=== block 1 ===
===== config.mk =====
export PLATFORM = sky130hd
export DESIGN_NAME = pipe_adder
export DESIGN_NICKNAME = d
export VERILOG_FILES = /design/src/rtl/pipe_adder.sv
export SDC_FILE = /design/constraint.sdc
export NUM_CORES = 1
export LEC_CHECK = 0
export ABC_AREA = 1
export CAP_MARGIN = 20
export CORE_AREA = 2 2 94 186
export DETAILED_ROUTE_END_ITERATION = 8
export DIE_AREA = 0 0 96 188
export PLACE_DENSITY = 0.69
export SLEW_MARGIN = 20
export SYNTH_ARGS = -nofsm -noshare
export SYNTH_HDL_FRONTEND = slang
export SYNTH_SLANG_ARGS = --single-unit

===== constraint.sdc =====
create_clock -name clk -period 2.1 [get_ports clk]
set_input_delay 0.63 -clock clk [delete_from_list [all_inputs] [get_ports clk]]
set_output_delay 0.63 -clock clk [all_outputs]
set_load 0.1 [all_outputs]

===== src/rtl/pipe_adder.sv =====
// Pipelined ripple-block adder: {cout, s} = a + b + cin, one CW-bit chunk per stage, latency STAGES.
// Optional golden-model self-check is built when PIPE_ADDER_SELF_CHECK_EN is defined; otherwise err is 0.
module pipe_adder #(
    parameter int WIDTH  = 32,
    parameter int STAGES = 4
) (
    input  logic             clk,
    input  logic             rst,
    input  logic [WIDTH-1:0] a,
    input  logic [WIDTH-1:0] b,
    input  logic             cin,
    input  logic             valid_in,
    output logic [WIDTH-1:0] s,
    output logic             cout,
    output logic             valid_out,
    output logic             err
);

    localparam int SAFE_STAGES = (STAGES < 1) ? 1 : STAGES;
    localparam int CW          = WIDTH / SAFE_STAGES;

    generate
        if ((STAGES < 1) || ((WIDTH % SAFE_STAGES) != 0)) begin : bad_param_g
            $error("pipe_adder: STAGES must be >= 1 and divide WIDTH");
        end
    endgenerate

    // Stage gi consumes operand chunk gi; the operand bits above it travel on in
    // narrowing skew registers, and the finished low chunks accumulate in sum_reg.
    for (genvar gi = 0; gi < STAGES; gi++) begin : stage_g
        localparam int LO  = gi * CW;
        localparam int REM = WIDTH - LO;

        logic [REM-1:0]     a_in;
        logic [REM-1:0]     b_in;
        logic               carry_in;
        logic               v_in;
        logic [CW:0]        chunk_sum;
        logic [LO+CW-1:0]   sum_next;
        logic [LO+CW-1:0]   sum_reg;
        logic               carry_reg;
        logic               valid_reg;

        assign chunk_sum = {1'b0, a_in[CW-1:0]} + {1'b0, b_in[CW-1:0]} + {{CW{1'b0}}, carry_in};

        if (gi == 0) begin : src_g
            assign a_in     = a;
            assign b_in     = b;
            assign carry_in = cin;
            assign v_in     = valid_in;
            assign sum_next = chunk_sum[CW-1:0];
        end else begin : src_g
            assign a_in     = stage_g[gi-1].skew_g.a_skew_reg;
            assign b_in     = stage_g[gi-1].skew_g.b_skew_reg;
            assign carry_in = stage_g[gi-1].carry_reg;
            assign v_in     = stage_g[gi-1].valid_reg;
            assign sum_next = {chunk_sum[CW-1:0], stage_g[gi-1].sum_reg};
        end

        always_ff @(posedge clk) begin
            if (rst) begin
                valid_reg <= 1'b0;
                sum_reg   <= '0;
                carry_reg <= 1'b0;
            end else begin
                valid_reg <= v_in;
                if (v_in) begin
                    sum_reg   <= sum_next;
                    carry_reg <= chunk_sum[CW];
                end
            end
        end

        if (gi < STAGES - 1) begin : skew_g
            logic [REM-CW-1:0] a_skew_reg;
            logic [REM-CW-1:0] b_skew_reg;

            always_ff @(posedge clk) begin
                if (v_in) begin
                    a_skew_reg <= a_in[REM-1:CW];
                    b_skew_reg <= b_in[REM-1:CW];
                end
            end
        end
    end

    assign s         = stage_g[STAGES-1].sum_reg;
    assign cout      = stage_g[STAGES-1].carry_reg;
    assign valid_out = stage_g[STAGES-1].valid_reg;

`ifdef PIPE_ADDER_SELF_CHECK_EN
    // Golden full-width result rides alongside the chunked pipeline with the same enables.
    logic [WIDTH:0] gold_reg [STAGES];
    logic           err_reg;

    for (genvar gi = 0; gi < STAGES; gi++) begin : gold_g
        if (gi == 0) begin : first_g
            always_ff @(posedge clk) begin
                if (valid_in) begin
                    gold_reg[0] <= {1'b0, a} + {1'b0, b} + {{WIDTH{1'b0}}, cin};
                end
            end
        end else begin : next_g
            always_ff @(posedge clk) begin
                if (stage_g[gi-1].valid_reg) begin
                    gold_reg[gi] <= gold_reg[gi-1];
                end
            end
        end
    end

    always_ff @(posedge clk) begin
        if (rst) begin
            err_reg <= 1'b0;
        end else if (valid_out && (gold_reg[STAGES-1] != {cout, s})) begin
            err_reg <= 1'b1;
        end
    end

    assign err = err_reg;
`else
    assign err = 1'b0;
`endif

endmodule


==> impl_metrics.toml <==
# flow metrics
[outcome]
status = "complete, no violations"

[grt]
met3_usage_pct = 3.01
grt_pass1_wl_um = 21500
met1_usage_pct = 17.5

[pwr]
pwr-share-clk_pct = 37.1
p_clk_w = 0.00305
p_leak_nw = 4.07

[final_layout]
final_cell_mix = "142 x nor2_1, 96 x edfxtp_1, 87 x dfxtp_1"
final_util_pct = 56.9
mostFrequentLayoutCell = "nor2_1"
logic_gate_count = 427
regArea_um2 = 4650
final_nets = 915

[floorplan]
die_y_um = 188

[cts]
cts_max_level = 4

[final_timing]
period_used_pct = 95.5
fin_ws_ns = 0.0935

[yosys]
synth.most_common_cell = "nor2_1"

[critical_path]
reg2reg_from = "stage_g[0].skew_g.a_skew_reg[0]"
cp.depth = 10
worst_setup_path_start_kind = "flop"
crit_top_cell = "nand2_1"

[drt]
dr.max_layer_used = "met4"

[run]
warnings = 26
### Logic cells by family, block 1

(2 px per um)
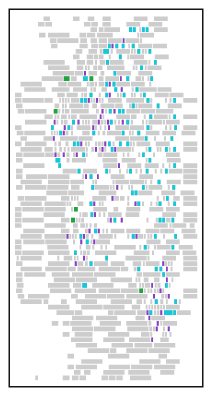
| color | family | cells |
|---|---|---|
| cyan | inverting AOI/OAI gates | 110 |
| green | AND and OR gates | 6 |
| purple | inverters | 63 |

### Cells by drive strength, block 1

(2 px per um)
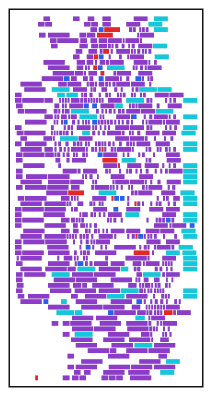
| color | size | cells |
|---|---|---|
| purple | drive 1 or less | 725 |
| cyan | drive 6 and up | 60 |
| blue | drive 3 to 4 | 23 |
| red | drive 2 | 16 |


=== block 2 ===
### Logic cells by family, block 2

(6 px per um)
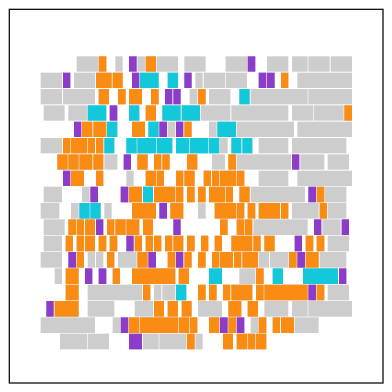
### Cells by drive strength, block 2

(6 px per um)
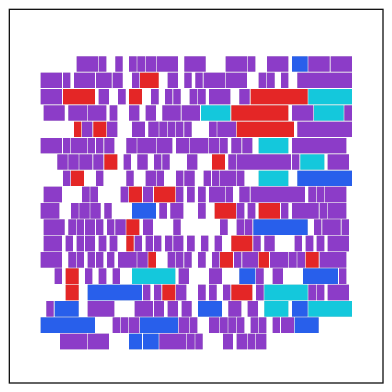
==> src/rtl/flex_counter_mm.sv <==
// Multi-mode up/down counter (wrap / saturate / one-shot) between 1 and a runtime rollover value R.
// All outputs registered; one cycle from the enabled edge. Optional prescaler under FLEX_CNT_PRESCALE_EN.
module flex_counter_mm #(
    parameter int NUM_BITS = 6,
    parameter int PRESCALE = 4
) (
    input  logic                clk,
    input  logic                rst,
    input  logic                clear,
    input  logic                load,
    input  logic                count_enable,
    input  logic                dir,
    input  logic [1:0]          mode,
    input  logic [NUM_BITS-1:0] load_val,
    input  logic [NUM_BITS-1:0] rollover_val,
    output logic [NUM_BITS-1:0] count_out,
    output logic                rollover_flag,
    output logic                done
);
    typedef enum logic {RUN, DONE} state_t;

    localparam logic [NUM_BITS-1:0] ONE = NUM_BITS'(1);

    state_t              state_q, state_d;
    logic [NUM_BITS-1:0] count_q, count_d, nxt, terminal;
    logic                flag_q, flag_d, done_q, done_d;
    logic                step_req, step, is_wrap, is_oneshot, r_zero;

    assign r_zero     = (rollover_val == '0);
    assign is_wrap    = (mode == 2'b00) || (mode == 2'b11);
    assign is_oneshot = (mode == 2'b10);
    assign terminal   = dir ? ONE : rollover_val;
    assign step_req   = count_enable && (state_q == RUN) && !r_zero;

`ifdef FLEX_CNT_PRESCALE_EN
    localparam int PW = (PRESCALE > 1) ? $clog2(PRESCALE) : 1;
    logic [PW-1:0] pre_q, pre_d;
    logic          tick;

    assign tick = (pre_q == PW'(PRESCALE - 1));
    assign step = step_req && tick;

    always_comb begin
        pre_d = pre_q;
        if (clear || load)
            pre_d = '0;
        else if (step_req)
            pre_d = tick ? '0 : pre_q + PW'(1);
    end

    always_ff @(posedge clk or posedge rst) begin
        if (rst) pre_q <= '0;
        else     pre_q <= pre_d;
    end
`else
    assign step = step_req;
`endif

    // Candidate value for a step; past-terminal handling depends on mode
    always_comb begin
        nxt = count_q;
        if (!dir) begin
            if (count_q < rollover_val) nxt = count_q + ONE;
            else if (is_wrap)           nxt = ONE;
        end else begin
            if (count_q > ONE)          nxt = count_q - ONE;
            else if (count_q == '0)     nxt = rollover_val;
            else if (is_wrap)           nxt = rollover_val;
        end
    end

    always_comb begin
        state_d = state_q;
        count_d = count_q;
        flag_d  = flag_q;
        done_d  = done_q;
        if (clear) begin
            state_d = RUN;
            count_d = '0;
            flag_d  = 1'b0;
            done_d  = 1'b0;
        end else if (load) begin
            state_d = RUN;
            count_d = load_val;
            flag_d  = (load_val == terminal);
            done_d  = 1'b0;
        end else if (step) begin
            count_d = nxt;
            flag_d  = (nxt == terminal);
            if (is_oneshot && (nxt == terminal)) begin
                state_d = DONE;
                done_d  = 1'b1;
            end
        end else if (count_enable && r_zero) begin
            flag_d = 1'b0;
        end
    end

    always_ff @(posedge clk or posedge rst) begin
        if (rst) begin
            state_q <= RUN;
            count_q <= '0;
            flag_q  <= 1'b0;
            done_q  <= 1'b0;
        end else begin
            state_q <= state_d;
            count_q <= count_d;
            flag_q  <= flag_d;
            done_q  <= done_d;
        end
    end

    assign count_out     = count_q;
    assign rollover_flag = flag_q;
    assign done          = done_q;
endmodule

==> config.mk <==
export PLATFORM = sky130hd
export DESIGN_NAME = flex_counter_mm
export DESIGN_NICKNAME = d
export VERILOG_FILES = /design/src/rtl/flex_counter_mm.sv
export SDC_FILE = /design/constraint.sdc
export NUM_CORES = 1
export LEC_CHECK = 0
export ABC_AREA = 1
export CAP_MARGIN = 10
export CORE_MARGIN = 5
export CORE_UTILIZATION = 54
export CTS_BUF_LIST = sky130_fd_sc_hd__clkbuf_8
export CTS_CLUSTER_SIZE = 40
export DETAILED_ROUTE_END_ITERATION = 8
export GPL_TIMING_DRIVEN = 0
export HOLD_SLACK_MARGIN = 0.12
export PLACE_DENSITY = 0.85
export SYNTH_ARGS = -nofsm -noshare
export SYNTH_HDL_FRONTEND = slang
export SYNTH_SLANG_ARGS = --single-unit
export TNS_END_PERCENT = 20
==> constraint.sdc <==
create_clock -name clk -period 2.3 [get_ports clk]
set_clock_uncertainty 0.2 [all_clocks]
set_input_delay 0.23 -clock clk [delete_from_list [all_inputs] [get_ports clk]]
set_output_delay 0.23 -clock clk [all_outputs]
set_load 0.03 [all_outputs]
==> impl_metrics.toml <==
# flow metrics
[pwr]
switching_share_pct = 47.1
p_sw_w = 0.000478

[outcome]
status = "finished, violations left"
violations = "setup timing"

[cts]
hold_buffers = 1

[final_timing]
fin_ws_ns = -0.00851
slew_headroom_pct = 73.8
finalSetupViolations = 1

[yosys]
synthArstFlopShare_pct = 100
yosysWarnings = 0
yosys_cells = 244

[critical_path]
worst_setup_path_start_kind = "flop"
required_ns = 2.27

[final_layout]
buffers_excl_clock = 39
mostFrequentLayoutCell = "nand2_1"
## Picture notes: 'Logic cells by family' of block 2
| color | family | cells |
|---|---|---|
| orange | NAND gates | 130 |
| purple | inverters | 39 |
| cyan | inverting AOI/OAI gates | 26 |

## Picture notes: 'Cells by drive strength' of block 2
| color | size | cells |
|---|---|---|
| red | drive 2 | 26 |
| purple | drive 1 or less | 231 |
| cyan | drive 6 and up | 10 |
| blue | drive 3 to 4 | 15 |


=== block 3 ===
==> config.mk <==
export PLATFORM = sky130hd
export DESIGN_NAME = gpu_cmd_parser_flat
export DESIGN_NICKNAME = d
export VERILOG_FILES = /design/src/rtl/gpu_pkg.sv /design/src/rtl/gpu_cmd_parser_if.sv /design/src/rtl/gpu_clip.sv /design/src/rtl/gpu_cmd_parser.sv /design/src/flat_wrapper.sv
export SDC_FILE = /design/constraint.sdc
export NUM_CORES = 1
export LEC_CHECK = 0
export ABC_AREA = 1
export CAP_MARGIN = 30
export CORE_ASPECT_RATIO = 0.75
export CORE_MARGIN = 3
export CORE_UTILIZATION = 56
export DETAILED_ROUTE_END_ITERATION = 10
export PLACE_DENSITY = 0.91
export SYNTH_ARGS = -nofsm -noshare
export SYNTH_HDL_FRONTEND = slang
export SYNTH_HIERARCHICAL = 1
export SYNTH_SLANG_ARGS = --single-unit
==> constraint.sdc <==
create_clock -name clk -period 3.2 [get_ports clk]
set_input_delay 0.32 -clock clk [delete_from_list [all_inputs] [get_ports clk]]
set_output_delay 0.32 -clock clk [all_outputs]
set_load 0.01 [all_outputs]
==> src/rtl/gpu_pkg.sv <==
// Shared types and constants for the GPU front end: host opcodes, decoded
// command struct, parser states and default screen geometry.
package gpu_pkg;

  localparam logic [15:0] GPU_CMD_NOP   = 16'h0000;
  localparam logic [15:0] GPU_CMD_SWAP  = 16'h0001;
  localparam logic [15:0] GPU_CMD_PIXEL = 16'h0002;
  localparam logic [15:0] GPU_CMD_RECT  = 16'h0003;
  localparam logic [15:0] GPU_CMD_FILL  = 16'h0004;

  localparam int unsigned SCREEN_W_DEF = 800;
  localparam int unsigned SCREEN_H_DEF = 600;

  typedef enum logic [2:0] {
    OP_NOP   = 3'd0,
    OP_SWAP  = 3'd1,
    OP_PIXEL = 3'd2,
    OP_RECT  = 3'd3,
    OP_FILL  = 3'd4
  } op_t;

  typedef struct packed {
    op_t         op;
    logic [1:0]  color;
    logic [15:0] x;
    logic [15:0] y;
    logic [15:0] w;
    logic [15:0] h;
  } cmd_t;

  typedef enum logic [2:0] {
    S_HDR,
    S_ARG_XY,
    S_ARG_WH,
    S_CLIP,
    S_SWAP_WAIT,
    S_ISSUE
  } parser_state_t;

endpackage

==> src/rtl/gpu_cmd_parser_if.sv <==
// Host word handshake plus decoded-command handshake to the draw engine.
interface gpu_cmd_parser_if;
  import gpu_pkg::*;

  logic        dv;
  logic [31:0] din;
  logic        ready;
  logic        cmd_valid;
  logic        cmd_ready;
  op_t         cmd_op;
  logic [1:0]  cmd_color;
  logic [15:0] cmd_x;
  logic [15:0] cmd_y;
  logic [15:0] cmd_w;
  logic [15:0] cmd_h;
  logic        engine_busy;
  logic [7:0]  drop_cnt;

  modport master (
    output dv, din, cmd_ready, engine_busy,
    input  ready, cmd_valid, cmd_op, cmd_color, cmd_x, cmd_y, cmd_w, cmd_h,
           drop_cnt
  );

  modport slave (
    input  dv, din, cmd_ready, engine_busy,
    output ready, cmd_valid, cmd_op, cmd_color, cmd_x, cmd_y, cmd_w, cmd_h,
           drop_cnt
  );

endinterface

==> src/rtl/gpu_clip.sv <==
// Combinational validate/clip of a rectangle against the screen: flags
// off-screen or empty rectangles and trims the extent to the screen edge.
module gpu_clip
  import gpu_pkg::*;
#(
  parameter int unsigned SCREEN_W = SCREEN_W_DEF,
  parameter int unsigned SCREEN_H = SCREEN_H_DEF
) (
  input  logic [15:0] x_i,
  input  logic [15:0] y_i,
  input  logic [15:0] w_i,
  input  logic [15:0] h_i,
  output logic [15:0] w_o,
  output logic [15:0] h_o,
  output logic        drop_o
);

  localparam logic [16:0] SW = 17'(SCREEN_W);
  localparam logic [16:0] SH = 17'(SCREEN_H);

  logic [16:0] x_end;
  logic [16:0] y_end;
  logic [16:0] w_rem;
  logic [16:0] h_rem;

  always_comb begin
    x_end  = {1'b0, x_i} + {1'b0, w_i};
    y_end  = {1'b0, y_i} + {1'b0, h_i};
    w_rem  = SW - {1'b0, x_i};
    h_rem  = SH - {1'b0, y_i};
    drop_o = ({1'b0, x_i} >= SW) || ({1'b0, y_i} >= SH) ||
             (w_i == '0) || (h_i == '0);
    w_o    = (x_end > SW) ? w_rem[15:0] : w_i;
    h_o    = (y_end > SH) ? h_rem[15:0] : h_i;
  end

endmodule

==> src/rtl/gpu_cmd_parser.sv <==
// GPU command front end: assembles multi-word host commands, clips them to
// the screen and hands one decoded command at a time to the draw engine.
module gpu_cmd_parser
  import gpu_pkg::*;
#(
  parameter int unsigned SCREEN_W = SCREEN_W_DEF,
  parameter int unsigned SCREEN_H = SCREEN_H_DEF
) (
  input  logic              clk,
  input  logic              rst_n,
  gpu_cmd_parser_if.slave   bus
);

  parser_state_t state_q, state_d;
  cmd_t          cmd_q, cmd_d;
  logic [7:0]    drop_cnt_q, drop_cnt_d;
  logic          ready_q, ready_d;
  logic          accept;
  logic          drop_evt;
  logic [15:0]   clip_w;
  logic [15:0]   clip_h;
  logic          clip_drop;

  gpu_clip #(
    .SCREEN_W (SCREEN_W),
    .SCREEN_H (SCREEN_H)
  ) u_clip (
    .x_i    (cmd_q.x),
    .y_i    (cmd_q.y),
    .w_i    (cmd_q.w),
    .h_i    (cmd_q.h),
    .w_o    (clip_w),
    .h_o    (clip_h),
    .drop_o (clip_drop)
  );

  // ready is registered from the next state so it stays low while in reset.
  always_ff @(posedge clk or negedge rst_n) begin
    if (!rst_n) begin
      state_q    <= S_HDR;
      cmd_q      <= '0;
      drop_cnt_q <= '0;
      ready_q    <= 1'b0;
    end else begin
      state_q    <= state_d;
      cmd_q      <= cmd_d;
      drop_cnt_q <= drop_cnt_d;
      ready_q    <= ready_d;
    end
  end

  always_comb begin
    state_d    = state_q;
    cmd_d      = cmd_q;
    drop_cnt_d = drop_cnt_q;
    drop_evt   = 1'b0;
    accept     = bus.dv & ready_q;

    case (state_q)
      S_HDR: begin
        if (accept) begin
          if (bus.din[31:18] != '0) begin
            drop_evt = 1'b1;
          end else begin
            case (bus.din[15:0])
              GPU_CMD_NOP: begin
                state_d = S_HDR;
              end
              GPU_CMD_SWAP: begin
                cmd_d       = '0;
                cmd_d.op    = OP_SWAP;
                cmd_d.color = bus.din[17:16];
                // Idle engine skips the wait state so Swap issues next cycle.
                state_d     = bus.engine_busy ? S_SWAP_WAIT : S_ISSUE;
              end
              GPU_CMD_PIXEL: begin
                cmd_d       = '0;
                cmd_d.op    = OP_PIXEL;
                cmd_d.color = bus.din[17:16];
                state_d     = S_ARG_XY;
              end
              GPU_CMD_RECT: begin
                cmd_d       = '0;
                cmd_d.op    = OP_RECT;
                cmd_d.color = bus.din[17:16];
                state_d     = S_ARG_XY;
              end
              GPU_CMD_FILL: begin
                cmd_d       = '0;
                cmd_d.op    = OP_FILL;
                cmd_d.color = bus.din[17:16];
                cmd_d.w     = 16'(SCREEN_W);
                cmd_d.h     = 16'(SCREEN_H);
                state_d     = S_ISSUE;
              end
              default: drop_evt = 1'b1;
            endcase
          end
        end
      end
      S_ARG_XY: begin
        if (accept) begin
          cmd_d.x = bus.din[15:0];
          cmd_d.y = bus.din[31:16];
          if (cmd_q.op == OP_PIXEL) begin
            cmd_d.w = 16'd1;
            cmd_d.h = 16'd1;
            state_d = S_CLIP;
          end else begin
            state_d = S_ARG_WH;
          end
        end
      end
      S_ARG_WH: begin
        if (accept) begin
          cmd_d.w = bus.din[15:0];
          cmd_d.h = bus.din[31:16];
          state_d = S_CLIP;
        end
      end
      S_CLIP: begin
        if (clip_drop) begin
          drop_evt = 1'b1;
          state_d  = S_HDR;
        end else begin
          cmd_d.w = clip_w;
          cmd_d.h = clip_h;
          state_d = S_ISSUE;
        end
      end
      S_SWAP_WAIT: begin
        if (!bus.engine_busy) state_d = S_ISSUE;
      end
      S_ISSUE: begin
        if (bus.cmd_ready) state_d = S_HDR;
      end
      default: state_d = S_HDR;
    endcase

    if (drop_evt && (drop_cnt_q != '1)) drop_cnt_d = drop_cnt_q + 8'd1;

    ready_d = (state_d == S_HDR) || (state_d == S_ARG_XY) ||
              (state_d == S_ARG_WH);
  end

  always_comb begin
    bus.ready     = ready_q;
    bus.cmd_valid = (state_q == S_ISSUE);
    bus.cmd_op    = cmd_q.op;
    bus.cmd_color = cmd_q.color;
    bus.cmd_x     = cmd_q.x;
    bus.cmd_y     = cmd_q.y;
    bus.cmd_w     = cmd_q.w;
    bus.cmd_h     = cmd_q.h;
    bus.drop_cnt  = drop_cnt_q;
  end

endmodule

==> src/flat_wrapper.sv <==
// flat-port wrapper written by rule: the top's interface ports become plain ports
module gpu_cmd_parser_flat import gpu_pkg::*;
#(
  parameter int unsigned SCREEN_W = SCREEN_W_DEF,
  parameter int unsigned SCREEN_H = SCREEN_H_DEF
)
  (clk, rst_n, bus_dv, bus_din, bus_cmd_ready, bus_engine_busy, bus_ready, bus_cmd_valid, bus_cmd_op, bus_cmd_color, bus_cmd_x, bus_cmd_y, bus_cmd_w, bus_cmd_h, bus_drop_cnt);
  gpu_cmd_parser_if bus_i ();
  input  logic clk;
  input  logic rst_n;
  input wire logic [$bits(bus_i.dv)-1:0] bus_dv;
  input wire logic [$bits(bus_i.din)-1:0] bus_din;
  input wire logic [$bits(bus_i.cmd_ready)-1:0] bus_cmd_ready;
  input wire logic [$bits(bus_i.engine_busy)-1:0] bus_engine_busy;
  output wire logic [$bits(bus_i.ready)-1:0] bus_ready;
  output wire logic [$bits(bus_i.cmd_valid)-1:0] bus_cmd_valid;
  output wire logic [$bits(bus_i.cmd_op)-1:0] bus_cmd_op;
  output wire logic [$bits(bus_i.cmd_color)-1:0] bus_cmd_color;
  output wire logic [$bits(bus_i.cmd_x)-1:0] bus_cmd_x;
  output wire logic [$bits(bus_i.cmd_y)-1:0] bus_cmd_y;
  output wire logic [$bits(bus_i.cmd_w)-1:0] bus_cmd_w;
  output wire logic [$bits(bus_i.cmd_h)-1:0] bus_cmd_h;
  output wire logic [$bits(bus_i.drop_cnt)-1:0] bus_drop_cnt;
  assign bus_i.dv = bus_dv;
  assign bus_i.din = bus_din;
  assign bus_i.cmd_ready = bus_cmd_ready;
  assign bus_i.engine_busy = bus_engine_busy;
  assign bus_ready = bus_i.ready;
  assign bus_cmd_valid = bus_i.cmd_valid;
  assign bus_cmd_op = bus_i.cmd_op;
  assign bus_cmd_color = bus_i.cmd_color;
  assign bus_cmd_x = bus_i.cmd_x;
  assign bus_cmd_y = bus_i.cmd_y;
  assign bus_cmd_w = bus_i.cmd_w;
  assign bus_cmd_h = bus_i.cmd_h;
  assign bus_drop_cnt = bus_i.drop_cnt;
  gpu_cmd_parser #(.SCREEN_W(SCREEN_W), .SCREEN_H(SCREEN_H)) u_core (.clk(clk), .rst_n(rst_n), .bus(bus_i));
endmodule
### Logic cells by family, block 3

(3 px per um)
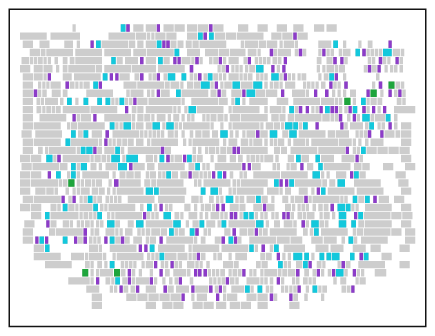
| color | family | cells |
|---|---|---|
| purple | inverters | 167 |
| cyan | inverting AOI/OAI gates | 135 |
| green | AND and OR gates | 6 |

### Metal 3, block 3

(3 px per um)
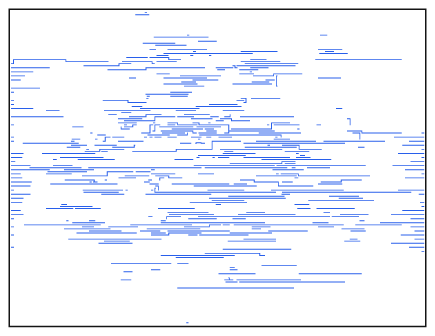
longest straight run: 43.7 um
share of all routed wire: 14%
main direction: horizontal
nets with wire on the layer: 255
wire length on this layer: 3310 um

### Cells colored by class, block 3

(3 px per um) Fill, decap, tap and diode cells in gray.
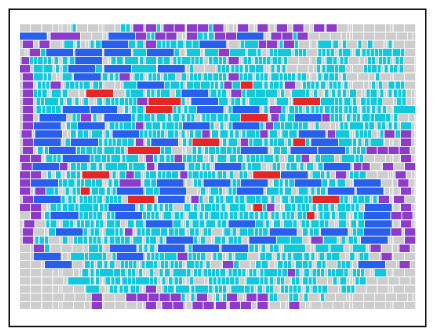
| color | class | cells | share of their area |
|---|---|---|---|
| blue | flip-flops | 81 | 23% |
| cyan | all other logic | 1034 | 58% |
| red | clock drivers and dummy loads | 16 | 3.7% |
| purple | other buffers and delay cells | 144 | 16% |

==> impl_metrics.toml <==
# flow metrics
[final_layout]
final_util_pct = 73.0
buffers_excl_clock = 144
area_share_nonclk_buffers_pct = 15.4

[critical_path]
r2r-end = "u_core/bus.cmd_h[11]"
reg2reg_from = "u_core/bus.cmd_x[1]"
critPathArrivalTime_ns = 3.18

[cts]
post_cts_buffers = 0

[yosys]
synth-main-ff-cell = "dfrtp_1"
synth.most_common_cell = "nand2_1"
yosys_cells = 1145
floorplan.nets = 1219
synthArstFlopShare_pct = 100
synth.area.top_cells = "dfrtp_1 28%, nand2_1 19%, inv_1 7.5%"
yosysUniqueCellTypes = 44

[final_timing]
drv_slew = 0
fmax_ghz = 0.338
fin_ws_ns = 0.240
worstMarginPinSlew_ns = 0.602

[floorplan]
die_area_um2 = 14600
die_y_um = 105

[drt]
m1WireLength_um = 10200
wl_per_cell_um = 16.9

[pwr]
top_power_group = "clock"
p_int_w = 0.00187
p_seq_share_pct = 43.4
p_sw_w = 0.000628

[outcome]
status = "complete, no violations"

[place]
dp_hpwl_um = 17600

[grt]
met3_usage_pct = 9.02

=== block 4 ===
File: src/rtl/tetron_rotator.sv
// Active tetromino holder: registered block offsets for all seven pieces, rotation
// requests resolved through a probe handshake with a horizontal wall-kick search.
//
// state | meaning
// IDLE  | committed piece stable; accepts load and rotation requests
// PROBE | candidate rotation presented to the checker, stepping through kicks
module tetron_rotator #(
   parameter int OFF_W = 5,
   parameter int KICKS = 3
) (
   input  logic                    clk,
   input  logic                    rst_n,
   input  logic                    active,
   input  logic                    load,
   input  logic [2:0]              load_type,
   input  logic                    rot_cw,
   input  logic                    rot_ccw,
   output logic                    probe_valid,
   output logic signed [OFF_W-1:0] probe_blk1_voffset,
   output logic signed [OFF_W-1:0] probe_blk1_hoffset,
   output logic signed [OFF_W-1:0] probe_blk2_voffset,
   output logic signed [OFF_W-1:0] probe_blk2_hoffset,
   output logic signed [OFF_W-1:0] probe_blk3_voffset,
   output logic signed [OFF_W-1:0] probe_blk3_hoffset,
   output logic signed [OFF_W-1:0] probe_blk4_voffset,
   output logic signed [OFF_W-1:0] probe_blk4_hoffset,
   output logic signed [OFF_W-1:0] probe_hshift,
   input  logic                    probe_ack,
   input  logic                    probe_free,
   output logic signed [OFF_W-1:0] blk1_voffset,
   output logic signed [OFF_W-1:0] blk1_hoffset,
   output logic signed [OFF_W-1:0] blk2_voffset,
   output logic signed [OFF_W-1:0] blk2_hoffset,
   output logic signed [OFF_W-1:0] blk3_voffset,
   output logic signed [OFF_W-1:0] blk3_hoffset,
   output logic signed [OFF_W-1:0] blk4_voffset,
   output logic signed [OFF_W-1:0] blk4_hoffset,
   output logic [1:0]              rotation,
   output logic signed [OFF_W-1:0] kick_hshift,
   output logic                    busy,
   output logic                    done,
   output logic                    rot_ok
);

   typedef enum logic {IDLE = 1'b0, PROBE = 1'b1} state_t;

   localparam logic [2:0] T_O   = 3'd1;
   localparam logic [2:0] T_BAD = 3'd7;
   localparam logic [2:0] Z0 = 3'b000, P1 = 3'b001, P2 = 3'b010, M1 = 3'b111;

   // Offsets are kept as 3-bit signed (v,h) pairs, blk1 in the top six bits.
   function automatic logic [23:0] shape0(input logic [2:0] t);
      case (t)
         3'd0:    shape0 = {Z0, Z0, Z0, M1, Z0, P1, Z0, P2};
         3'd1:    shape0 = {Z0, Z0, Z0, P1, P1, Z0, P1, P1};
         3'd2:    shape0 = {Z0, Z0, Z0, M1, Z0, P1, M1, Z0};
         3'd3:    shape0 = {Z0, Z0, Z0, M1, M1, Z0, M1, P1};
         3'd4:    shape0 = {Z0, Z0, Z0, P1, M1, Z0, M1, M1};
         3'd5:    shape0 = {Z0, Z0, Z0, M1, Z0, P1, M1, M1};
         3'd6:    shape0 = {Z0, Z0, Z0, M1, Z0, P1, M1, P1};
         default: shape0 = '0;
      endcase
   endfunction

   function automatic logic [23:0] shape(input logic [2:0] t, input logic [1:0] r);
      logic [23:0] s;
      logic [2:0]  v;
      logic [2:0]  h;
      s = shape0(t);
      if (t != T_O)
         for (int i = 0; i < 3; i++)
            if (i < int'(r))
               for (int b = 0; b < 4; b++) begin
                  v = s[b*6+3 +: 3];
                  h = s[b*6 +: 3];
                  s[b*6+3 +: 3] = h;
                  s[b*6 +: 3]   = 3'd0 - v;
               end
      return s;
   endfunction

   function automatic logic signed [OFF_W-1:0] kick(input logic [2:0] n);
      case (n)
         3'd1:    kick = OFF_W'(-1);
         3'd2:    kick = OFF_W'(1);
         3'd3:    kick = OFF_W'(-2);
         3'd4:    kick = OFF_W'(2);
         default: kick = '0;
      endcase
   endfunction

   function automatic logic signed [OFF_W-1:0] sx(input logic [2:0] x);
      return OFF_W'($signed(x));
   endfunction

   state_t      state;
   logic [2:0]  ptype;
   logic [2:0]  k;
   logic [1:0]  cand_rot;
   logic [1:0]  next_rot;
   logic [23:0] cur;
   logic [23:0] cand;

   assign next_rot = rot_cw ? rotation + 2'd1 : rotation - 2'd1;

   always_ff @(posedge clk or negedge rst_n) begin
      if (!rst_n) begin
         state        <= IDLE;
         ptype        <= T_O;
         k            <= '0;
         cand_rot     <= '0;
         cur          <= '0;
         cand         <= '0;
         rotation     <= '0;
         kick_hshift  <= '0;
         probe_hshift <= '0;
         probe_valid  <= 1'b0;
         busy         <= 1'b0;
         done         <= 1'b0;
         rot_ok       <= 1'b0;
      end else if (!active) begin
         state        <= IDLE;
         ptype        <= T_O;
         k            <= '0;
         cand_rot     <= '0;
         cur          <= '0;
         cand         <= '0;
         rotation     <= '0;
         kick_hshift  <= '0;
         probe_hshift <= '0;
         probe_valid  <= 1'b0;
         busy         <= 1'b0;
         done         <= 1'b0;
         rot_ok       <= 1'b0;
      end else begin
         done   <= 1'b0;
         rot_ok <= 1'b0;
         if (load && load_type != T_BAD) begin
            // A load also abandons any outstanding probe without a done pulse.
            ptype       <= load_type;
            rotation    <= '0;
            cur         <= shape(load_type, 2'd0);
            kick_hshift <= '0;
            k           <= '0;
            probe_valid <= 1'b0;
            busy        <= 1'b0;
            state       <= IDLE;
         end else begin
            case (state)
               IDLE: begin
                  if (rot_cw ^ rot_ccw) begin
                     if (ptype == T_O) begin
                        rotation    <= next_rot;
                        kick_hshift <= '0;
                        done        <= 1'b1;
                        rot_ok      <= 1'b1;
                     end else begin
                        cand_rot     <= next_rot;
                        cand         <= shape(ptype, next_rot);
                        k            <= '0;
                        probe_hshift <= kick(3'd0);
                        probe_valid  <= 1'b1;
                        busy         <= 1'b1;
                        state        <= PROBE;
                     end
                  end
               end
               PROBE: begin
                  if (probe_ack) begin
                     if (probe_free) begin
                        rotation    <= cand_rot;
                        cur         <= cand;
                        kick_hshift <= probe_hshift;
                        done        <= 1'b1;
                        rot_ok      <= 1'b1;
                        probe_valid <= 1'b0;
                        busy        <= 1'b0;
                        state       <= IDLE;
                     end else if (k == 3'(KICKS-1)) begin
                        done        <= 1'b1;
                        probe_valid <= 1'b0;
                        busy        <= 1'b0;
                        state       <= IDLE;
                     end else begin
                        k            <= k + 3'd1;
                        probe_hshift <= kick(k + 3'd1);
                     end
                  end
               end
               default: state <= IDLE;
            endcase
         end
      end
   end

   assign blk1_voffset = sx(cur[21 +: 3]);
   assign blk1_hoffset = sx(cur[18 +: 3]);
   assign blk2_voffset = sx(cur[15 +: 3]);
   assign blk2_hoffset = sx(cur[12 +: 3]);
   assign blk3_voffset = sx(cur[9 +: 3]);
   assign blk3_hoffset = sx(cur[6 +: 3]);
   assign blk4_voffset = sx(cur[3 +: 3]);
   assign blk4_hoffset = sx(cur[0 +: 3]);

   assign probe_blk1_voffset = sx(cand[21 +: 3]);
   assign probe_blk1_hoffset = sx(cand[18 +: 3]);
   assign probe_blk2_voffset = sx(cand[15 +: 3]);
   assign probe_blk2_hoffset = sx(cand[12 +: 3]);
   assign probe_blk3_voffset = sx(cand[9 +: 3]);
   assign probe_blk3_hoffset = sx(cand[6 +: 3]);
   assign probe_blk4_voffset = sx(cand[3 +: 3]);
   assign probe_blk4_hoffset = sx(cand[0 +: 3]);

endmodule

File: config.mk
export PLATFORM = sky130hd
export DESIGN_NAME = tetron_rotator
export DESIGN_NICKNAME = d
export VERILOG_FILES = /design/src/rtl/tetron_rotator.sv
export SDC_FILE = /design/constraint.sdc
export NUM_CORES = 1
export LEC_CHECK = 0
export CORE_UTILIZATION = 30
export CTS_CLUSTER_DIAMETER = 200
export CTS_CLUSTER_SIZE = 16
export DETAILED_ROUTE_END_ITERATION = 8
export PLACE_DENSITY = 0.61
export RECOVER_POWER = 25
export SLEW_MARGIN = 40
export SYNTH_ARGS = -nofsm -noshare
export SYNTH_HDL_FRONTEND = slang
export SYNTH_SLANG_ARGS = --single-unit
File: constraint.sdc
create_clock -name clk -period 3.16 [get_ports clk]
set_input_delay 0.474 -clock clk [delete_from_list [all_inputs] [get_ports clk]]
set_output_delay 0.474 -clock clk [all_outputs]
set_load 0.02 [all_outputs]
### Cells colored by class, block 4

(3 px per um) Fill, decap, tap and diode cells in gray.
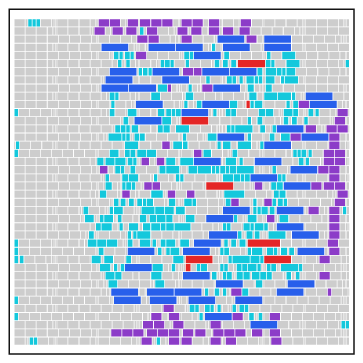
| color | class | cells | share of their area |
|---|---|---|---|
| blue | flip-flops | 56 | 31% |
| cyan | all other logic | 330 | 44% |
| red | clock drivers and dummy loads | 8 | 3.6% |
| purple | other buffers and delay cells | 102 | 22% |

==> impl_metrics.toml <==
# flow metrics
[outcome]
status = "finished, violations left"
violations = "capacitance limit, slew limit"

[final_layout]
n_antenna_cell = 0
ff_count = 56
sh_comb_area_pct = 41.0
buffers_excl_clock = 102

[pwr]
p_comb_share_pct = 33.7
p_per_area_nw_per_um2 = 458

[drt]
ant_nets = 0
vias_per_cell = 4.95

[final_timing]
period_used_pct = 87.3
drv_slew = 43

[yosys]
yosysUniqueCellTypes = 60
simple_gate_area_share_pct = 18.1

[critical_path]
path_cells = "clkdlybuf4s50_1 -> xnor2_1 -> ha_1 -> a21boi_2 -> o22ai_1 -> ha_1 -> xor2_1 -> o32ai_1 -> a31oi_1 -> mux2i_1 -> a22o_1"

[run]
maxCapViolations = 1

[worst_hold_path]
worstHoldStart = "cur[1]"

[cts]
root_buffer = "clkbuf_16"

[place]
placed_area_um2 = 4560

=== block 5 ===
### Metal 3, block 5

(12 px per um)
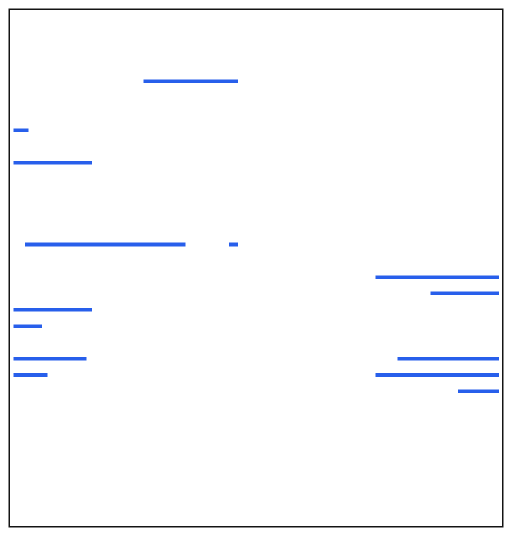
### Cells colored by class, block 5

(8 px per um) Fill, decap, tap and diode cells in gray.
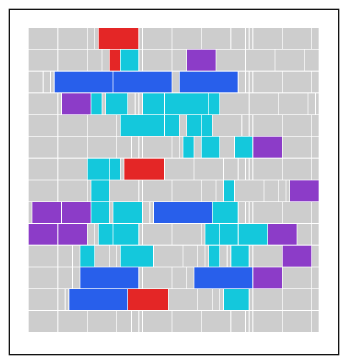
**config.mk**
```make
export PLATFORM = sky130hd
export DESIGN_NAME = axil_arbiter_rr_wr_flat
export DESIGN_NICKNAME = d
export VERILOG_FILES = /design/src/rtl/axil_arbiter_rr_wr_pkg.sv /design/src/rtl/axil_arbiter_rr_wr_if.sv /design/src/rtl/axil_rr_pick.sv /design/src/rtl/axil_arbiter_rr_wr.sv /design/src/flat_wrapper.sv
export SDC_FILE = /design/constraint.sdc
export NUM_CORES = 1
export LEC_CHECK = 0
export CAP_MARGIN = 20
export CORE_AREA = 2 2 39 41
export CTS_BUF_LIST = sky130_fd_sc_hd__clkbuf_8
export CTS_CLUSTER_SIZE = 12
export DETAILED_ROUTE_END_ITERATION = 12
export DIE_AREA = 0 0 41 43
export PLACE_DENSITY_LB_ADDON = 0.05
export SETUP_SLACK_MARGIN = 0.5
export SLEW_MARGIN = 20
export SYNTH_ARGS = -nofsm -noshare
export SYNTH_HDL_FRONTEND = slang
export SYNTH_SLANG_ARGS = --single-unit
```
**constraint.sdc**
```tcl
create_clock -name aclk -period 3 [get_ports aclk]
set_clock_uncertainty 0.05 [all_clocks]
set_input_delay 0.6 -clock aclk [delete_from_list [all_inputs] [get_ports aclk]]
set_output_delay 0.6 -clock aclk [all_outputs]
set_load 0.05 [all_outputs]
```
**src/rtl/axil_arbiter_rr_wr_pkg.sv**
```systemverilog
// ============================================================================
// Module : axil_arb_pkg
// Shared types and helpers for the AXI-Lite per-slave arbiters.
// Rev    : 1.0  initial release
// ============================================================================
`default_nettype none

package axil_arb_pkg;

  typedef enum logic [1:0] {
    IDLE      = 2'd0,
    ADDR_DATA = 2'd1,
    RESP      = 2'd2
  } arb_wr_state_t;

  localparam int TIMEOUT_CNT_W = 16;

  function automatic int grant_width(input int n);
    return (n > 1) ? $clog2(n) : 1;
  endfunction

endpackage

`default_nettype wire

```
**src/rtl/axil_arbiter_rr_wr_if.sv**
```systemverilog
// ============================================================================
// Module : axil_arbiter_rr_wr_if
// Request/handshake/grant bundle between the write crossbar and its arbiter.
// Optional watchdog output is present with AXIL_ARB_TIMEOUT_EN.
// Rev    : 1.0  initial release
// ============================================================================
`default_nettype none

interface axil_arbiter_rr_wr_if
  import axil_arb_pkg::*;
#(
  parameter int NUMBER_MASTER = 2
) ();

  localparam int GRANT_W = grant_width(NUMBER_MASTER);

  logic [NUMBER_MASTER-1:0] request_wr;
  logic                     s_axil_awvalid;
  logic                     s_axil_awready;
  logic                     s_axil_wvalid;
  logic                     s_axil_wready;
  logic                     s_axil_bvalid;
  logic                     s_axil_bready;
  logic [GRANT_W-1:0]       grant_wr;
  logic                     grant_valid;
`ifdef AXIL_ARB_TIMEOUT_EN
  logic                     timeout_pulse;
`endif

  // Arbiter side
  modport slave (
    input  request_wr,
    input  s_axil_awvalid, s_axil_awready,
    input  s_axil_wvalid,  s_axil_wready,
    input  s_axil_bvalid,  s_axil_bready,
`ifdef AXIL_ARB_TIMEOUT_EN
    output timeout_pulse,
`endif
    output grant_wr,
    output grant_valid
  );

  // Crossbar side
  modport master (
    output request_wr,
    output s_axil_awvalid, s_axil_awready,
    output s_axil_wvalid,  s_axil_wready,
    output s_axil_bvalid,  s_axil_bready,
`ifdef AXIL_ARB_TIMEOUT_EN
    input  timeout_pulse,
`endif
    input  grant_wr,
    input  grant_valid
  );

endinterface

`default_nettype wire

```
**src/rtl/axil_rr_pick.sv**
```systemverilog
// ============================================================================
// Module : axil_rr_pick
// Combinational round-robin picker: first set request scanning from rr_ptr.
// Rev    : 1.0  initial release
// ============================================================================
`default_nettype none

module axil_rr_pick
  import axil_arb_pkg::*;
#(
  parameter  int NUMBER_MASTER = 2,
  localparam int GRANT_W       = grant_width(NUMBER_MASTER)
) (
  input  logic [NUMBER_MASTER-1:0] request,
  input  logic [GRANT_W-1:0]       rr_ptr,
  output logic [GRANT_W-1:0]       pick,
  output logic                     any_req
);

  generate
    if (NUMBER_MASTER == 1) begin : g_single
      assign pick    = '0;
      assign any_req = request[0];
    end else begin : g_multi
      always_comb begin
        int idx;
        idx     = 0;
        pick    = '0;
        any_req = 1'b0;
        for (int i = 0; i < NUMBER_MASTER; i++) begin
          idx = int'(rr_ptr) + i;
          if (idx >= NUMBER_MASTER) idx = idx - NUMBER_MASTER;
          if (!any_req && request[idx]) begin
            any_req = 1'b1;
            pick    = GRANT_W'(idx);
          end
        end
      end
    end
  endgenerate

endmodule

`default_nettype wire

```
**src/rtl/axil_arbiter_rr_wr.sv**
```systemverilog
// ============================================================================
// Module : axil_arbiter_rr_wr
// Per-slave round-robin write arbiter; grant held from pick through B.
// Optional watchdog enabled by defining AXIL_ARB_TIMEOUT_EN.
// Rev    : 1.0  initial release
// ============================================================================
`default_nettype none

module axil_arbiter_rr_wr
  import axil_arb_pkg::*;
#(
  parameter int NUMBER_MASTER  = 2,
  parameter int TIMEOUT_CYCLES = 1024
) (
  input  logic                 aclk,
  input  logic                 areset,
  axil_arbiter_rr_wr_if.slave  bus
);

  localparam int GRANT_W = grant_width(NUMBER_MASTER);

  arb_wr_state_t      state_q,   state_d;
  logic [GRANT_W-1:0] grant_q,   grant_d;
  logic               gvalid_q,  gvalid_d;
  logic [GRANT_W-1:0] rr_ptr_q,  rr_ptr_d;
  logic               aw_done_q, aw_done_d;
  logic               w_done_q,  w_done_d;

  logic [GRANT_W-1:0] pick;
  logic               any_req;
  logic               aw_hs, w_hs, b_hs;
  logic               aw_now, w_now;
  logic               req_granted;
  logic [GRANT_W-1:0] next_ptr;

  axil_rr_pick #(
    .NUMBER_MASTER (NUMBER_MASTER)
  ) u_pick (
    .request (bus.request_wr),
    .rr_ptr  (rr_ptr_q),
    .pick    (pick),
    .any_req (any_req)
  );

  // Handshakes outside an active grant belong to nobody and are ignored
  assign aw_hs       = bus.s_axil_awvalid & bus.s_axil_awready & gvalid_q;
  assign w_hs        = bus.s_axil_wvalid  & bus.s_axil_wready  & gvalid_q;
  assign b_hs        = bus.s_axil_bvalid  & bus.s_axil_bready  & gvalid_q;
  assign aw_now      = aw_done_q | aw_hs;
  assign w_now       = w_done_q  | w_hs;
  assign req_granted = bus.request_wr[grant_q];
  assign next_ptr    = (grant_q == GRANT_W'(NUMBER_MASTER - 1)) ? '0 : grant_q + 1'b1;

`ifdef AXIL_ARB_TIMEOUT_EN
  localparam logic [TIMEOUT_CNT_W-1:0] TIMEOUT_LAST = TIMEOUT_CNT_W'(TIMEOUT_CYCLES - 1);

  logic [TIMEOUT_CNT_W-1:0] tcnt_q, tcnt_d;
  logic                     tpulse_q, tpulse_d;

  assign bus.timeout_pulse = tpulse_q;
`endif

  always_comb begin
    state_d   = state_q;
    grant_d   = grant_q;
    gvalid_d  = gvalid_q;
    rr_ptr_d  = rr_ptr_q;
    aw_done_d = aw_done_q;
    w_done_d  = w_done_q;
`ifdef AXIL_ARB_TIMEOUT_EN
    tcnt_d    = tcnt_q;
    tpulse_d  = 1'b0;
`endif

    case (state_q)
      IDLE: begin
        if (any_req) begin
          state_d  = ADDR_DATA;
          grant_d  = pick;
          gvalid_d = 1'b1;
        end
      end
      ADDR_DATA: begin
        if (aw_now && w_now) begin
          state_d   = RESP;
          aw_done_d = 1'b0;
          w_done_d  = 1'b0;
        // Release only when nothing of the burst has been accepted yet
        end else if (!aw_now && !w_now && !req_granted) begin
          state_d  = IDLE;
          gvalid_d = 1'b0;
        end else begin
          aw_done_d = aw_now;
          w_done_d  = w_now;
        end
      end
      RESP: begin
        if (b_hs) begin
          state_d  = IDLE;
          gvalid_d = 1'b0;
          rr_ptr_d = next_ptr;
        end
      end
      default: begin
        state_d  = IDLE;
        gvalid_d = 1'b0;
      end
    endcase

`ifdef AXIL_ARB_TIMEOUT_EN
    if (state_q == IDLE) begin
      tcnt_d = '0;
    end else begin
      tcnt_d = tcnt_q + 1'b1;
      // A B handshake landing on the last cycle counts as completion
      if (tcnt_q == TIMEOUT_LAST && !(state_q == RESP && b_hs)) begin
        state_d   = IDLE;
        gvalid_d  = 1'b0;
        aw_done_d = 1'b0;
        w_done_d  = 1'b0;
        rr_ptr_d  = next_ptr;
        tpulse_d  = 1'b1;
      end
    end
`endif
  end

  always_ff @(posedge aclk) begin
    if (areset) begin
      state_q   <= IDLE;
      grant_q   <= '0;
      gvalid_q  <= 1'b0;
      rr_ptr_q  <= '0;
      aw_done_q <= 1'b0;
      w_done_q  <= 1'b0;
`ifdef AXIL_ARB_TIMEOUT_EN
      tcnt_q    <= '0;
      tpulse_q  <= 1'b0;
`endif
    end else begin
      state_q   <= state_d;
      grant_q   <= grant_d;
      gvalid_q  <= gvalid_d;
      rr_ptr_q  <= rr_ptr_d;
      aw_done_q <= aw_done_d;
      w_done_q  <= w_done_d;
`ifdef AXIL_ARB_TIMEOUT_EN
      tcnt_q    <= tcnt_d;
      tpulse_q  <= tpulse_d;
`endif
    end
  end

  assign bus.grant_wr    = grant_q;
  assign bus.grant_valid = gvalid_q;

endmodule

`default_nettype wire

```
**src/flat_wrapper.sv**
```systemverilog
// flat-port wrapper written by rule: the top's interface ports become plain ports
module axil_arbiter_rr_wr_flat import axil_arb_pkg::*;
#(
  parameter int NUMBER_MASTER  = 2,
  parameter int TIMEOUT_CYCLES = 1024
)
  (aclk, areset, bus_request_wr, bus_s_axil_awvalid, bus_s_axil_awready, bus_s_axil_wvalid, bus_s_axil_wready, bus_s_axil_bvalid, bus_s_axil_bready, bus_grant_wr, bus_grant_valid);
  axil_arbiter_rr_wr_if #(.NUMBER_MASTER(NUMBER_MASTER)) bus_i ();
  input  logic aclk;
  input  logic areset;
  input wire logic [$bits(bus_i.request_wr)-1:0] bus_request_wr;
  input wire logic [$bits(bus_i.s_axil_awvalid)-1:0] bus_s_axil_awvalid;
  input wire logic [$bits(bus_i.s_axil_awready)-1:0] bus_s_axil_awready;
  input wire logic [$bits(bus_i.s_axil_wvalid)-1:0] bus_s_axil_wvalid;
  input wire logic [$bits(bus_i.s_axil_wready)-1:0] bus_s_axil_wready;
  input wire logic [$bits(bus_i.s_axil_bvalid)-1:0] bus_s_axil_bvalid;
  input wire logic [$bits(bus_i.s_axil_bready)-1:0] bus_s_axil_bready;
  output wire logic [$bits(bus_i.grant_wr)-1:0] bus_grant_wr;
  output wire logic [$bits(bus_i.grant_valid)-1:0] bus_grant_valid;
  assign bus_i.request_wr = bus_request_wr;
  assign bus_i.s_axil_awvalid = bus_s_axil_awvalid;
  assign bus_i.s_axil_awready = bus_s_axil_awready;
  assign bus_i.s_axil_wvalid = bus_s_axil_wvalid;
  assign bus_i.s_axil_wready = bus_s_axil_wready;
  assign bus_i.s_axil_bvalid = bus_s_axil_bvalid;
  assign bus_i.s_axil_bready = bus_s_axil_bready;
  assign bus_grant_wr = bus_i.grant_wr;
  assign bus_grant_valid = bus_i.grant_valid;
  axil_arbiter_rr_wr #(.NUMBER_MASTER(NUMBER_MASTER), .TIMEOUT_CYCLES(TIMEOUT_CYCLES)) u_core (.aclk(aclk), .areset(areset), .bus(bus_i));
endmodule
```
==> impl_metrics.toml <==
# flow metrics
[outcome]
status = "complete, no violations"

[pwr]
p_clk_w = 0.000128
p_comb_w = 0.0000514
p_sw_w = 0.0000712

[yosys]
ys_chip_area_um2 = 345
ys_seq_elements = 7
synth.most_common_cell = "dfxtp_1"

[final_layout]
sh_comb_area_pct = 39.4
buffers_excl_clock = 11
area_share_nonclk_buffers_pct = 21.2

[grt]
antenna_found_initial = 0
grt_max_degree = 8

[place]
place_inst = 64
dp_hpwl_um = 672

[cts]
root_buffer = "clkbuf_8"
post_cts_buffers = 0

[final_timing]
finalHoldViolations = 0
About 'Metal 3' of block 5:
share of all routed wire: 9.3%
main direction: horizontal
longest straight run: 13.1 um
nets with wire on the layer: 12
wire length on this layer: 81.3 um

About 'Cells colored by class' of block 5:
| color | class | cells | share of their area |
|---|---|---|---|
| red | clock drivers and dummy loads | 4 | 9.0% |
| cyan | all other logic | 30 | 41% |
| blue | flip-flops | 7 | 28% |
| purple | other buffers and delay cells | 11 | 22% |


=== block 6 ===
### Metal 3, block 6

(4 px per um)
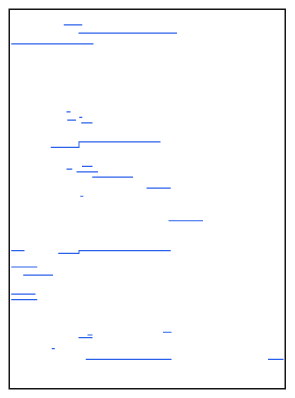
### Cells colored by class, block 6

(4 px per um) Fill, decap, tap and diode cells in gray.
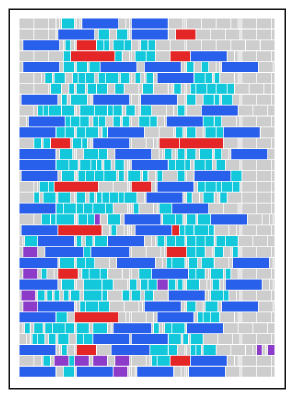
### Cells by drive strength, block 6

(4 px per um)
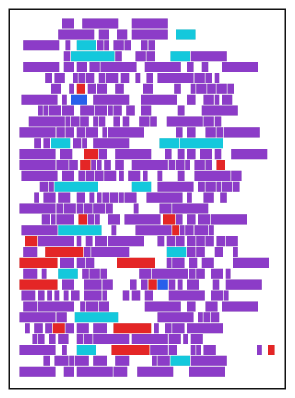
[src/rtl/bidir_ring_counter.sv]
// Bidirectional ring counter for the active-low LED bank.
// Two active-low push buttons are synchronized and debounced; a debounced
// left press rotates the single lit LED toward the MSB, a right press
// toward the LSB. Also provides the binary LED position and a wrap pulse.
module bidir_ring_counter #(
    parameter int               BITS        = 4,
    parameter int               POS_W       = 2,
    parameter int               CNT_W       = 25,
    parameter logic [CNT_W-1:0] PULSE_METER = 25'd2000000
) (
    input  logic             clk,
    input  logic             reset,
    input  logic             button_left,
    input  logic             button_right,
    output logic [BITS-1:0]  LEDS,
    output logic [POS_W-1:0] POS,
    output logic             WRAP
);

    // Button index 0 is the left button, index 1 the right button.
    localparam int NBTN = 2;

    localparam logic [BITS-1:0]  RING_INIT = {{(BITS-1){1'b0}}, 1'b1};
    localparam logic [CNT_W-1:0] CNT_ONE   = {{(CNT_W-1){1'b0}}, 1'b1};
    localparam logic [CNT_W-1:0] CNT_ZERO  = {CNT_W{1'b0}};
    // Counter value at which the current sample is the PULSE_METER-th one.
    localparam logic [CNT_W-1:0] CNT_LAST  = PULSE_METER - CNT_ONE;

    // ARMED waits for a stable press, HELD waits for a stable release.
    typedef enum logic {
        ARMED = 1'b0,
        HELD  = 1'b1
    } deb_state_t;

    // True when exactly one bit of the vector is set.
    function automatic logic is_onehot(input logic [BITS-1:0] v);
        return (v != {BITS{1'b0}}) && ((v & (v - RING_INIT)) == {BITS{1'b0}});
    endfunction

    // Binary index of the highest set bit (the only one when one-hot).
    function automatic logic [POS_W-1:0] encode_pos(input logic [BITS-1:0] v);
        logic [POS_W-1:0] idx;
        idx = {POS_W{1'b0}};
        for (int i = 0; i < BITS; i++) begin
            if (v[i]) begin
                idx = POS_W'(i);
            end else begin
                idx = idx;
            end
        end
        return idx;
    endfunction

    logic [NBTN-1:0]  raw_s;
    logic [NBTN-1:0]  sync1_r;
    logic [NBTN-1:0]  sync2_r;
    deb_state_t       state_r [NBTN];
    logic [CNT_W-1:0] cnt_r   [NBTN];
    logic [NBTN-1:0]  count_en_s;
    logic [NBTN-1:0]  step_s;

    logic [BITS-1:0]  ring_r;
    logic [BITS-1:0]  ring_next_s;
    logic [POS_W-1:0] pos_r;
    logic [POS_W-1:0] pos_next_s;
    logic             wrap_r;
    logic             wrap_next_s;

    assign raw_s = {button_right, button_left};

    // Two-flop synchronizers; reset to the released (high) level.
    always_ff @(posedge clk or negedge reset) begin
        if (!reset) begin
            sync1_r <= {NBTN{1'b1}};
            sync2_r <= {NBTN{1'b1}};
        end else begin
            sync1_r <= raw_s;
            sync2_r <= sync1_r;
        end
    end

    // Per-button: which level counts toward a transition, and the press step.
    always_comb begin
        count_en_s = {NBTN{1'b0}};
        step_s     = {NBTN{1'b0}};
        for (int i = 0; i < NBTN; i++) begin
            if (state_r[i] == ARMED) begin
                count_en_s[i] = ~sync2_r[i];
                step_s[i]     = ~sync2_r[i] & (cnt_r[i] == CNT_LAST);
            end else begin
                count_en_s[i] = sync2_r[i];
                step_s[i]     = 1'b0;
            end
        end
    end

    // Debouncer state and stable-sample counters; any opposite sample restarts.
    always_ff @(posedge clk or negedge reset) begin
        if (!reset) begin
            for (int i = 0; i < NBTN; i++) begin
                state_r[i] <= HELD;
                cnt_r[i]   <= CNT_ZERO;
            end
        end else begin
            for (int i = 0; i < NBTN; i++) begin
                if (!count_en_s[i]) begin
                    cnt_r[i]   <= CNT_ZERO;
                    state_r[i] <= state_r[i];
                end else if (cnt_r[i] == CNT_LAST) begin
                    cnt_r[i]   <= CNT_ZERO;
                    state_r[i] <= (state_r[i] == ARMED) ? HELD : ARMED;
                end else begin
                    cnt_r[i]   <= cnt_r[i] + CNT_ONE;
                    state_r[i] <= state_r[i];
                end
            end
        end
    end

    // Next ring value: integrity recovery first, then single-direction steps.
    always_comb begin
        ring_next_s = ring_r;
        wrap_next_s = 1'b0;
        if (!is_onehot(ring_r)) begin
            ring_next_s = RING_INIT;
            wrap_next_s = 1'b0;
        end else if (step_s[0] && !step_s[1]) begin
            ring_next_s = {ring_r[BITS-2:0], ring_r[BITS-1]};
            wrap_next_s = ring_r[BITS-1];
        end else if (step_s[1] && !step_s[0]) begin
            ring_next_s = {ring_r[0], ring_r[BITS-1:1]};
            wrap_next_s = ring_r[0];
        end else begin
            ring_next_s = ring_r;
            wrap_next_s = 1'b0;
        end
        pos_next_s = encode_pos(ring_next_s);
    end

    // Ring, position and wrap registers update together.
    always_ff @(posedge clk or negedge reset) begin
        if (!reset) begin
            ring_r <= RING_INIT;
            pos_r  <= {POS_W{1'b0}};
            wrap_r <= 1'b0;
        end else begin
            ring_r <= ring_next_s;
            pos_r  <= pos_next_s;
            wrap_r <= wrap_next_s;
        end
    end

    assign LEDS = ~ring_r;
    assign POS  = pos_r;
    assign WRAP = wrap_r;

endmodule

[config.mk]
export PLATFORM = sky130hd
export DESIGN_NAME = bidir_ring_counter
export DESIGN_NICKNAME = d
export VERILOG_FILES = /design/src/rtl/bidir_ring_counter.sv
export SDC_FILE = /design/constraint.sdc
export NUM_CORES = 1
export LEC_CHECK = 0
export CORE_ASPECT_RATIO = 1.4
export CORE_MARGIN = 2
export CORE_UTILIZATION = 55
export CTS_CLUSTER_DIAMETER = 60
export CTS_CLUSTER_SIZE = 28
export DETAILED_ROUTE_END_ITERATION = 8
export MAX_ROUTING_LAYER = met4
export PLACE_DENSITY_LB_ADDON = 0.3
export RECOVER_POWER = 25
export REMOVE_ABC_BUFFERS = 1
export SKIP_CTS_REPAIR_TIMING = 1
export SLEW_MARGIN = 10
export SYNTH_ARGS = -nofsm -noshare
export SYNTH_HDL_FRONTEND = slang
export SYNTH_SLANG_ARGS = --single-unit
[constraint.sdc]
create_clock -name clk -period 6.85 [get_ports clk]
set_input_delay 1.37 -clock clk [delete_from_list [all_inputs] [get_ports clk]]
set_output_delay 1.37 -clock clk [all_outputs]
set_load 0.01 [all_outputs]
==> impl_metrics.toml <==
# flow metrics
[final_timing]
drv_slew = 64
finalSetupViolations = 0

[run]
maxCapViolations = 1

[drt]
wl_per_cell_um = 15.3

[outcome]
violations = "capacitance limit, slew limit"
status = "finished, violations left"

[final_layout]
reg.largest.list = "cnt_r (50), ring_r (4)"
n_all_inverters = 13
regMostFlops = "cnt_r"
logic_gate_count = 242

[grt]
grt_use_total_pct = 23.6
grt_max_degree = 64
busiest_layer = "met2"

[floorplan]
die_y_um = 94.5
die_area_um2 = 6490
ios = 11

[worst_hold_path]
hold_class = "reg -> reg"
worstHoldStart = "sync1_r[0]"

[critical_path]
worst_setup_path_start_kind = "input pin"
r2r-end = "POS[0]"
r2r_cells = 10
path_delay_family = "buffers and inverters"

[yosys]
yosys_cells = 334
synth.area.top_cells = "dfrtp_1 44%, dfstp_2 5.7%, xnor2_1 4.1%"
ys_sh_xor_pct = 7.62

[pwr]
p_clk_w = 0.000471
top_power_group = "clock"
ir_worst_vdd_mv = 0.181

[cts]
ctsLongestPathBuffers = 2
Notes on 'Metal 3' of block 6 above:
longest straight run: 24.4 um
nets with wire on the layer: 18
main direction: horizontal
share of all routed wire: 3.2%

Notes on 'Cells colored by class' of block 6 above:
| color | class | cells | share of their area |
|---|---|---|---|
| cyan | all other logic | 255 | 44% |
| blue | flip-flops | 63 | 45% |
| red | clock drivers and dummy loads | 16 | 8.2% |
| purple | other buffers and delay cells | 13 | 3.1% |

Notes on 'Cells by drive strength' of block 6 above:
| color | size | cells |
|---|---|---|
| red | drive 2 | 17 |
| blue | drive 3 to 4 | 2 |
| purple | drive 1 or less | 313 |
| cyan | drive 6 and up | 15 |


=== block 7 ===
[config.mk]
export PLATFORM = sky130hd
export DESIGN_NAME = pixel_unpack_fsm
export DESIGN_NICKNAME = d
export VERILOG_FILES = /design/src/rtl/pixel_pkg.sv /design/src/rtl/pixel_window_decode.sv /design/src/rtl/pixel_unpack_fsm.sv
export SDC_FILE = /design/constraint.sdc
export NUM_CORES = 1
export LEC_CHECK = 0
export CAP_MARGIN = 5
export CORE_MARGIN = 1
export CORE_UTILIZATION = 50
export DETAILED_ROUTE_END_ITERATION = 10
export PLACE_DENSITY_LB_ADDON = 0.12
export SETUP_SLACK_MARGIN = 0.2
export SLEW_MARGIN = 25
export SYNTH_ARGS = -nofsm -noshare
export SYNTH_HDL_FRONTEND = slang
export SYNTH_HIERARCHICAL = 1
export SYNTH_SLANG_ARGS = --single-unit
[constraint.sdc]
create_clock -name clk_20MHz -period 10.1 [get_ports clk_20MHz]
set_clock_uncertainty 0.05 [all_clocks]
set_input_delay 2.02 -clock clk_20MHz [delete_from_list [all_inputs] [get_ports clk_20MHz]]
set_output_delay 2.02 -clock clk_20MHz [all_outputs]
set_load 0.01 [all_outputs]
[src/rtl/pixel_pkg.sv]
// Shared state encoding, default display window and width helper for the pixel unpacker.
package pixel_pkg;

    typedef logic [1:0] state_t;

    localparam state_t S_IDLE  = 2'd0;
    localparam state_t S_EMPTY = 2'd1;
    localparam state_t S_HAVE  = 2'd2;

    localparam int unsigned DEF_X_START = 192;
    localparam int unsigned DEF_X_END   = 448;
    localparam int unsigned DEF_Y_START = 48;
    localparam int unsigned DEF_Y_END   = 432;

    function automatic int unsigned clog2(input int unsigned value);
        int unsigned result;
        result = 0;
        for (int i = 0; i < 32; i++) begin
            if ((64'd1 << i) < 64'(value)) result = unsigned'(i + 1);
        end
        return result;
    endfunction

endpackage

[src/rtl/pixel_window_decode.sv]
// Decodes the active display window and the first pixel of a frame from hcount/vcount.
module pixel_window_decode
    import pixel_pkg::*;
#(
    parameter int unsigned CNT_W   = 11,
    parameter int unsigned X_START = DEF_X_START,
    parameter int unsigned X_END   = DEF_X_END,
    parameter int unsigned Y_START = DEF_Y_START,
    parameter int unsigned Y_END   = DEF_Y_END
) (
    input  logic [CNT_W-1:0] hcount,
    input  logic [CNT_W-1:0] vcount,
    output logic             in_win,
    output logic             frame_start
);

    assign in_win = (vcount >= CNT_W'(Y_START)) && (vcount < CNT_W'(Y_END)) &&
                    (hcount >= CNT_W'(X_START)) && (hcount < CNT_W'(X_END));

    assign frame_start = (hcount == '0) && (vcount == '0);

endmodule

[src/rtl/pixel_unpack_fsm.sv]
// Unpacks FWFT FIFO words into one pixel per clock inside the display window.
// Optional horizontal pixel doubling is enabled by defining PIX_DOUBLE_EN.
module pixel_unpack_fsm
    import pixel_pkg::*;
#(
    parameter int unsigned WORD_W       = 16,
    parameter int unsigned PIX_W        = 3,
    parameter int unsigned PIX_PER_WORD = 5,
    parameter int unsigned CNT_W        = 11,
    parameter int unsigned X_START      = DEF_X_START,
    parameter int unsigned X_END        = DEF_X_END,
    parameter int unsigned Y_START      = DEF_Y_START,
    parameter int unsigned Y_END        = DEF_Y_END
) (
    input  logic              clk_20MHz,
    input  logic              reset,
    input  logic              enable,
    input  logic [CNT_W-1:0]  hcount,
    input  logic [CNT_W-1:0]  vcount,
    input  logic [WORD_W-1:0] fifo_dout,
    input  logic              fifo_empty,
    output logic              fifo_rd,
    output logic [PIX_W-1:0]  pix_rgb,
    output logic              pix_valid,
    output logic              underflow,
    output logic [15:0]       word_cnt
);

    localparam int unsigned IDX_W = (clog2(PIX_PER_WORD) > 0) ? clog2(PIX_PER_WORD) : 1;
    localparam logic [IDX_W-1:0] IDX_LAST = IDX_W'(PIX_PER_WORD - 1);

    if (PIX_W * PIX_PER_WORD > WORD_W) begin : g_bad_packing
        $error("pixel_unpack_fsm: PIX_W*PIX_PER_WORD exceeds WORD_W");
    end

    state_t             state, state_nxt;
    logic [WORD_W-1:0]  word_reg, word_nxt;
    logic [IDX_W-1:0]   idx, idx_nxt;
    logic [PIX_W-1:0]   rgb_nxt;
    logic               valid_nxt, underflow_nxt;
    logic [15:0]        cnt_nxt;
    logic               in_win, frame_start, advance, pop;

    pixel_window_decode #(
        .CNT_W   (CNT_W),
        .X_START (X_START),
        .X_END   (X_END),
        .Y_START (Y_START),
        .Y_END   (Y_END)
    ) u_window (
        .hcount      (hcount),
        .vcount      (vcount),
        .in_win      (in_win),
        .frame_start (frame_start)
    );

`ifdef PIX_DOUBLE_EN
    logic phase, phase_eff;

    // The first window column of every line restarts the pair.
    assign phase_eff = (hcount == CNT_W'(X_START)) ? 1'b0 : phase;
    assign advance   = phase_eff;

    always_ff @(posedge clk_20MHz) begin
        if (reset || frame_start) phase <= 1'b0;
        else if (in_win)          phase <= ~phase_eff;
    end
`else
    assign advance = 1'b1;
`endif

    always_comb begin
        state_nxt     = state;
        word_nxt      = word_reg;
        idx_nxt       = idx;
        rgb_nxt       = '0;
        valid_nxt     = 1'b0;
        underflow_nxt = underflow;
        cnt_nxt       = word_cnt;
        pop           = 1'b0;

        if (!enable) begin
            state_nxt = S_IDLE;
            word_nxt  = '0;
            idx_nxt   = '0;
        end else begin
            case (state)
                S_IDLE:  state_nxt = S_EMPTY;
                S_EMPTY: begin
                    underflow_nxt = underflow | in_win;
                    pop           = !fifo_empty;
                end
                S_HAVE: begin
                    if (frame_start && idx != '0) begin
                        // Drop the tail of a word left over from the previous frame.
                        idx_nxt   = '0;
                        state_nxt = S_EMPTY;
                        pop       = !fifo_empty;
                    end else if (in_win) begin
                        rgb_nxt   = word_reg[idx*PIX_W +: PIX_W];
                        valid_nxt = 1'b1;
                        if (advance) begin
                            if (idx != IDX_LAST) begin
                                idx_nxt = idx + 1'b1;
                            end else begin
                                idx_nxt = '0;
                                pop     = !fifo_empty;
                                if (fifo_empty) state_nxt = S_EMPTY;
                            end
                        end
                    end
                end
                default: state_nxt = S_IDLE;
            endcase
        end

        if (pop) begin
            word_nxt  = fifo_dout;
            idx_nxt   = '0;
            state_nxt = S_HAVE;
        end

        if (frame_start) begin
            underflow_nxt = 1'b0;
            cnt_nxt       = {15'd0, pop};
        end else if (pop && word_cnt != 16'hFFFF) begin
            cnt_nxt = word_cnt + 16'd1;
        end
    end

    assign fifo_rd = pop && !reset;

    always_ff @(posedge clk_20MHz) begin
        if (reset) begin
            state     <= S_IDLE;
            word_reg  <= '0;
            idx       <= '0;
            pix_rgb   <= '0;
            pix_valid <= 1'b0;
            underflow <= 1'b0;
            word_cnt  <= '0;
        end else begin
            state     <= state_nxt;
            word_reg  <= word_nxt;
            idx       <= idx_nxt;
            pix_rgb   <= rgb_nxt;
            pix_valid <= valid_nxt;
            underflow <= underflow_nxt;
            word_cnt  <= cnt_nxt;
        end
    end

endmodule

==> impl_metrics.toml <==
# flow metrics
[cts]
cts.sinks = 42
cts_max_level = 2
hold_buffers = 0
clk-insertion-delay-late_ns = 0.30
tritoncts = "done"

[final_timing]
slew_headroom_pct = 44.1
finalSetupViolations = 0

[yosys]
top_area_share_pct = 40.3
ys_chip_area_um2 = 2080
floorplan.nets = 274

[place]
pre_cts_ws_ns = 2.15

[critical_path]
r2r_cells = 7
cp_max_fo = 18
critPathArrivalTime_ns = 5.95

[drt]
drt_pass1_iterations = 4

[pwr]
p_int_w = 0.000232
ir_worst_vdd_mv = 0.0822
p_seq_share_pct = 55.3

[outcome]
status = "complete, no violations"

[worst_hold_path]
worstHoldStart = "word_reg[2]"

[floorplan]
initial_utilization_pct = 52.1

[final_layout]
syn2layout_area_growth_pct = 35.2
regArea_um2 = 841

[grt]
grt_max_degree = 22
grt_pass1_vias = 1704
### Routing congestion map, block 7

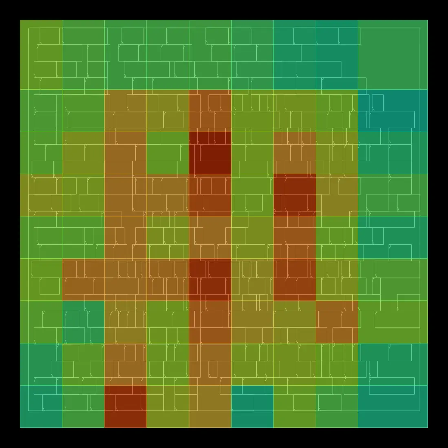
grt met1 use: 32.0%
GR Util met2: 37.8%
busiest grt layer: met2
DR WL/cell: 14.8 um
met3 Use GR: 6.16%

### Cells by drive strength, block 7

(6 px per um)
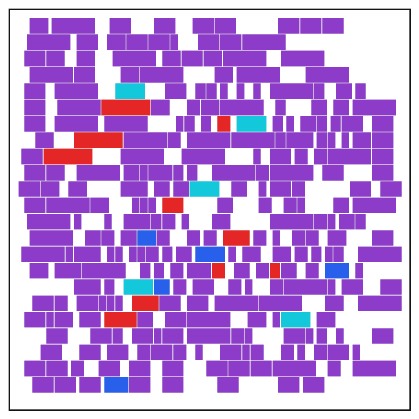
| color | size | cells |
|---|---|---|
| cyan | drive 6 and up | 5 |
| red | drive 2 | 10 |
| blue | drive 3 to 4 | 5 |
| purple | drive 1 or less | 265 |


=== block 8 ===
### Cells by drive strength, block 8

(4 px per um)
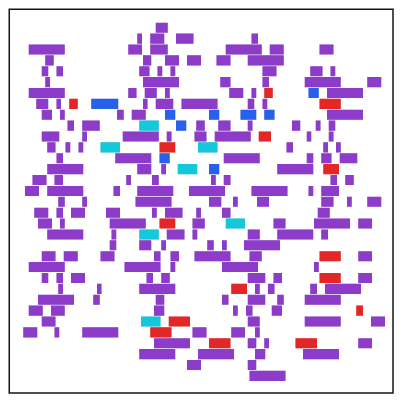
$ cat config.mk
export PLATFORM = sky130hd
export DESIGN_NAME = bcd_result_converter
export DESIGN_NICKNAME = d
export VERILOG_FILES = /design/src/rtl/bcd_result_converter.sv
export SDC_FILE = /design/constraint.sdc
export NUM_CORES = 1
export LEC_CHECK = 0
export CELL_PAD_IN_SITES_DETAIL_PLACEMENT = 2
export CELL_PAD_IN_SITES_GLOBAL_PLACEMENT = 2
export CORE_MARGIN = 1.5
export CORE_UTILIZATION = 24
export CTS_BUF_LIST = sky130_fd_sc_hd__clkbuf_4 sky130_fd_sc_hd__clkbuf_8
export CTS_CLUSTER_SIZE = 20
export DETAILED_ROUTE_END_ITERATION = 10
export PLACE_DENSITY_LB_ADDON = 0.1
export SYNTH_ARGS = -nofsm -noshare
export SYNTH_HDL_FRONTEND = slang
export SYNTH_SLANG_ARGS = --single-unit
export TNS_END_PERCENT = 50
$ cat constraint.sdc
create_clock -name clk -period 2.2 [get_ports clk]
set_input_delay 0.22 -clock clk [delete_from_list [all_inputs] [get_ports clk]]
set_output_delay 0.22 -clock clk [all_outputs]
set_load 0.02 [all_outputs]
$ cat src/rtl/bcd_result_converter.sv
// bcd_result_converter
// Sequential binary-to-BCD converter (shift-and-add-3, one bit per clock).
// Sits behind the registered multiplier: captures the product on a start
// strobe, produces D packed BCD digits N clocks later, or an all-F error
// code one clock later when the multiplier flagged out-of-range.
//
// Handshake: start is a request sampled only while idle (busy=0); the edge
// that samples it is the accepting edge and raises busy. There is no
// back-pressure: start while busy is dropped. done is a one-cycle pulse on
// the result edge, and bcd/err_out hold that result until the next one.
//
// D must satisfy 10^D > 2^N so the accumulator cannot overflow.
module bcd_result_converter #(
  parameter int N = 8,
  parameter int D = 3
) (
  input  logic           clk,
  input  logic           rst,        // asynchronous, active-low
  input  logic           start,
  input  logic [N-1:0]   bin,
  input  logic           err,
  output logic           busy,
  output logic           done,
  output logic [4*D-1:0] bcd,
  output logic           err_out,
  output logic [1:0]     dbg_state   // current FSM state for observation
);

  localparam int CW = $clog2(N + 1);

  typedef enum logic [1:0] {
    S_IDLE  = 2'd0,
    S_SHIFT = 2'd1,
    S_ERR   = 2'd2
  } state_t;

  state_t         r_state;
  state_t         w_next_state;

  logic [N-1:0]   r_sr;       // binary bits still to be shifted in
  logic [4*D-1:0] r_acc;      // BCD digit accumulator
  logic [CW-1:0]  r_cnt;      // shifts remaining
  logic [4*D-1:0] r_bcd;
  logic           r_err_out;
  logic           r_done;

  logic [4*D-1:0] w_adj;      // accumulator after add-3 adjust
  logic [4*D-1:0] w_acc_next;
  logic [N-1:0]   w_sr_next;
  logic           w_last;     // this SHIFT cycle performs the Nth shift
  logic           w_accept;   // start accepted this edge

  // Add 3 to every digit that is 5 or more, so the following shift carries
  // correctly into the next decimal digit.
  always_comb begin
    w_adj = r_acc;
    for (int i = 0; i < D; i++) begin
      if (r_acc[4*i +: 4] >= 4'd5) begin
        w_adj[4*i +: 4] = r_acc[4*i +: 4] + 4'd3;
      end
    end
  end

  assign w_acc_next = {w_adj[4*D-2:0], r_sr[N-1]};
  assign w_sr_next  = {r_sr[N-2:0], 1'b0};
  assign w_last     = (r_cnt == CW'(1));
  assign w_accept   = (r_state == S_IDLE) && start;

  // Next-state decode.
  always_comb begin
    w_next_state = r_state;
    case (r_state)
      S_IDLE: begin
        if (start) begin
          w_next_state = err ? S_ERR : S_SHIFT;
        end
      end
      S_SHIFT: begin
        if (w_last) begin
          w_next_state = S_IDLE;
        end
      end
      S_ERR: begin
        w_next_state = S_IDLE;
      end
      default: begin
        w_next_state = S_IDLE;
      end
    endcase
  end

  // State register.
  always_ff @(posedge clk or negedge rst) begin
    if (!rst) begin
      r_state <= S_IDLE;
    end else begin
      r_state <= w_next_state;
    end
  end

  // Datapath: load on accept, shift while converting, publish on result edge.
  always_ff @(posedge clk or negedge rst) begin
    if (!rst) begin
      r_sr      <= '0;
      r_acc     <= '0;
      r_cnt     <= '0;
      r_bcd     <= '0;
      r_err_out <= 1'b0;
      r_done    <= 1'b0;
    end else begin
      r_done <= 1'b0;
      case (r_state)
        S_IDLE: begin
          if (w_accept && !err) begin
            r_sr  <= bin;
            r_acc <= '0;
            r_cnt <= CW'(N);
          end
        end
        S_SHIFT: begin
          r_sr  <= w_sr_next;
          r_acc <= w_acc_next;
          r_cnt <= r_cnt - CW'(1);
          if (w_last) begin
            r_bcd     <= w_acc_next;
            r_err_out <= 1'b0;
            r_done    <= 1'b1;
          end
        end
        S_ERR: begin
          r_bcd     <= {(4*D){1'b1}};
          r_err_out <= 1'b1;
          r_done    <= 1'b1;
        end
        default: begin
          r_done <= 1'b0;
        end
      endcase
    end
  end

  assign busy      = (r_state != S_IDLE);
  assign done      = r_done;
  assign bcd       = r_bcd;
  assign err_out   = r_err_out;
  assign dbg_state = r_state;

endmodule

==> impl_metrics.toml <==
# flow metrics
[final_layout]
final_cell_mix = "40 x dfrtp_1, 29 x nand2_1, 27 x clkdlybuf4s50_1"
drive_above_1_share_pct = 13.5
regArea_um2 = 1000
final_util_pct = 31.2
buffers_excl_clock = 36
final-clk-cell-share_pct = 3.74

[cts]
cts_resized = 0
clk-insertion-delay-late_ns = 0.29

[yosys]
syn_area_per_cell_um2 = 10.7
floorplan.nets = 216

[critical_path]
critPathArrivalTime_ns = 1.80
critPathSlowestCell = "clkdlybuf4s50_1"

[pwr]
p_leak_nw = 1.01
p_int_w = 0.00166

[outcome]
status = "complete, no violations"

[floorplan]
fp-row-count = 33
die_w_um = 95.6

[worst_hold_path]
hold_class = "in -> async"

[drt]
ant_nets = 0

[place]
finalWeightedCongestion = 0.738

[grt]
grt_pass1_wl_um = 9220

[final_timing]
tns_ns = 0
## Picture notes: 'Cells by drive strength' of block 8
| color | size | cells |
|---|---|---|
| blue | drive 3 to 4 | 9 |
| cyan | drive 6 and up | 7 |
| red | drive 2 | 15 |
| purple | drive 1 or less | 198 |


=== block 9 ===
### Logic cells by family, block 9

(1.5 px per um)
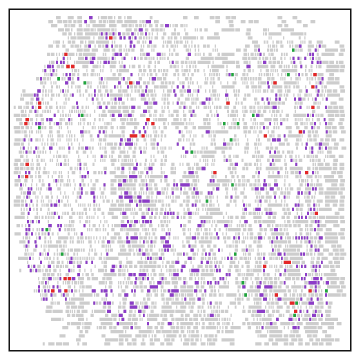
### Cells by drive strength, block 9

(1.5 px per um)
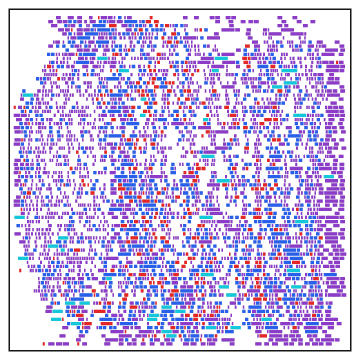
### Metal 3, block 9

(2 px per um)
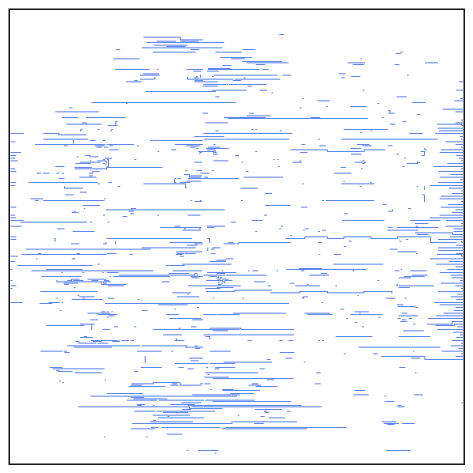
--- config.mk ---
export PLATFORM = sky130hd
export DESIGN_NAME = exec_top
export DESIGN_NICKNAME = d
export VERILOG_FILES = /design/src/rtl/exec_pkg.sv /design/src/rtl/exec_alu.sv /design/src/rtl/exec_top.sv
export SDC_FILE = /design/constraint.sdc
export NUM_CORES = 1
export LEC_CHECK = 0
export ABC_AREA = 1
export CAP_MARGIN = 20
export CORE_MARGIN = 2
export CORE_UTILIZATION = 34
export DETAILED_ROUTE_END_ITERATION = 8
export HOLD_SLACK_MARGIN = 0.1
export SETUP_SLACK_MARGIN = 0.02
export SYNTH_ARGS = -nofsm -noshare
export SYNTH_HDL_FRONTEND = slang
export SYNTH_SLANG_ARGS = --single-unit
--- constraint.sdc ---
create_clock -name clk -period 2.78 [get_ports clk]
set_input_delay 0.834 -clock clk [delete_from_list [all_inputs] [get_ports clk]]
set_output_delay 0.834 -clock clk [all_outputs]
set_load 0.05 [all_outputs]
--- src/rtl/exec_pkg.sv ---
//------------------------------------------------------------------------------
// Module   : exec_pkg
// Brief    : Shared constants and ALU op-code encodings for the execute stage.
// Revision : 1.0
//------------------------------------------------------------------------------
`default_nettype none

package exec_pkg;

    localparam int XLEN = 32;

    typedef enum logic [5:0] {
        OP_ADD   = 6'h00,
        OP_SUB   = 6'h01,
        OP_AND   = 6'h02,
        OP_OR    = 6'h03,
        OP_XOR   = 6'h04,
        OP_SLL   = 6'h05,
        OP_SRL   = 6'h06,
        OP_SRA   = 6'h07,
        OP_SLT   = 6'h08,
        OP_SLTU  = 6'h09,
        OP_PASSB = 6'h0A,
        OP_AUIPC = 6'h0B,
        OP_BEQ   = 6'h10,
        OP_BNE   = 6'h11,
        OP_BLT   = 6'h12,
        OP_BGE   = 6'h13,
        OP_BLTU  = 6'h14,
        OP_BGEU  = 6'h15,
        OP_JAL   = 6'h18,
        OP_JALR  = 6'h19
    } alu_op_e;

endpackage

`default_nettype wire

--- src/rtl/exec_alu.sv ---
//------------------------------------------------------------------------------
// Module   : exec_alu
// Brief    : Combinational ALU plus branch/jump condition and target generation.
// Revision : 1.0
//------------------------------------------------------------------------------
`default_nettype none

module exec_alu
    import exec_pkg::*;
(
    input  logic [5:0]      op_i,
    input  logic [XLEN-1:0] a_i,
    input  logic [XLEN-1:0] b_i,
    input  logic [XLEN-1:0] pc_i,
    input  logic [XLEN-1:0] imm_i,
    input  logic [XLEN-1:0] rdata1_i,
    output logic [XLEN-1:0] result_o,
    output logic            cond_o,
    output logic [XLEN-1:0] target_o
);

    localparam logic [XLEN-1:0] c_ALIGN_MASK = ~{{(XLEN-1){1'b0}}, 1'b1};
    localparam logic [XLEN-1:0] c_LINK_OFS   = XLEN'(4);

    logic [XLEN-1:0] w_br_tgt;
    logic [XLEN-1:0] w_jalr_sum;
    logic [XLEN-1:0] w_link;
    logic [4:0]      w_shamt;
    logic            w_lt_s;
    logic            w_lt_u;

    assign w_br_tgt   = pc_i + imm_i;
    assign w_jalr_sum = rdata1_i + imm_i;
    assign w_link     = pc_i + c_LINK_OFS;
    assign w_shamt    = b_i[4:0];
    assign w_lt_s     = $signed(a_i) < $signed(b_i);
    assign w_lt_u     = a_i < b_i;

    always_comb begin
        result_o = '0;
        cond_o   = 1'b0;
        target_o = '0;
        case (op_i)
            OP_ADD:   result_o = a_i + b_i;
            OP_SUB:   result_o = a_i - b_i;
            OP_AND:   result_o = a_i & b_i;
            OP_OR:    result_o = a_i | b_i;
            OP_XOR:   result_o = a_i ^ b_i;
            OP_SLL:   result_o = a_i << w_shamt;
            OP_SRL:   result_o = a_i >> w_shamt;
            OP_SRA:   result_o = $unsigned($signed(a_i) >>> w_shamt);
            OP_SLT:   result_o = {{(XLEN-1){1'b0}}, w_lt_s};
            OP_SLTU:  result_o = {{(XLEN-1){1'b0}}, w_lt_u};
            OP_PASSB: result_o = b_i;
            OP_AUIPC: result_o = w_br_tgt;
            // Conditional branches produce no writeback value.
            OP_BEQ:   begin cond_o = (a_i == b_i); target_o = w_br_tgt; end
            OP_BNE:   begin cond_o = (a_i != b_i); target_o = w_br_tgt; end
            OP_BLT:   begin cond_o = w_lt_s;       target_o = w_br_tgt; end
            OP_BGE:   begin cond_o = ~w_lt_s;      target_o = w_br_tgt; end
            OP_BLTU:  begin cond_o = w_lt_u;       target_o = w_br_tgt; end
            OP_BGEU:  begin cond_o = ~w_lt_u;      target_o = w_br_tgt; end
            OP_JAL: begin
                result_o = w_link;
                cond_o   = 1'b1;
                target_o = w_br_tgt;
            end
            OP_JALR: begin
                result_o = w_link;
                cond_o   = 1'b1;
                target_o = w_jalr_sum & c_ALIGN_MASK;
            end
            default: ;
        endcase
    end

endmodule

`default_nettype wire

--- src/rtl/exec_top.sv ---
//------------------------------------------------------------------------------
// Module   : exec_top
// Brief    : Execute stage: ALU, branch resolution and registered results.
// Revision : 1.0
//------------------------------------------------------------------------------
`default_nettype none

module exec_top
    import exec_pkg::*;
(
    input  logic            clk,
    input  logic            rstn,
    input  logic [5:0]      ALU_Control,
    input  logic            branch_op,
    input  logic [XLEN-1:0] operand_A,
    input  logic [XLEN-1:0] operand_B,
    input  logic [XLEN-1:0] Rdata1,
    input  logic [XLEN-1:0] imm32,
    input  logic [XLEN-1:0] PC,
    output logic [XLEN-1:0] ALU_result,
    output logic            jump_flag,
    output logic [XLEN-1:0] jump_target_PC
);

    logic [XLEN-1:0] result_d;
    logic [XLEN-1:0] target_d;
    logic            cond;
    logic            flag_d;

    logic [XLEN-1:0] result_q;
    logic [XLEN-1:0] target_q;
    logic            flag_q;

    exec_alu u_alu (
        .op_i     (ALU_Control),
        .a_i      (operand_A),
        .b_i      (operand_B),
        .pc_i     (PC),
        .imm_i    (imm32),
        .rdata1_i (Rdata1),
        .result_o (result_d),
        .cond_o   (cond),
        .target_o (target_d)
    );

    // The ALU only raises cond for branch/jump codes, so this gate suffices.
    assign flag_d = branch_op & cond;

    // rstn is active-high despite its name.
    always_ff @(posedge clk or posedge rstn) begin
        if (rstn) begin
            result_q <= '0;
            flag_q   <= 1'b0;
            target_q <= '0;
        end else begin
            result_q <= result_d;
            flag_q   <= flag_d;
            target_q <= target_d;
        end
    end

    assign ALU_result     = result_q;
    assign jump_flag      = flag_q;
    assign jump_target_PC = target_q;

endmodule

`default_nettype wire

==> impl_metrics.toml <==
# flow metrics
[drt]
drc_errors = 0

[yosys]
floorplan.nets = 3392
synth_seq_share_pct = 9.64
ys_sh_xor_pct = 1.45
synth.area.top_cells = "nand2_1 20%, ha_1 13%, nand3_1 11%"

[floorplan]
nWellTaps = 664

[place]
finalWeightedCongestion = 1.07

[critical_path]
critPathSlowestCell = "clkdlybuf4s50_1"

[final_layout]
final_nets = 4395
n_all_inverters = 314
dominant-cell-class = "combinational gates"

[final_timing]
finalHoldViolations = 0
rsz0062_at_grt = "yes"
period_used_pct = 98.7

[outcome]
status = "complete, no violations"

[pwr]
p_clk_w = 0.00126

[cts]
cts.sinks = 65
cts_resized = 168
Notes on 'Logic cells by family' of block 9 above:
| color | family | cells | where |
|---|---|---|---|
| purple | inverting AOI/OAI gates | 575 | spread over the die |
| red | AND-OR and OR-AND gates | 35 | spread over the die |
| green | AND and OR gates | 22 | spread over the die |

Notes on 'Cells by drive strength' of block 9 above:
| color | size | cells |
|---|---|---|
| blue | drive 3 to 4 | 932 |
| red | drive 2 | 328 |
| purple | drive 1 or less | 2755 |
| cyan | drive 6 and up | 42 |

Notes on 'Metal 3' of block 9 above:
main direction: horizontal
nets with wire on the layer: 530
longest straight run: 91.8 um
share of all routed wire: 6.6%


=== block 10 ===
### Cells by drive strength, block 10

(8 px per um)
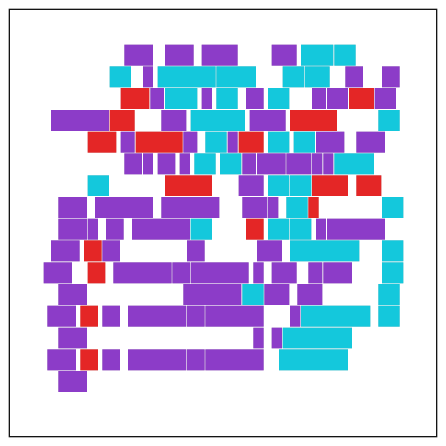
### Logic cells by family, block 10

(8 px per um)
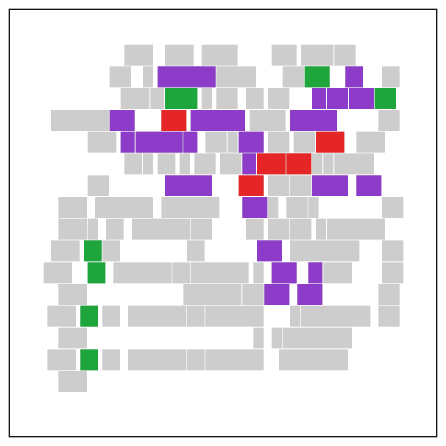
$ cat src/rtl/despachador_llamadas_pkg.sv
// Shared floor/direction codes and the SCAN target-selection helper for the elevator dispatcher.
// The car controller also uses these codes.
package despachador_llamadas_pkg;

    typedef enum logic [1:0] {
        PISO_MENOS1 = 2'b00,
        PISO_1      = 2'b01,
        PISO_2      = 2'b10,
        PISO_3      = 2'b11
    } piso_t;

    typedef enum logic [1:0] {
        DIR_NADA   = 2'b00,
        DIR_ARRIBA = 2'b01,
        DIR_ABAJO  = 2'b10
    } direccion_t;

    typedef enum logic {
        SENTIDO_ARRIBA = 1'b0,
        SENTIDO_ABAJO  = 1'b1
    } sentido_t;

    typedef struct packed {
        logic [1:0] destino;
        sentido_t   sentido;
    } seleccion_t;

    localparam int unsigned NUM_PISOS = 4;

    // Floor codes are monotonic in height, so plain numeric compares give above/below.
    function automatic seleccion_t seleccionar(input logic [NUM_PISOS-1:0] disp,
                                               input logic [1:0] piso,
                                               input sentido_t sentido);
        seleccion_t sel;
        logic       hay_arriba;
        logic       hay_abajo;
        logic [1:0] menor_arriba;
        logic [1:0] mayor_abajo;
        hay_arriba   = 1'b0;
        hay_abajo    = 1'b0;
        menor_arriba = '0;
        mayor_abajo  = '0;
        for (int unsigned j = 0; j < NUM_PISOS; j++) begin
            if (disp[j] && (j > 32'(piso)) && !hay_arriba) begin
                menor_arriba = 2'(j);
                hay_arriba   = 1'b1;
            end
            if (disp[j] && (j < 32'(piso))) begin
                mayor_abajo = 2'(j);
                hay_abajo   = 1'b1;
            end
        end
        sel.destino = piso;
        sel.sentido = sentido;
        if (sentido == SENTIDO_ARRIBA) begin
            if (hay_arriba) begin
                sel.destino = menor_arriba;
            end else if (hay_abajo) begin
                sel.destino = mayor_abajo;
                sel.sentido = SENTIDO_ABAJO;
            end
        end else begin
            if (hay_abajo) begin
                sel.destino = mayor_abajo;
            end else if (hay_arriba) begin
                sel.destino = menor_arriba;
                sel.sentido = SENTIDO_ARRIBA;
            end
        end
        return sel;
    endfunction

endpackage

$ cat src/rtl/despachador_llamadas_sincronizador_botones.sv
// Multi-flop synchroniser for the asynchronous push-button levels.
module sincronizador_botones #(
    parameter int unsigned SYNC_STAGES = 2,
    parameter int unsigned ANCHO       = 4
) (
    input  logic             clk,
    input  logic             rst,
    input  logic [ANCHO-1:0] d,
    output logic [ANCHO-1:0] q
);

    logic [ANCHO-1:0] etapas [SYNC_STAGES];

    always_ff @(posedge clk) begin
        if (rst) begin
            for (int unsigned i = 0; i < SYNC_STAGES; i++) begin
                etapas[i] <= '0;
            end
        end else begin
            etapas[0] <= d;
            for (int unsigned i = 1; i < SYNC_STAGES; i++) begin
                etapas[i] <= etapas[i-1];
            end
        end
    end

    assign q = etapas[SYNC_STAGES-1];

endmodule

$ cat src/rtl/despachador_llamadas.sv
// Elevator call dispatcher: latches cabin/hall requests and picks the next target with SCAN.
module despachador_llamadas
    import despachador_llamadas_pkg::*;
#(
    parameter logic [1:0]  PISO_INICIAL = 2'b01,
    parameter int unsigned SYNC_STAGES  = 2
) (
    input  logic       clk,
    input  logic       rst,
    input  logic [3:0] boton_cabina,
    input  logic [3:0] boton_piso,
    input  logic [1:0] piso,
    input  logic [1:0] direccion,
    input  logic       puertas_abiertas,
    output logic [1:0] destino,
    output logic [3:0] pendientes,
    output logic       hay_pedido
);

    logic [3:0] req_s;
    logic [3:0] servir;
    logic [3:0] disponibles;
    logic [3:0] pendientes_sig;
    logic [1:0] destino_sig;
    logic       bloqueado;
    seleccion_t sel;
    sentido_t   sentido, sentido_sig;

    sincronizador_botones #(
        .SYNC_STAGES(SYNC_STAGES),
        .ANCHO      (4)
    ) u_sync (
        .clk(clk),
        .rst(rst),
        .d  (boton_cabina | boton_piso),
        .q  (req_s)
    );

    always_ff @(posedge clk) begin
        if (rst) begin
            destino    <= PISO_INICIAL;
            pendientes <= '0;
            hay_pedido <= 1'b0;
            sentido    <= SENTIDO_ARRIBA;
        end else begin
            destino    <= destino_sig;
            pendientes <= pendientes_sig;
            hay_pedido <= |pendientes;
            sentido    <= sentido_sig;
        end
    end

    // A floor being served this cycle is neither latched nor eligible as a target.
    always_comb begin
        servir         = '0;
        disponibles    = '0;
        pendientes_sig = '0;
        destino_sig    = destino;
        sentido_sig    = sentido;
        bloqueado      = 1'b0;
        if (puertas_abiertas) begin
            servir = 4'b0001 << piso;
        end
        disponibles    = pendientes & ~servir;
        pendientes_sig = (pendientes | req_s) & ~servir;
        sel            = seleccionar(disponibles, piso, sentido);
        bloqueado      = ((direccion == DIR_ARRIBA) && (sel.destino < piso)) ||
                         ((direccion == DIR_ABAJO)  && (sel.destino > piso));
        if (!bloqueado) begin
            destino_sig = sel.destino;
            sentido_sig = sel.sentido;
        end
    end

endmodule
$ cat config.mk
export PLATFORM = sky130hd
export DESIGN_NAME = despachador_llamadas
export DESIGN_NICKNAME = d
export VERILOG_FILES = /design/src/rtl/despachador_llamadas_pkg.sv /design/src/rtl/despachador_llamadas_sincronizador_botones.sv /design/src/rtl/despachador_llamadas.sv
export SDC_FILE = /design/constraint.sdc
export NUM_CORES = 1
export LEC_CHECK = 0
export CORE_MARGIN = 4
export CORE_UTILIZATION = 42
export DETAILED_ROUTE_END_ITERATION = 6
export PLACE_DENSITY = 0.74
export SLEW_MARGIN = 20
export SYNTH_ARGS = -nofsm -noshare
export SYNTH_HDL_FRONTEND = slang
export SYNTH_HIERARCHICAL = 1
export SYNTH_SLANG_ARGS = --single-unit
$ cat constraint.sdc
create_clock -name clk -period 2.2 [get_ports clk]
set_input_delay 0.22 -clock clk [delete_from_list [all_inputs] [get_ports clk]]
set_output_delay 0.22 -clock clk [all_outputs]
set_load 0.1 [all_outputs]
==> impl_metrics.toml <==
# flow metrics
[final_timing]
slew_headroom_pct = 61.1
fin_ws_ns = 0.0864
tns_ns = 0
finalCriticalPeriod_ns = 2.11

[drt]
drc_errors = 0

[pwr]
p_comb_share_pct = 40.1
switching_share_pct = 35.9

[yosys]
ys_sh_xor_pct = 0
floorplan.nets = 109
synth_seq_share_pct = 37.3
yosys.area.top_type = "dfxtp_1"
synth.area.top_cells = "dfxtp_1 37%, nor2b_1 7.3%, a311oi_1 4.1%"

[final_layout]
final_cell_mix = "21 x buf_4, 12 x dfxtp_1, 12 x clkdlybuf4s50_1"
final_nets = 142

[critical_path]
worstSetupEndpoint = "destino[0]"
crit_top_cell = "a32o_1"
cp.depth = 9

[outcome]
status = "complete, no violations"

[grt]
met3_usage_pct = 5.07

[floorplan]
initial_utilization_pct = 43.8

[place]
place_inst = 144
Notes on 'Cells by drive strength' of block 10 above:
| color | size | cells |
|---|---|---|
| red | drive 2 | 16 |
| cyan | drive 3 to 4 | 35 |
| purple | drive 1 or less | 73 |

Notes on 'Logic cells by family' of block 10 above:
| color | family | cells |
|---|---|---|
| purple | inverting AOI/OAI gates | 22 |
| red | AND-OR and OR-AND gates | 5 |
| green | AND and OR gates | 7 |


=== block 11 ===
### Metal 3, block 11

(4 px per um)
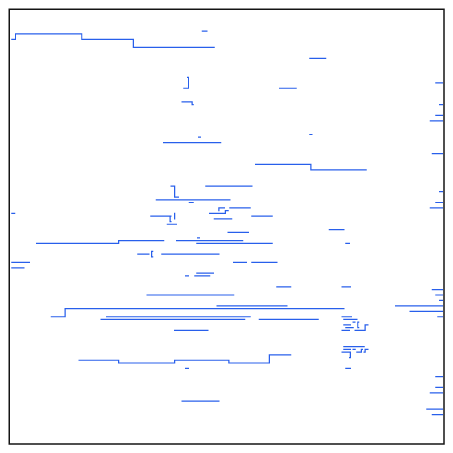
### Routing congestion map, block 11

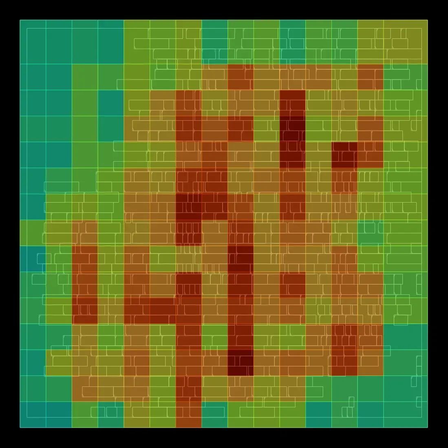
### Logic cells by family, block 11

(3 px per um)
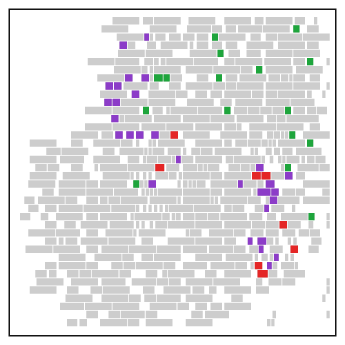
$ cat src/rtl/event_pkg.sv
// event_pkg: shared event encoding constants, polarity codes and the event packer
// for the DVS event encoder and its FIFO.
package event_pkg;
    localparam int EVT_W = 8;
    localparam int NPIX  = 16;
    localparam int X_OFF = 0;
    localparam int Y_OFF = 2;
    localparam int T_OFF = 4;
    localparam int P_OFF = 6;

    typedef enum logic [1:0] {
        POL_NONE = 2'b00,
        POL_OFF  = 2'b10,
        POL_ON   = 2'b11
    } pol_e;

    function automatic logic [EVT_W-1:0] pack_evt(pol_e p, logic [1:0] t, logic [3:0] a);
        logic [EVT_W-1:0] e;
        e = '0;
        e[P_OFF +: 2] = p;
        e[T_OFF +: 2] = t;
        e[Y_OFF +: 2] = a[3:2];
        e[X_OFF +: 2] = a[1:0];
        return e;
    endfunction
endpackage

$ cat src/rtl/event_fifo.sv
// event_fifo: synchronous FIFO; head output comes only from flops and reads 0 when empty.
module event_fifo #(
    parameter int DEPTH = 4,
    parameter int W     = 8
) (
    input  logic         clk,
    input  logic         rst_n,
    input  logic         push,
    input  logic         pop,
    input  logic [W-1:0] din,
    output logic [W-1:0] dout,
    output logic         full,
    output logic         empty
);
    localparam int AW = $clog2(DEPTH);
    localparam logic [AW:0] CNT_MAX = (AW+1)'(DEPTH);

    logic [W-1:0]  mem_q [DEPTH];
    logic [W-1:0]  mem_d [DEPTH];
    logic [AW-1:0] wr_q, wr_d, rd_q, rd_d;
    logic [AW:0]   cnt_q, cnt_d;
    logic          do_push, do_pop;

    assign full  = cnt_q == CNT_MAX;
    assign empty = cnt_q == '0;
    assign dout  = empty ? '0 : mem_q[rd_q];

    always_comb begin
        do_pop  = pop & ~empty;
        do_push = push & (~full | do_pop);
        mem_d   = mem_q;
        if (do_push) mem_d[wr_q] = din;
        wr_d  = do_push ? wr_q + AW'(1) : wr_q;
        rd_d  = do_pop ? rd_q + AW'(1) : rd_q;
        cnt_d = cnt_q + (AW+1)'(do_push) - (AW+1)'(do_pop);
    end

    always_ff @(posedge clk or negedge rst_n) begin
        if (!rst_n) begin
            for (int i = 0; i < DEPTH; i++) mem_q[i] <= '0;
            wr_q  <= '0;
            rd_q  <= '0;
            cnt_q <= '0;
        end else begin
            mem_q <= mem_d;
            wr_q  <= wr_d;
            rd_q  <= rd_d;
            cnt_q <= cnt_d;
        end
    end
endmodule

$ cat src/rtl/dvs_event_encoder.sv
// dvs_event_encoder: turns a 4x4 raster of pixel samples into ON/OFF events against a
// per-pixel reference level and queues them in a small FIFO for the downstream filter.
module dvs_event_encoder
    import event_pkg::*;
#(
    parameter int FIFO_DEPTH = 4,
    parameter int PIX_W      = 4
) (
    input  logic       clk,
    input  logic       rst_n,
    input  logic       ena,
    input  logic [7:0] ui_in,
    output logic [7:0] uo_out,
    input  logic [7:0] uio_in,
    output logic [7:0] uio_out,
    output logic [7:0] uio_oe
);
    logic [3:0]       addr_q, addr_d;
    logic [1:0]       frame_q, frame_d;
    logic [PIX_W-1:0] ref_q [NPIX];
    logic [PIX_W-1:0] ref_d [NPIX];
    logic [NPIX-1:0]  rv_q, rv_d;
    logic             tick_q, tick_d, ovf_q, ovf_d;
    logic             accept, pop, push, evt, full, empty, last_pix;
    logic [PIX_W-1:0] s;
    logic [PIX_W:0]   s_x, r_x, thr_x;
    logic [EVT_W-1:0] evt_data;
    pol_e             pol;
    logic             unused_ok;

    assign s         = ui_in[PIX_W-1:0];
    assign unused_ok = &{1'b0, ui_in[7:5], uio_in[3:1]};

    always_comb begin
        accept   = ena & ui_in[4];
        last_pix = accept & (addr_q == 4'hF);
        s_x      = {1'b0, s};
        r_x      = {1'b0, ref_q[addr_q]};
        thr_x    = (PIX_W+1)'((uio_in[7:4] == 4'd0) ? 4'd1 : uio_in[7:4]);
        pol      = POL_NONE;
        if (accept && rv_q[addr_q])
            pol = (s_x >= r_x + thr_x) ? POL_ON : ((s_x + thr_x <= r_x) ? POL_OFF : POL_NONE);
        evt      = pol != POL_NONE;
        pop      = ena & uio_in[0] & ~empty;
        // A dropped event leaves the reference alone so the change is reported again next frame.
        push     = evt & (~full | pop);
        ovf_d    = ovf_q | (evt & ~push);
        rv_d     = rv_q;
        ref_d    = ref_q;
        if (accept && !rv_q[addr_q]) begin
            rv_d[addr_q]  = 1'b1;
            ref_d[addr_q] = s;
        end
        if (push) ref_d[addr_q] = s;
        addr_d   = accept ? addr_q + 4'd1 : addr_q;
        frame_d  = last_pix ? frame_q + 2'd1 : frame_q;
        tick_d   = ena ? last_pix : tick_q;
        evt_data = pack_evt(pol, frame_q, addr_q);
    end

    always_ff @(posedge clk or negedge rst_n) begin
        if (!rst_n) begin
            for (int i = 0; i < NPIX; i++) ref_q[i] <= '0;
            addr_q  <= '0;
            frame_q <= '0;
            rv_q    <= '0;
            tick_q  <= 1'b0;
            ovf_q   <= 1'b0;
        end else begin
            ref_q   <= ref_d;
            addr_q  <= addr_d;
            frame_q <= frame_d;
            rv_q    <= rv_d;
            tick_q  <= tick_d;
            ovf_q   <= ovf_d;
        end
    end

    event_fifo #(.DEPTH(FIFO_DEPTH), .W(EVT_W)) u_fifo (
        .clk   (clk),
        .rst_n (rst_n),
        .push  (push),
        .pop   (pop),
        .din   (evt_data),
        .dout  (uo_out),
        .full  (full),
        .empty (empty)
    );

    assign uio_out = {4'b0, tick_q, ovf_q, full, 1'b0};
    assign uio_oe  = 8'b0000_1110;
endmodule

$ cat config.mk
export PLATFORM = sky130hd
export DESIGN_NAME = dvs_event_encoder
export DESIGN_NICKNAME = d
export VERILOG_FILES = /design/src/rtl/event_pkg.sv /design/src/rtl/event_fifo.sv /design/src/rtl/dvs_event_encoder.sv
export SDC_FILE = /design/constraint.sdc
export NUM_CORES = 1
export LEC_CHECK = 0
export CAP_MARGIN = 20
export CORE_MARGIN = 1.5
export CORE_UTILIZATION = 59
export DETAILED_ROUTE_END_ITERATION = 10
export PLACE_DENSITY = 0.89
export SYNTH_ARGS = -nofsm -noshare
export SYNTH_HDL_FRONTEND = slang
export SYNTH_HIERARCHICAL = 1
export SYNTH_SLANG_ARGS = --single-unit
$ cat constraint.sdc
create_clock -name clk -period 6.64 [get_ports clk]
set_input_delay 1.328 -clock clk [delete_from_list [all_inputs] [get_ports clk]]
set_output_delay 1.328 -clock clk [all_outputs]
set_load 0.05 [all_outputs]
==> impl_metrics.toml <==
# flow metrics
[pwr]
p_comb_share_pct = 42.8
p_int_w = 0.00242
p_comb_w = 0.00166

[final_timing]
finalHoldViolations = 0
finalCriticalPeriod_ns = 5.26
hold_slack_ns = 0.468
finalSetupViolations = 0

[drt]
vias = 4009

[final_layout]
dominant-cell-class = "sequential cells"
largest_register_ffs = 64

[yosys]
yosys-top-cells-count = "127 x dfrtp_1, 57 x mux2_2, 42 x mux2_1"
simple_gate_area_share_pct = 6.60
edf_count = 0
synthCells = 485

[critical_path]
worstSetupEndpoint = "u_fifo/cnt_q[2]"

[place]
finalWeightedCongestion = 0.839

[cts]
root_buffer = "clkbuf_8"

[floorplan]
die_w_um = 108
initial_utilization_pct = 60.4

[outcome]
status = "complete, no violations"
## Picture notes: 'Metal 3' of block 11
nets with wire on the layer: 66
share of all routed wire: 5.0%

## Picture notes: 'Routing congestion map' of block 11
all-layer global routing usage: 25.6%
busiest grt layer: met2
met3 Use GR: 8.26%
GR Util met2: 42.5%

## Picture notes: 'Logic cells by family' of block 11
| color | family | cells |
|---|---|---|
| green | AND and OR gates | 16 |
| purple | inverting AOI/OAI gates | 29 |
| red | AND-OR and OR-AND gates | 8 |


=== block 12 ===
$ cat src/rtl/dmem_bus_adapter_pkg.sv
// ============================================================================
// Module   : dmem_bus_adapter_pkg
// Brief    : Shared funct3 size codes and FSM encoding for the DMem bus adapter
// Revision : 1.0 - initial release
// ============================================================================
`default_nettype none

package dmem_bus_adapter_pkg;

    localparam logic [2:0] c_MEM_B  = 3'b000;
    localparam logic [2:0] c_MEM_H  = 3'b001;
    localparam logic [2:0] c_MEM_W  = 3'b010;
    localparam logic [2:0] c_MEM_BU = 3'b100;
    localparam logic [2:0] c_MEM_HU = 3'b101;

    typedef enum logic [1:0] {
        ST_IDLE = 2'd0,
        ST_REQ  = 2'd1,
        ST_RESP = 2'd2,
        ST_DONE = 2'd3
    } state_e;

endpackage

`default_nettype wire

$ cat src/rtl/dmem_bus_adapter_lane_align.sv
// ============================================================================
// Module   : mem_lane_align
// Brief    : Byte-lane strobe/replication, load extraction and legality check
// Revision : 1.0 - initial release
// ============================================================================
`default_nettype none

module mem_lane_align
    import dmem_bus_adapter_pkg::*;
(
    input  logic [2:0]  funct3_i,
    input  logic        is_store_i,
    input  logic [1:0]  offset_i,
    input  logic [31:0] store_data_i,
    input  logic [31:0] read_word_i,
    output logic [3:0]  wstrb_o,
    output logic [31:0] wdata_o,
    output logic [31:0] load_data_o,
    output logic        illegal_o
);

    logic [7:0]  w_byte;
    logic [15:0] w_half;

    assign w_byte = read_word_i[{offset_i, 3'b000} +: 8];
    assign w_half = offset_i[1] ? read_word_i[31:16] : read_word_i[15:0];

    always_comb begin
        wstrb_o     = 4'b0000;
        wdata_o     = store_data_i;
        load_data_o = read_word_i;
        illegal_o   = 1'b0;
        case (funct3_i)
            c_MEM_B: begin
                wstrb_o     = 4'b0001 << offset_i;
                wdata_o     = {4{store_data_i[7:0]}};
                load_data_o = {{24{w_byte[7]}}, w_byte};
            end
            c_MEM_H: begin
                illegal_o   = offset_i[0];
                wstrb_o     = offset_i[1] ? 4'b1100 : 4'b0011;
                wdata_o     = {2{store_data_i[15:0]}};
                load_data_o = {{16{w_half[15]}}, w_half};
            end
            c_MEM_W: begin
                illegal_o   = |offset_i;
                wstrb_o     = 4'b1111;
            end
            c_MEM_BU: begin
                illegal_o   = is_store_i;
                load_data_o = {24'd0, w_byte};
            end
            c_MEM_HU: begin
                illegal_o   = is_store_i | offset_i[0];
                load_data_o = {16'd0, w_half};
            end
            default: illegal_o = 1'b1;
        endcase
        // Loads never assert byte strobes on the bus.
        if (!is_store_i) begin
            wstrb_o = 4'b0000;
        end
    end

endmodule

`default_nettype wire

$ cat src/rtl/dmem_bus_adapter.sv
// ============================================================================
// Module   : dmem_bus_adapter
// Brief    : MEM-stage load/store to valid/ready word bus adapter with stall
// Revision : 1.0 - initial release
// ============================================================================
`default_nettype none

module dmem_bus_adapter
    import dmem_bus_adapter_pkg::*;
#(
    parameter int ADDR_W  = 32,
    parameter int TIMEOUT = 255
)(
    input  logic              clk,
    input  logic              rst,
    input  logic              cpu_re,
    input  logic              cpu_we,
    input  logic [ADDR_W-1:0] cpu_addr,
    input  logic [2:0]        cpu_funct3,
    input  logic [31:0]       cpu_wdata,
    output logic [31:0]       cpu_rdata,
    output logic              cpu_stall,
    output logic              cpu_misalign,
    output logic              bus_err,
    output logic              bus_req_valid,
    input  logic              bus_req_ready,
    output logic              bus_req_we,
    output logic [ADDR_W-1:0] bus_req_addr,
    output logic [3:0]        bus_req_wstrb,
    output logic [31:0]       bus_req_wdata,
    input  logic              bus_resp_valid,
    input  logic [31:0]       bus_resp_rdata
);

    localparam int CNT_W = (TIMEOUT < 2) ? 1 : $clog2(TIMEOUT + 1);
    localparam logic [CNT_W:0] c_TO_LIMIT = TIMEOUT[CNT_W:0];

    state_e            state_q;
    logic [2:0]        funct3_q;
    logic [1:0]        offset_q;
    logic [CNT_W-1:0]  cnt_q;

    logic              w_idle;
    logic [2:0]        w_funct3;
    logic [1:0]        w_offset;
    logic              w_is_store;
    logic [3:0]        w_wstrb;
    logic [31:0]       w_wdata;
    logic [31:0]       w_load;
    logic              w_illegal;
    logic              w_req;
    logic [CNT_W:0]    w_cnt_inc;
    logic              w_timeout;

    // The aligner sees the live request in IDLE and the latched one afterwards.
    assign w_idle     = (state_q == ST_IDLE);
    assign w_funct3   = w_idle ? cpu_funct3 : funct3_q;
    assign w_offset   = w_idle ? cpu_addr[1:0] : offset_q;
    assign w_is_store = w_idle ? cpu_we : bus_req_we;
    assign w_req      = cpu_re | cpu_we;

    mem_lane_align u_align (
        .funct3_i     (w_funct3),
        .is_store_i   (w_is_store),
        .offset_i     (w_offset),
        .store_data_i (cpu_wdata),
        .read_word_i  (bus_resp_rdata),
        .wstrb_o      (w_wstrb),
        .wdata_o      (w_wdata),
        .load_data_o  (w_load),
        .illegal_o    (w_illegal)
    );

    assign w_cnt_inc = {1'b0, cnt_q} + {{CNT_W{1'b0}}, 1'b1};
    assign w_timeout = (TIMEOUT != 0) && (w_cnt_inc == c_TO_LIMIT);

    // Gated by reset so an abandoned transaction releases the pipeline at once.
    assign cpu_stall = rst & ((w_idle & w_req & ~w_illegal) |
                              (state_q == ST_REQ) | (state_q == ST_RESP));

    always_ff @(posedge clk or negedge rst) begin
        if (!rst) begin
            state_q       <= ST_IDLE;
            funct3_q      <= 3'b000;
            offset_q      <= 2'b00;
            cnt_q         <= '0;
            bus_req_valid <= 1'b0;
            bus_req_we    <= 1'b0;
            bus_req_addr  <= '0;
            bus_req_wstrb <= 4'b0000;
            bus_req_wdata <= 32'd0;
            cpu_rdata     <= 32'd0;
            cpu_misalign  <= 1'b0;
            bus_err       <= 1'b0;
        end else begin
            cpu_misalign <= 1'b0;
            bus_err      <= 1'b0;
            case (state_q)
                ST_IDLE: begin
                    if (w_req) begin
                        if (w_illegal) begin
                            cpu_misalign <= 1'b1;
                        end else begin
                            bus_req_valid <= 1'b1;
                            bus_req_we    <= cpu_we;
                            bus_req_addr  <= {cpu_addr[ADDR_W-1:2], 2'b00};
                            bus_req_wstrb <= w_wstrb;
                            bus_req_wdata <= w_wdata;
                            funct3_q      <= cpu_funct3;
                            offset_q      <= cpu_addr[1:0];
                            state_q       <= ST_REQ;
                        end
                    end
                end
                ST_REQ: begin
                    if (bus_req_ready) begin
                        bus_req_valid <= 1'b0;
                        cnt_q         <= '0;
                        state_q       <= bus_req_we ? ST_DONE : ST_RESP;
                    end
                end
                ST_RESP: begin
                    if (bus_resp_valid) begin
                        cpu_rdata <= w_load;
                        state_q   <= ST_DONE;
                    end else if (w_timeout) begin
                        cpu_rdata <= 32'd0;
                        bus_err   <= 1'b1;
                        state_q   <= ST_DONE;
                    end else begin
                        cnt_q <= w_cnt_inc[CNT_W-1:0];
                    end
                end
                ST_DONE: begin
                    state_q <= ST_IDLE;
                end
                default: begin
                    state_q <= ST_IDLE;
                end
            endcase
        end
    end

endmodule

`default_nettype wire

$ cat config.mk
export PLATFORM = sky130hd
export DESIGN_NAME = dmem_bus_adapter
export DESIGN_NICKNAME = d
export VERILOG_FILES = /design/src/rtl/dmem_bus_adapter_pkg.sv /design/src/rtl/dmem_bus_adapter_lane_align.sv /design/src/rtl/dmem_bus_adapter.sv
export SDC_FILE = /design/constraint.sdc
export NUM_CORES = 1
export LEC_CHECK = 0
export CAP_MARGIN = 20
export CORE_UTILIZATION = 46
export CTS_CLUSTER_DIAMETER = 50
export DETAILED_ROUTE_END_ITERATION = 8
export PLACE_DENSITY = 0.8
export SETUP_SLACK_MARGIN = 0.15
export SYNTH_ARGS = -nofsm -noshare
export SYNTH_HDL_FRONTEND = slang
export SYNTH_SLANG_ARGS = --single-unit
$ cat constraint.sdc
create_clock -name clk -period 2.73 [get_ports clk]
set_input_delay 0.273 -clock clk [delete_from_list [all_inputs] [get_ports clk]]
set_output_delay 0.273 -clock clk [all_outputs]
set_load 0.02 [all_outputs]
==> impl_metrics.toml <==
# flow metrics
[outcome]
status = "complete, no violations"

[yosys]
synthCells = 533
simple_gate_area_share_pct = 10.4
yosysUniqueCellTypes = 59

[place]
place_inst = 909
dp_hpwl_um = 12500

[final_timing]
tns_ns = 0
hold_slack_ns = 0.298
fmax_ghz = 0.392

[cts]
clk_pin_slew_ns = 0.05

[drt]
drt_pass1_iterations = 5
drc_errors = 0

[final_layout]
regArea_um2 = 2930

[critical_path]
path_delay_family = "buffers and inverters"
slowest_delay_ns = 0.40

[grt]
grtUsageMet2_pct = 46.0

[floorplan]
die_y_um = 116
### Cells by drive strength, block 12

(3 px per um)
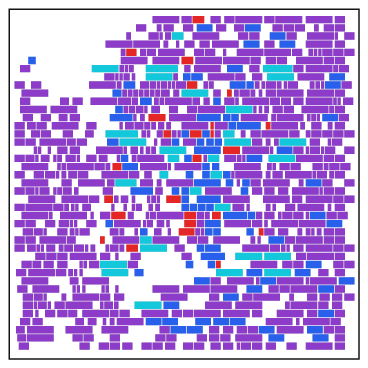
| color | size | cells |
|---|---|---|
| cyan | drive 6 and up | 31 |
| red | drive 2 | 25 |
| purple | drive 1 or less | 634 |
| blue | drive 3 to 4 | 96 |


=== block 13 ===
File: config.mk
export PLATFORM = sky130hd
export DESIGN_NAME = flash_port_arbiter
export DESIGN_NICKNAME = d
export VERILOG_FILES = /design/src/rtl/flash_port_arbiter.sv
export SDC_FILE = /design/constraint.sdc
export NUM_CORES = 1
export LEC_CHECK = 0
export CAP_MARGIN = 20
export CORE_MARGIN = 2
export CORE_UTILIZATION = 40
export DETAILED_ROUTE_END_ITERATION = 12
export GPL_TIMING_DRIVEN = 0
export PLACE_DENSITY_LB_ADDON = 0.12
export SLEW_MARGIN = 0
export SYNTH_ARGS = -nofsm -noshare
export SYNTH_HDL_FRONTEND = slang
export SYNTH_SLANG_ARGS = --single-unit
File: constraint.sdc
create_clock -name clk -period 3.65 [get_ports clk]
set_clock_uncertainty 0.05 [all_clocks]
set_input_delay 0.5475 -clock clk [delete_from_list [all_inputs] [get_ports clk]]
set_output_delay 0.5475 -clock clk [all_outputs]
set_load 0.01 [all_outputs]
File: src/rtl/flash_port_arbiter.sv
`default_nettype none
// ============================================================================
//  Module      : flash_port_arbiter
//  Description : Shares one spixpress SPI-flash Wishbone reader between two
//                Wishbone-classic read requesters. Round-robin grant, a
//                one-entry last-word read cache and a slave-ack timeout that
//                converts a hung flash read into a bus error pulse.
//  Revision    : 1.0  initial release
// ----------------------------------------------------------------------------
//  Parameters
//    AW         word-address width
//    TIMEOUT    WAIT cycles without slave ack before an error is returned
//    OPT_CACHE  1 = one-entry read cache enabled, 0 = always read flash
//  Ports
//    clk, rst            clock, synchronous active-low reset
//    m0_* / m1_*         requester ports: cyc, stb, addr in;
//                        stall (combinational), ack, err, data out
//    inval               1-cycle pulse, invalidates the cached word
//    s_cyc/stb/addr/sel  request to spixpress
//    s_stall/ack/data    response from spixpress
// ============================================================================
module flash_port_arbiter #(
    parameter int AW        = 22,
    parameter int TIMEOUT   = 4095,
    parameter bit OPT_CACHE = 1'b1
) (
    input  logic          clk,
    input  logic          rst,
    input  logic          m0_cyc,
    input  logic          m0_stb,
    input  logic [AW-1:0] m0_addr,
    output logic          m0_stall,
    output logic          m0_ack,
    output logic          m0_err,
    output logic [31:0]   m0_data,
    input  logic          m1_cyc,
    input  logic          m1_stb,
    input  logic [AW-1:0] m1_addr,
    output logic          m1_stall,
    output logic          m1_ack,
    output logic          m1_err,
    output logic [31:0]   m1_data,
    input  logic          inval,
    output logic          s_cyc,
    output logic          s_stb,
    output logic [AW-1:0] s_addr,
    output logic [3:0]    s_sel,
    input  logic          s_stall,
    input  logic          s_ack,
    input  logic [31:0]   s_data
);

    typedef enum logic [1:0] {
        S_IDLE  = 2'd0,
        S_ISSUE = 2'd1,
        S_WAIT  = 2'd2,
        S_RESP  = 2'd3
    } state_t;

    // Last counter value at which an ack is still accepted; one edge later
    // the read is declared dead.
    localparam logic [11:0] c_TMO_LAST = 12'(TIMEOUT - 1);

    state_t        r_state;
    logic          r_rr;        // port favoured when both request
    logic          r_port;      // port owning the current transaction
    logic [AW-1:0] r_addr;
    logic          r_abort;     // owner dropped cyc after acceptance
    logic [11:0]   r_tmo;
    logic          r_valid;
    logic [AW-1:0] r_tag;
    logic [31:0]   r_cdata;
    logic [31:0]   r_data;

    logic          w_req0;
    logic          w_req1;
    logic          w_gnt0;
    logic          w_gnt1;
    logic          w_idle;
    logic [AW-1:0] w_addr;
    logic          w_hit;
    logic          w_dead;

    assign w_req0 = m0_cyc & m0_stb;
    assign w_req1 = m1_cyc & m1_stb;
    assign w_gnt0 = w_req0 & (~w_req1 | ~r_rr);
    assign w_gnt1 = w_req1 & (~w_req0 |  r_rr);
    assign w_idle = rst & (r_state == S_IDLE);
    assign w_addr = w_gnt1 ? m1_addr : m0_addr;
    assign w_hit  = OPT_CACHE && r_valid && (r_tag == w_addr);

    // A response is suppressed if the owner let go of cyc at any point,
    // including the very edge the response is generated on.
    assign w_dead = r_abort | ~(r_port ? m1_cyc : m0_cyc);

    assign m0_stall = ~(w_idle & w_gnt0);
    assign m1_stall = ~(w_idle & w_gnt1);
    assign m0_data  = r_data;
    assign m1_data  = r_data;
    assign s_sel    = {4{s_cyc}};

    always_ff @(posedge clk) begin
        if (!rst) begin
            r_state <= S_IDLE;
            r_rr    <= 1'b0;
            r_port  <= 1'b0;
            r_addr  <= '0;
            r_abort <= 1'b0;
            r_tmo   <= '0;
            r_valid <= 1'b0;
            r_tag   <= '0;
            r_cdata <= '0;
            r_data  <= '0;
            m0_ack  <= 1'b0;
            m0_err  <= 1'b0;
            m1_ack  <= 1'b0;
            m1_err  <= 1'b0;
            s_cyc   <= 1'b0;
            s_stb   <= 1'b0;
            s_addr  <= '0;
        end else begin
            m0_ack <= 1'b0;
            m0_err <= 1'b0;
            m1_ack <= 1'b0;
            m1_err <= 1'b0;

            if (inval) begin
                r_valid <= 1'b0;
            end

            if ((r_state == S_ISSUE || r_state == S_WAIT) && w_dead) begin
                r_abort <= 1'b1;
            end

            case (r_state)
                S_IDLE: begin
                    if (w_req0 || w_req1) begin
                        r_port  <= w_gnt1;
                        r_rr    <= ~w_gnt1;
                        r_addr  <= w_addr;
                        r_abort <= 1'b0;
                        if (w_hit) begin
                            r_data  <= r_cdata;
                            m0_ack  <= ~w_gnt1;
                            m1_ack  <= w_gnt1;
                            r_state <= S_RESP;
                        end else begin
                            s_cyc   <= 1'b1;
                            s_stb   <= 1'b1;
                            s_addr  <= w_addr;
                            r_tmo   <= '0;
                            r_state <= S_ISSUE;
                        end
                    end
                end
                S_ISSUE: begin
                    if (!s_stall) begin
                        s_stb   <= 1'b0;
                        r_state <= S_WAIT;
                    end
                end
                S_WAIT: begin
                    // Ack is checked first so it wins over a same-cycle timeout.
                    if (s_ack) begin
                        s_cyc   <= 1'b0;
                        r_data  <= s_data;
                        r_cdata <= s_data;
                        r_tag   <= r_addr;
                        r_valid <= ~inval;
                        m0_ack  <= ~w_dead & ~r_port;
                        m1_ack  <= ~w_dead &  r_port;
                        r_state <= S_RESP;
                    end else if (r_tmo >= c_TMO_LAST) begin
                        s_cyc   <= 1'b0;
                        m0_err  <= ~w_dead & ~r_port;
                        m1_err  <= ~w_dead &  r_port;
                        r_state <= S_RESP;
                    end else begin
                        r_tmo <= r_tmo + 12'd1;
                    end
                end
                S_RESP: begin
                    r_state <= S_IDLE;
                end
                default: begin
                    r_state <= S_IDLE;
                end
            endcase
        end
    end

endmodule
`default_nettype wire

### Cells by drive strength, block 13

(3 px per um)
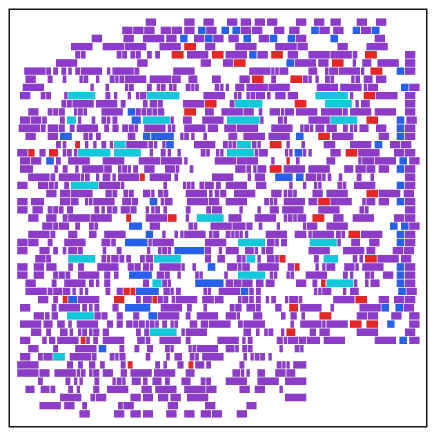
| color | size | cells |
|---|---|---|
| blue | drive 3 to 4 | 61 |
| cyan | drive 6 and up | 28 |
| red | drive 2 | 48 |
| purple | drive 1 or less | 948 |

### Routing congestion map, block 13

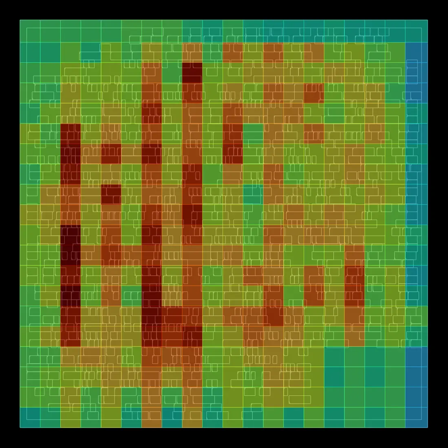
met3 Use GR: 5.32%
all-layer global routing usage: 25.1%
grt met1 use: 32.9%
DR WL/cell: 18.4 um
GR Util met2: 41.4%

==> impl_metrics.toml <==
# flow metrics
[final_layout]
n_all_inverters = 9
final-clk-cell-share_pct = 6.37
buffers_excl_clock = 286

[pwr]
p_per_area_nw_per_um2 = 691
total_power_w = 0.00697
top_power_group = "combinational logic"
p_sw_w = 0.00242

[run]
warnings = 29

[critical_path]
r2r_cells = 11
rrSetupSlack_ns = 0.44
r2r-end = "r_tmo[0]"
cp.depth = 11

[cts]
tritoncts = "done"

[final_timing]
hold_slack_ns = 0.399
period_used_pct = 96.6

[worst_hold_path]
worstHoldStart = "r_addr[0]"

[floorplan]
coreArea_um2 = 17900

[drt]
routed_wl_um = 24100

[outcome]
status = "complete, no violations"
### Metal 3, block 13

(3 px per um)
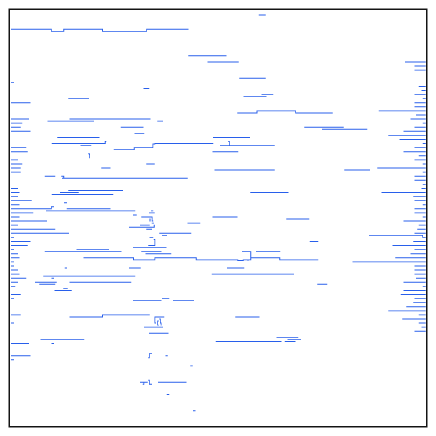
longest straight run: 41.6 um
main direction: horizontal
share of all routed wire: 6.2%



==> gallery <==
Cells colored by class.
panel A
(2 px per um) Fill, decap, tap and diode cells in gray.
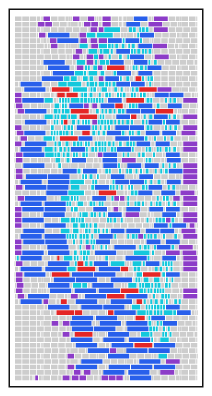
panel B
(1.5 px per um) Fill, decap, tap and diode cells in gray.
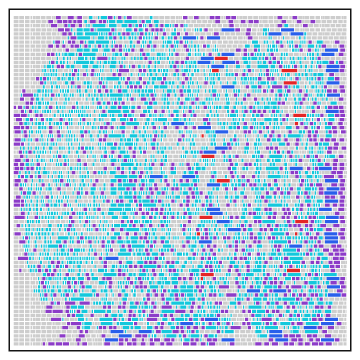
panel C
(4 px per um) Fill, decap, tap and diode cells in gray.
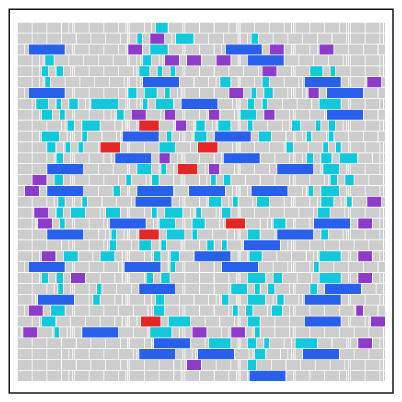
panel D
(3 px per um) Fill, decap, tap and diode cells in gray.
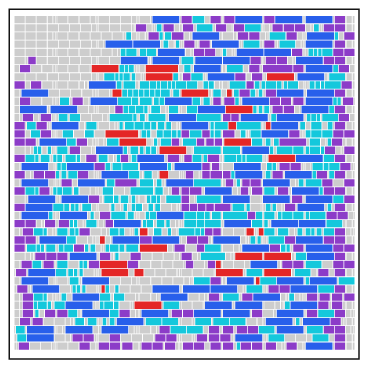
panel E
(3 px per um) Fill, decap, tap and diode cells in gray.
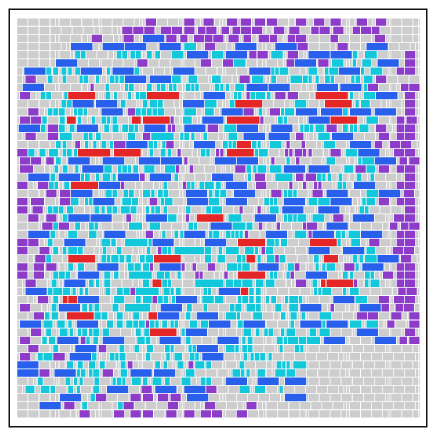
panel F
(3 px per um) Fill, decap, tap and diode cells in gray.
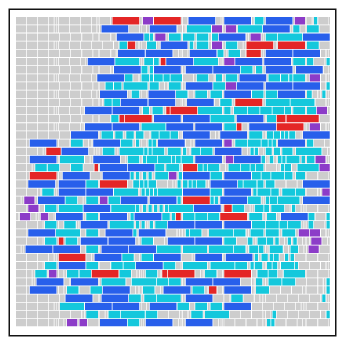
Panel E comes from block 13.
Panel D comes from block 12.
Panel B comes from block 9.
Panel C comes from block 8.
Panel A comes from block 1.
Panel F comes from block 11.


==> screenshots <==
Metal 3.
picture 1
(4 px per um)
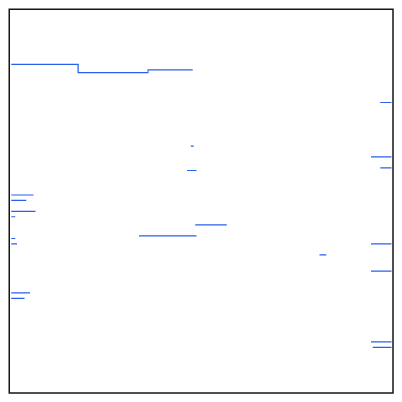
picture 2
(8 px per um)
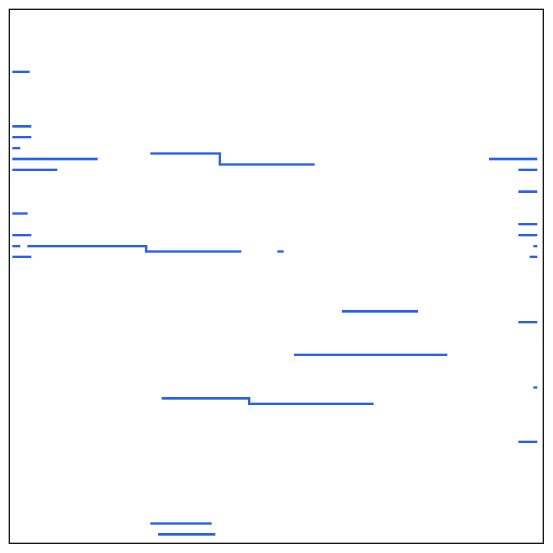
picture 3
(4 px per um)
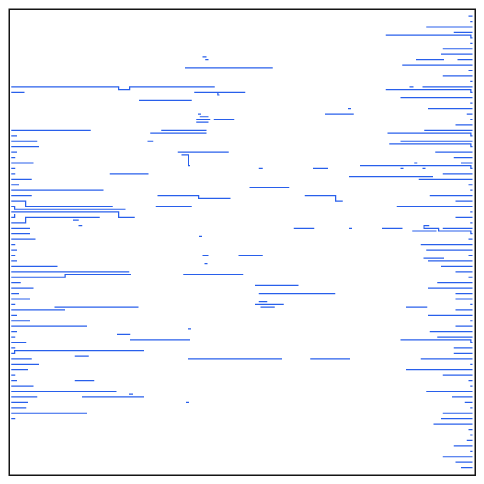
picture 4
(8 px per um)
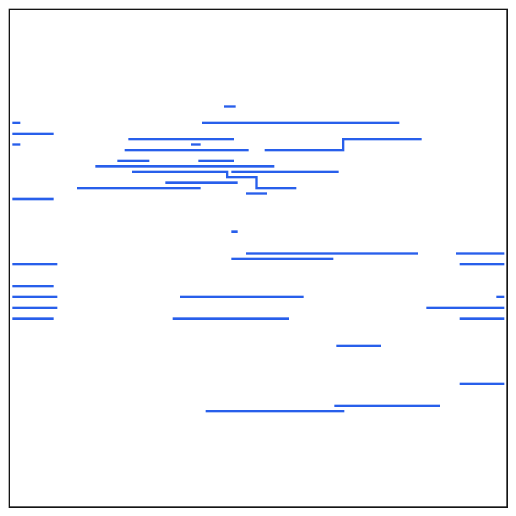
picture 5
(3 px per um)
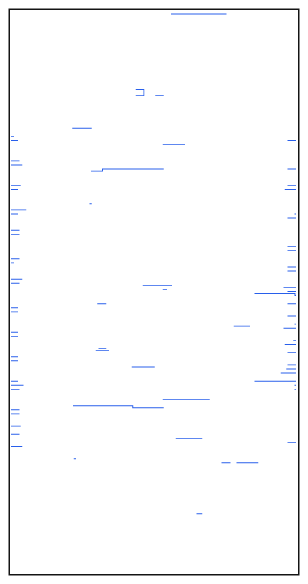
picture 6
(10 px per um)
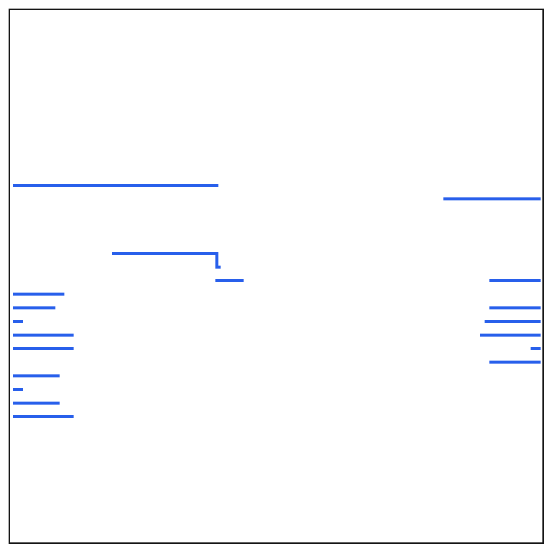
| picture | from |
|---|---|
| picture 3 | block 12 |
| picture 5 | block 1 |
| picture 2 | block 7 |
| picture 1 | block 8 |
| picture 6 | block 10 |
| picture 4 | block 2 |
The one with the largest die is picture 5.
The one with the smallest die is picture 6.

No activity file was given, so power comes from the tool's default toggle rates.
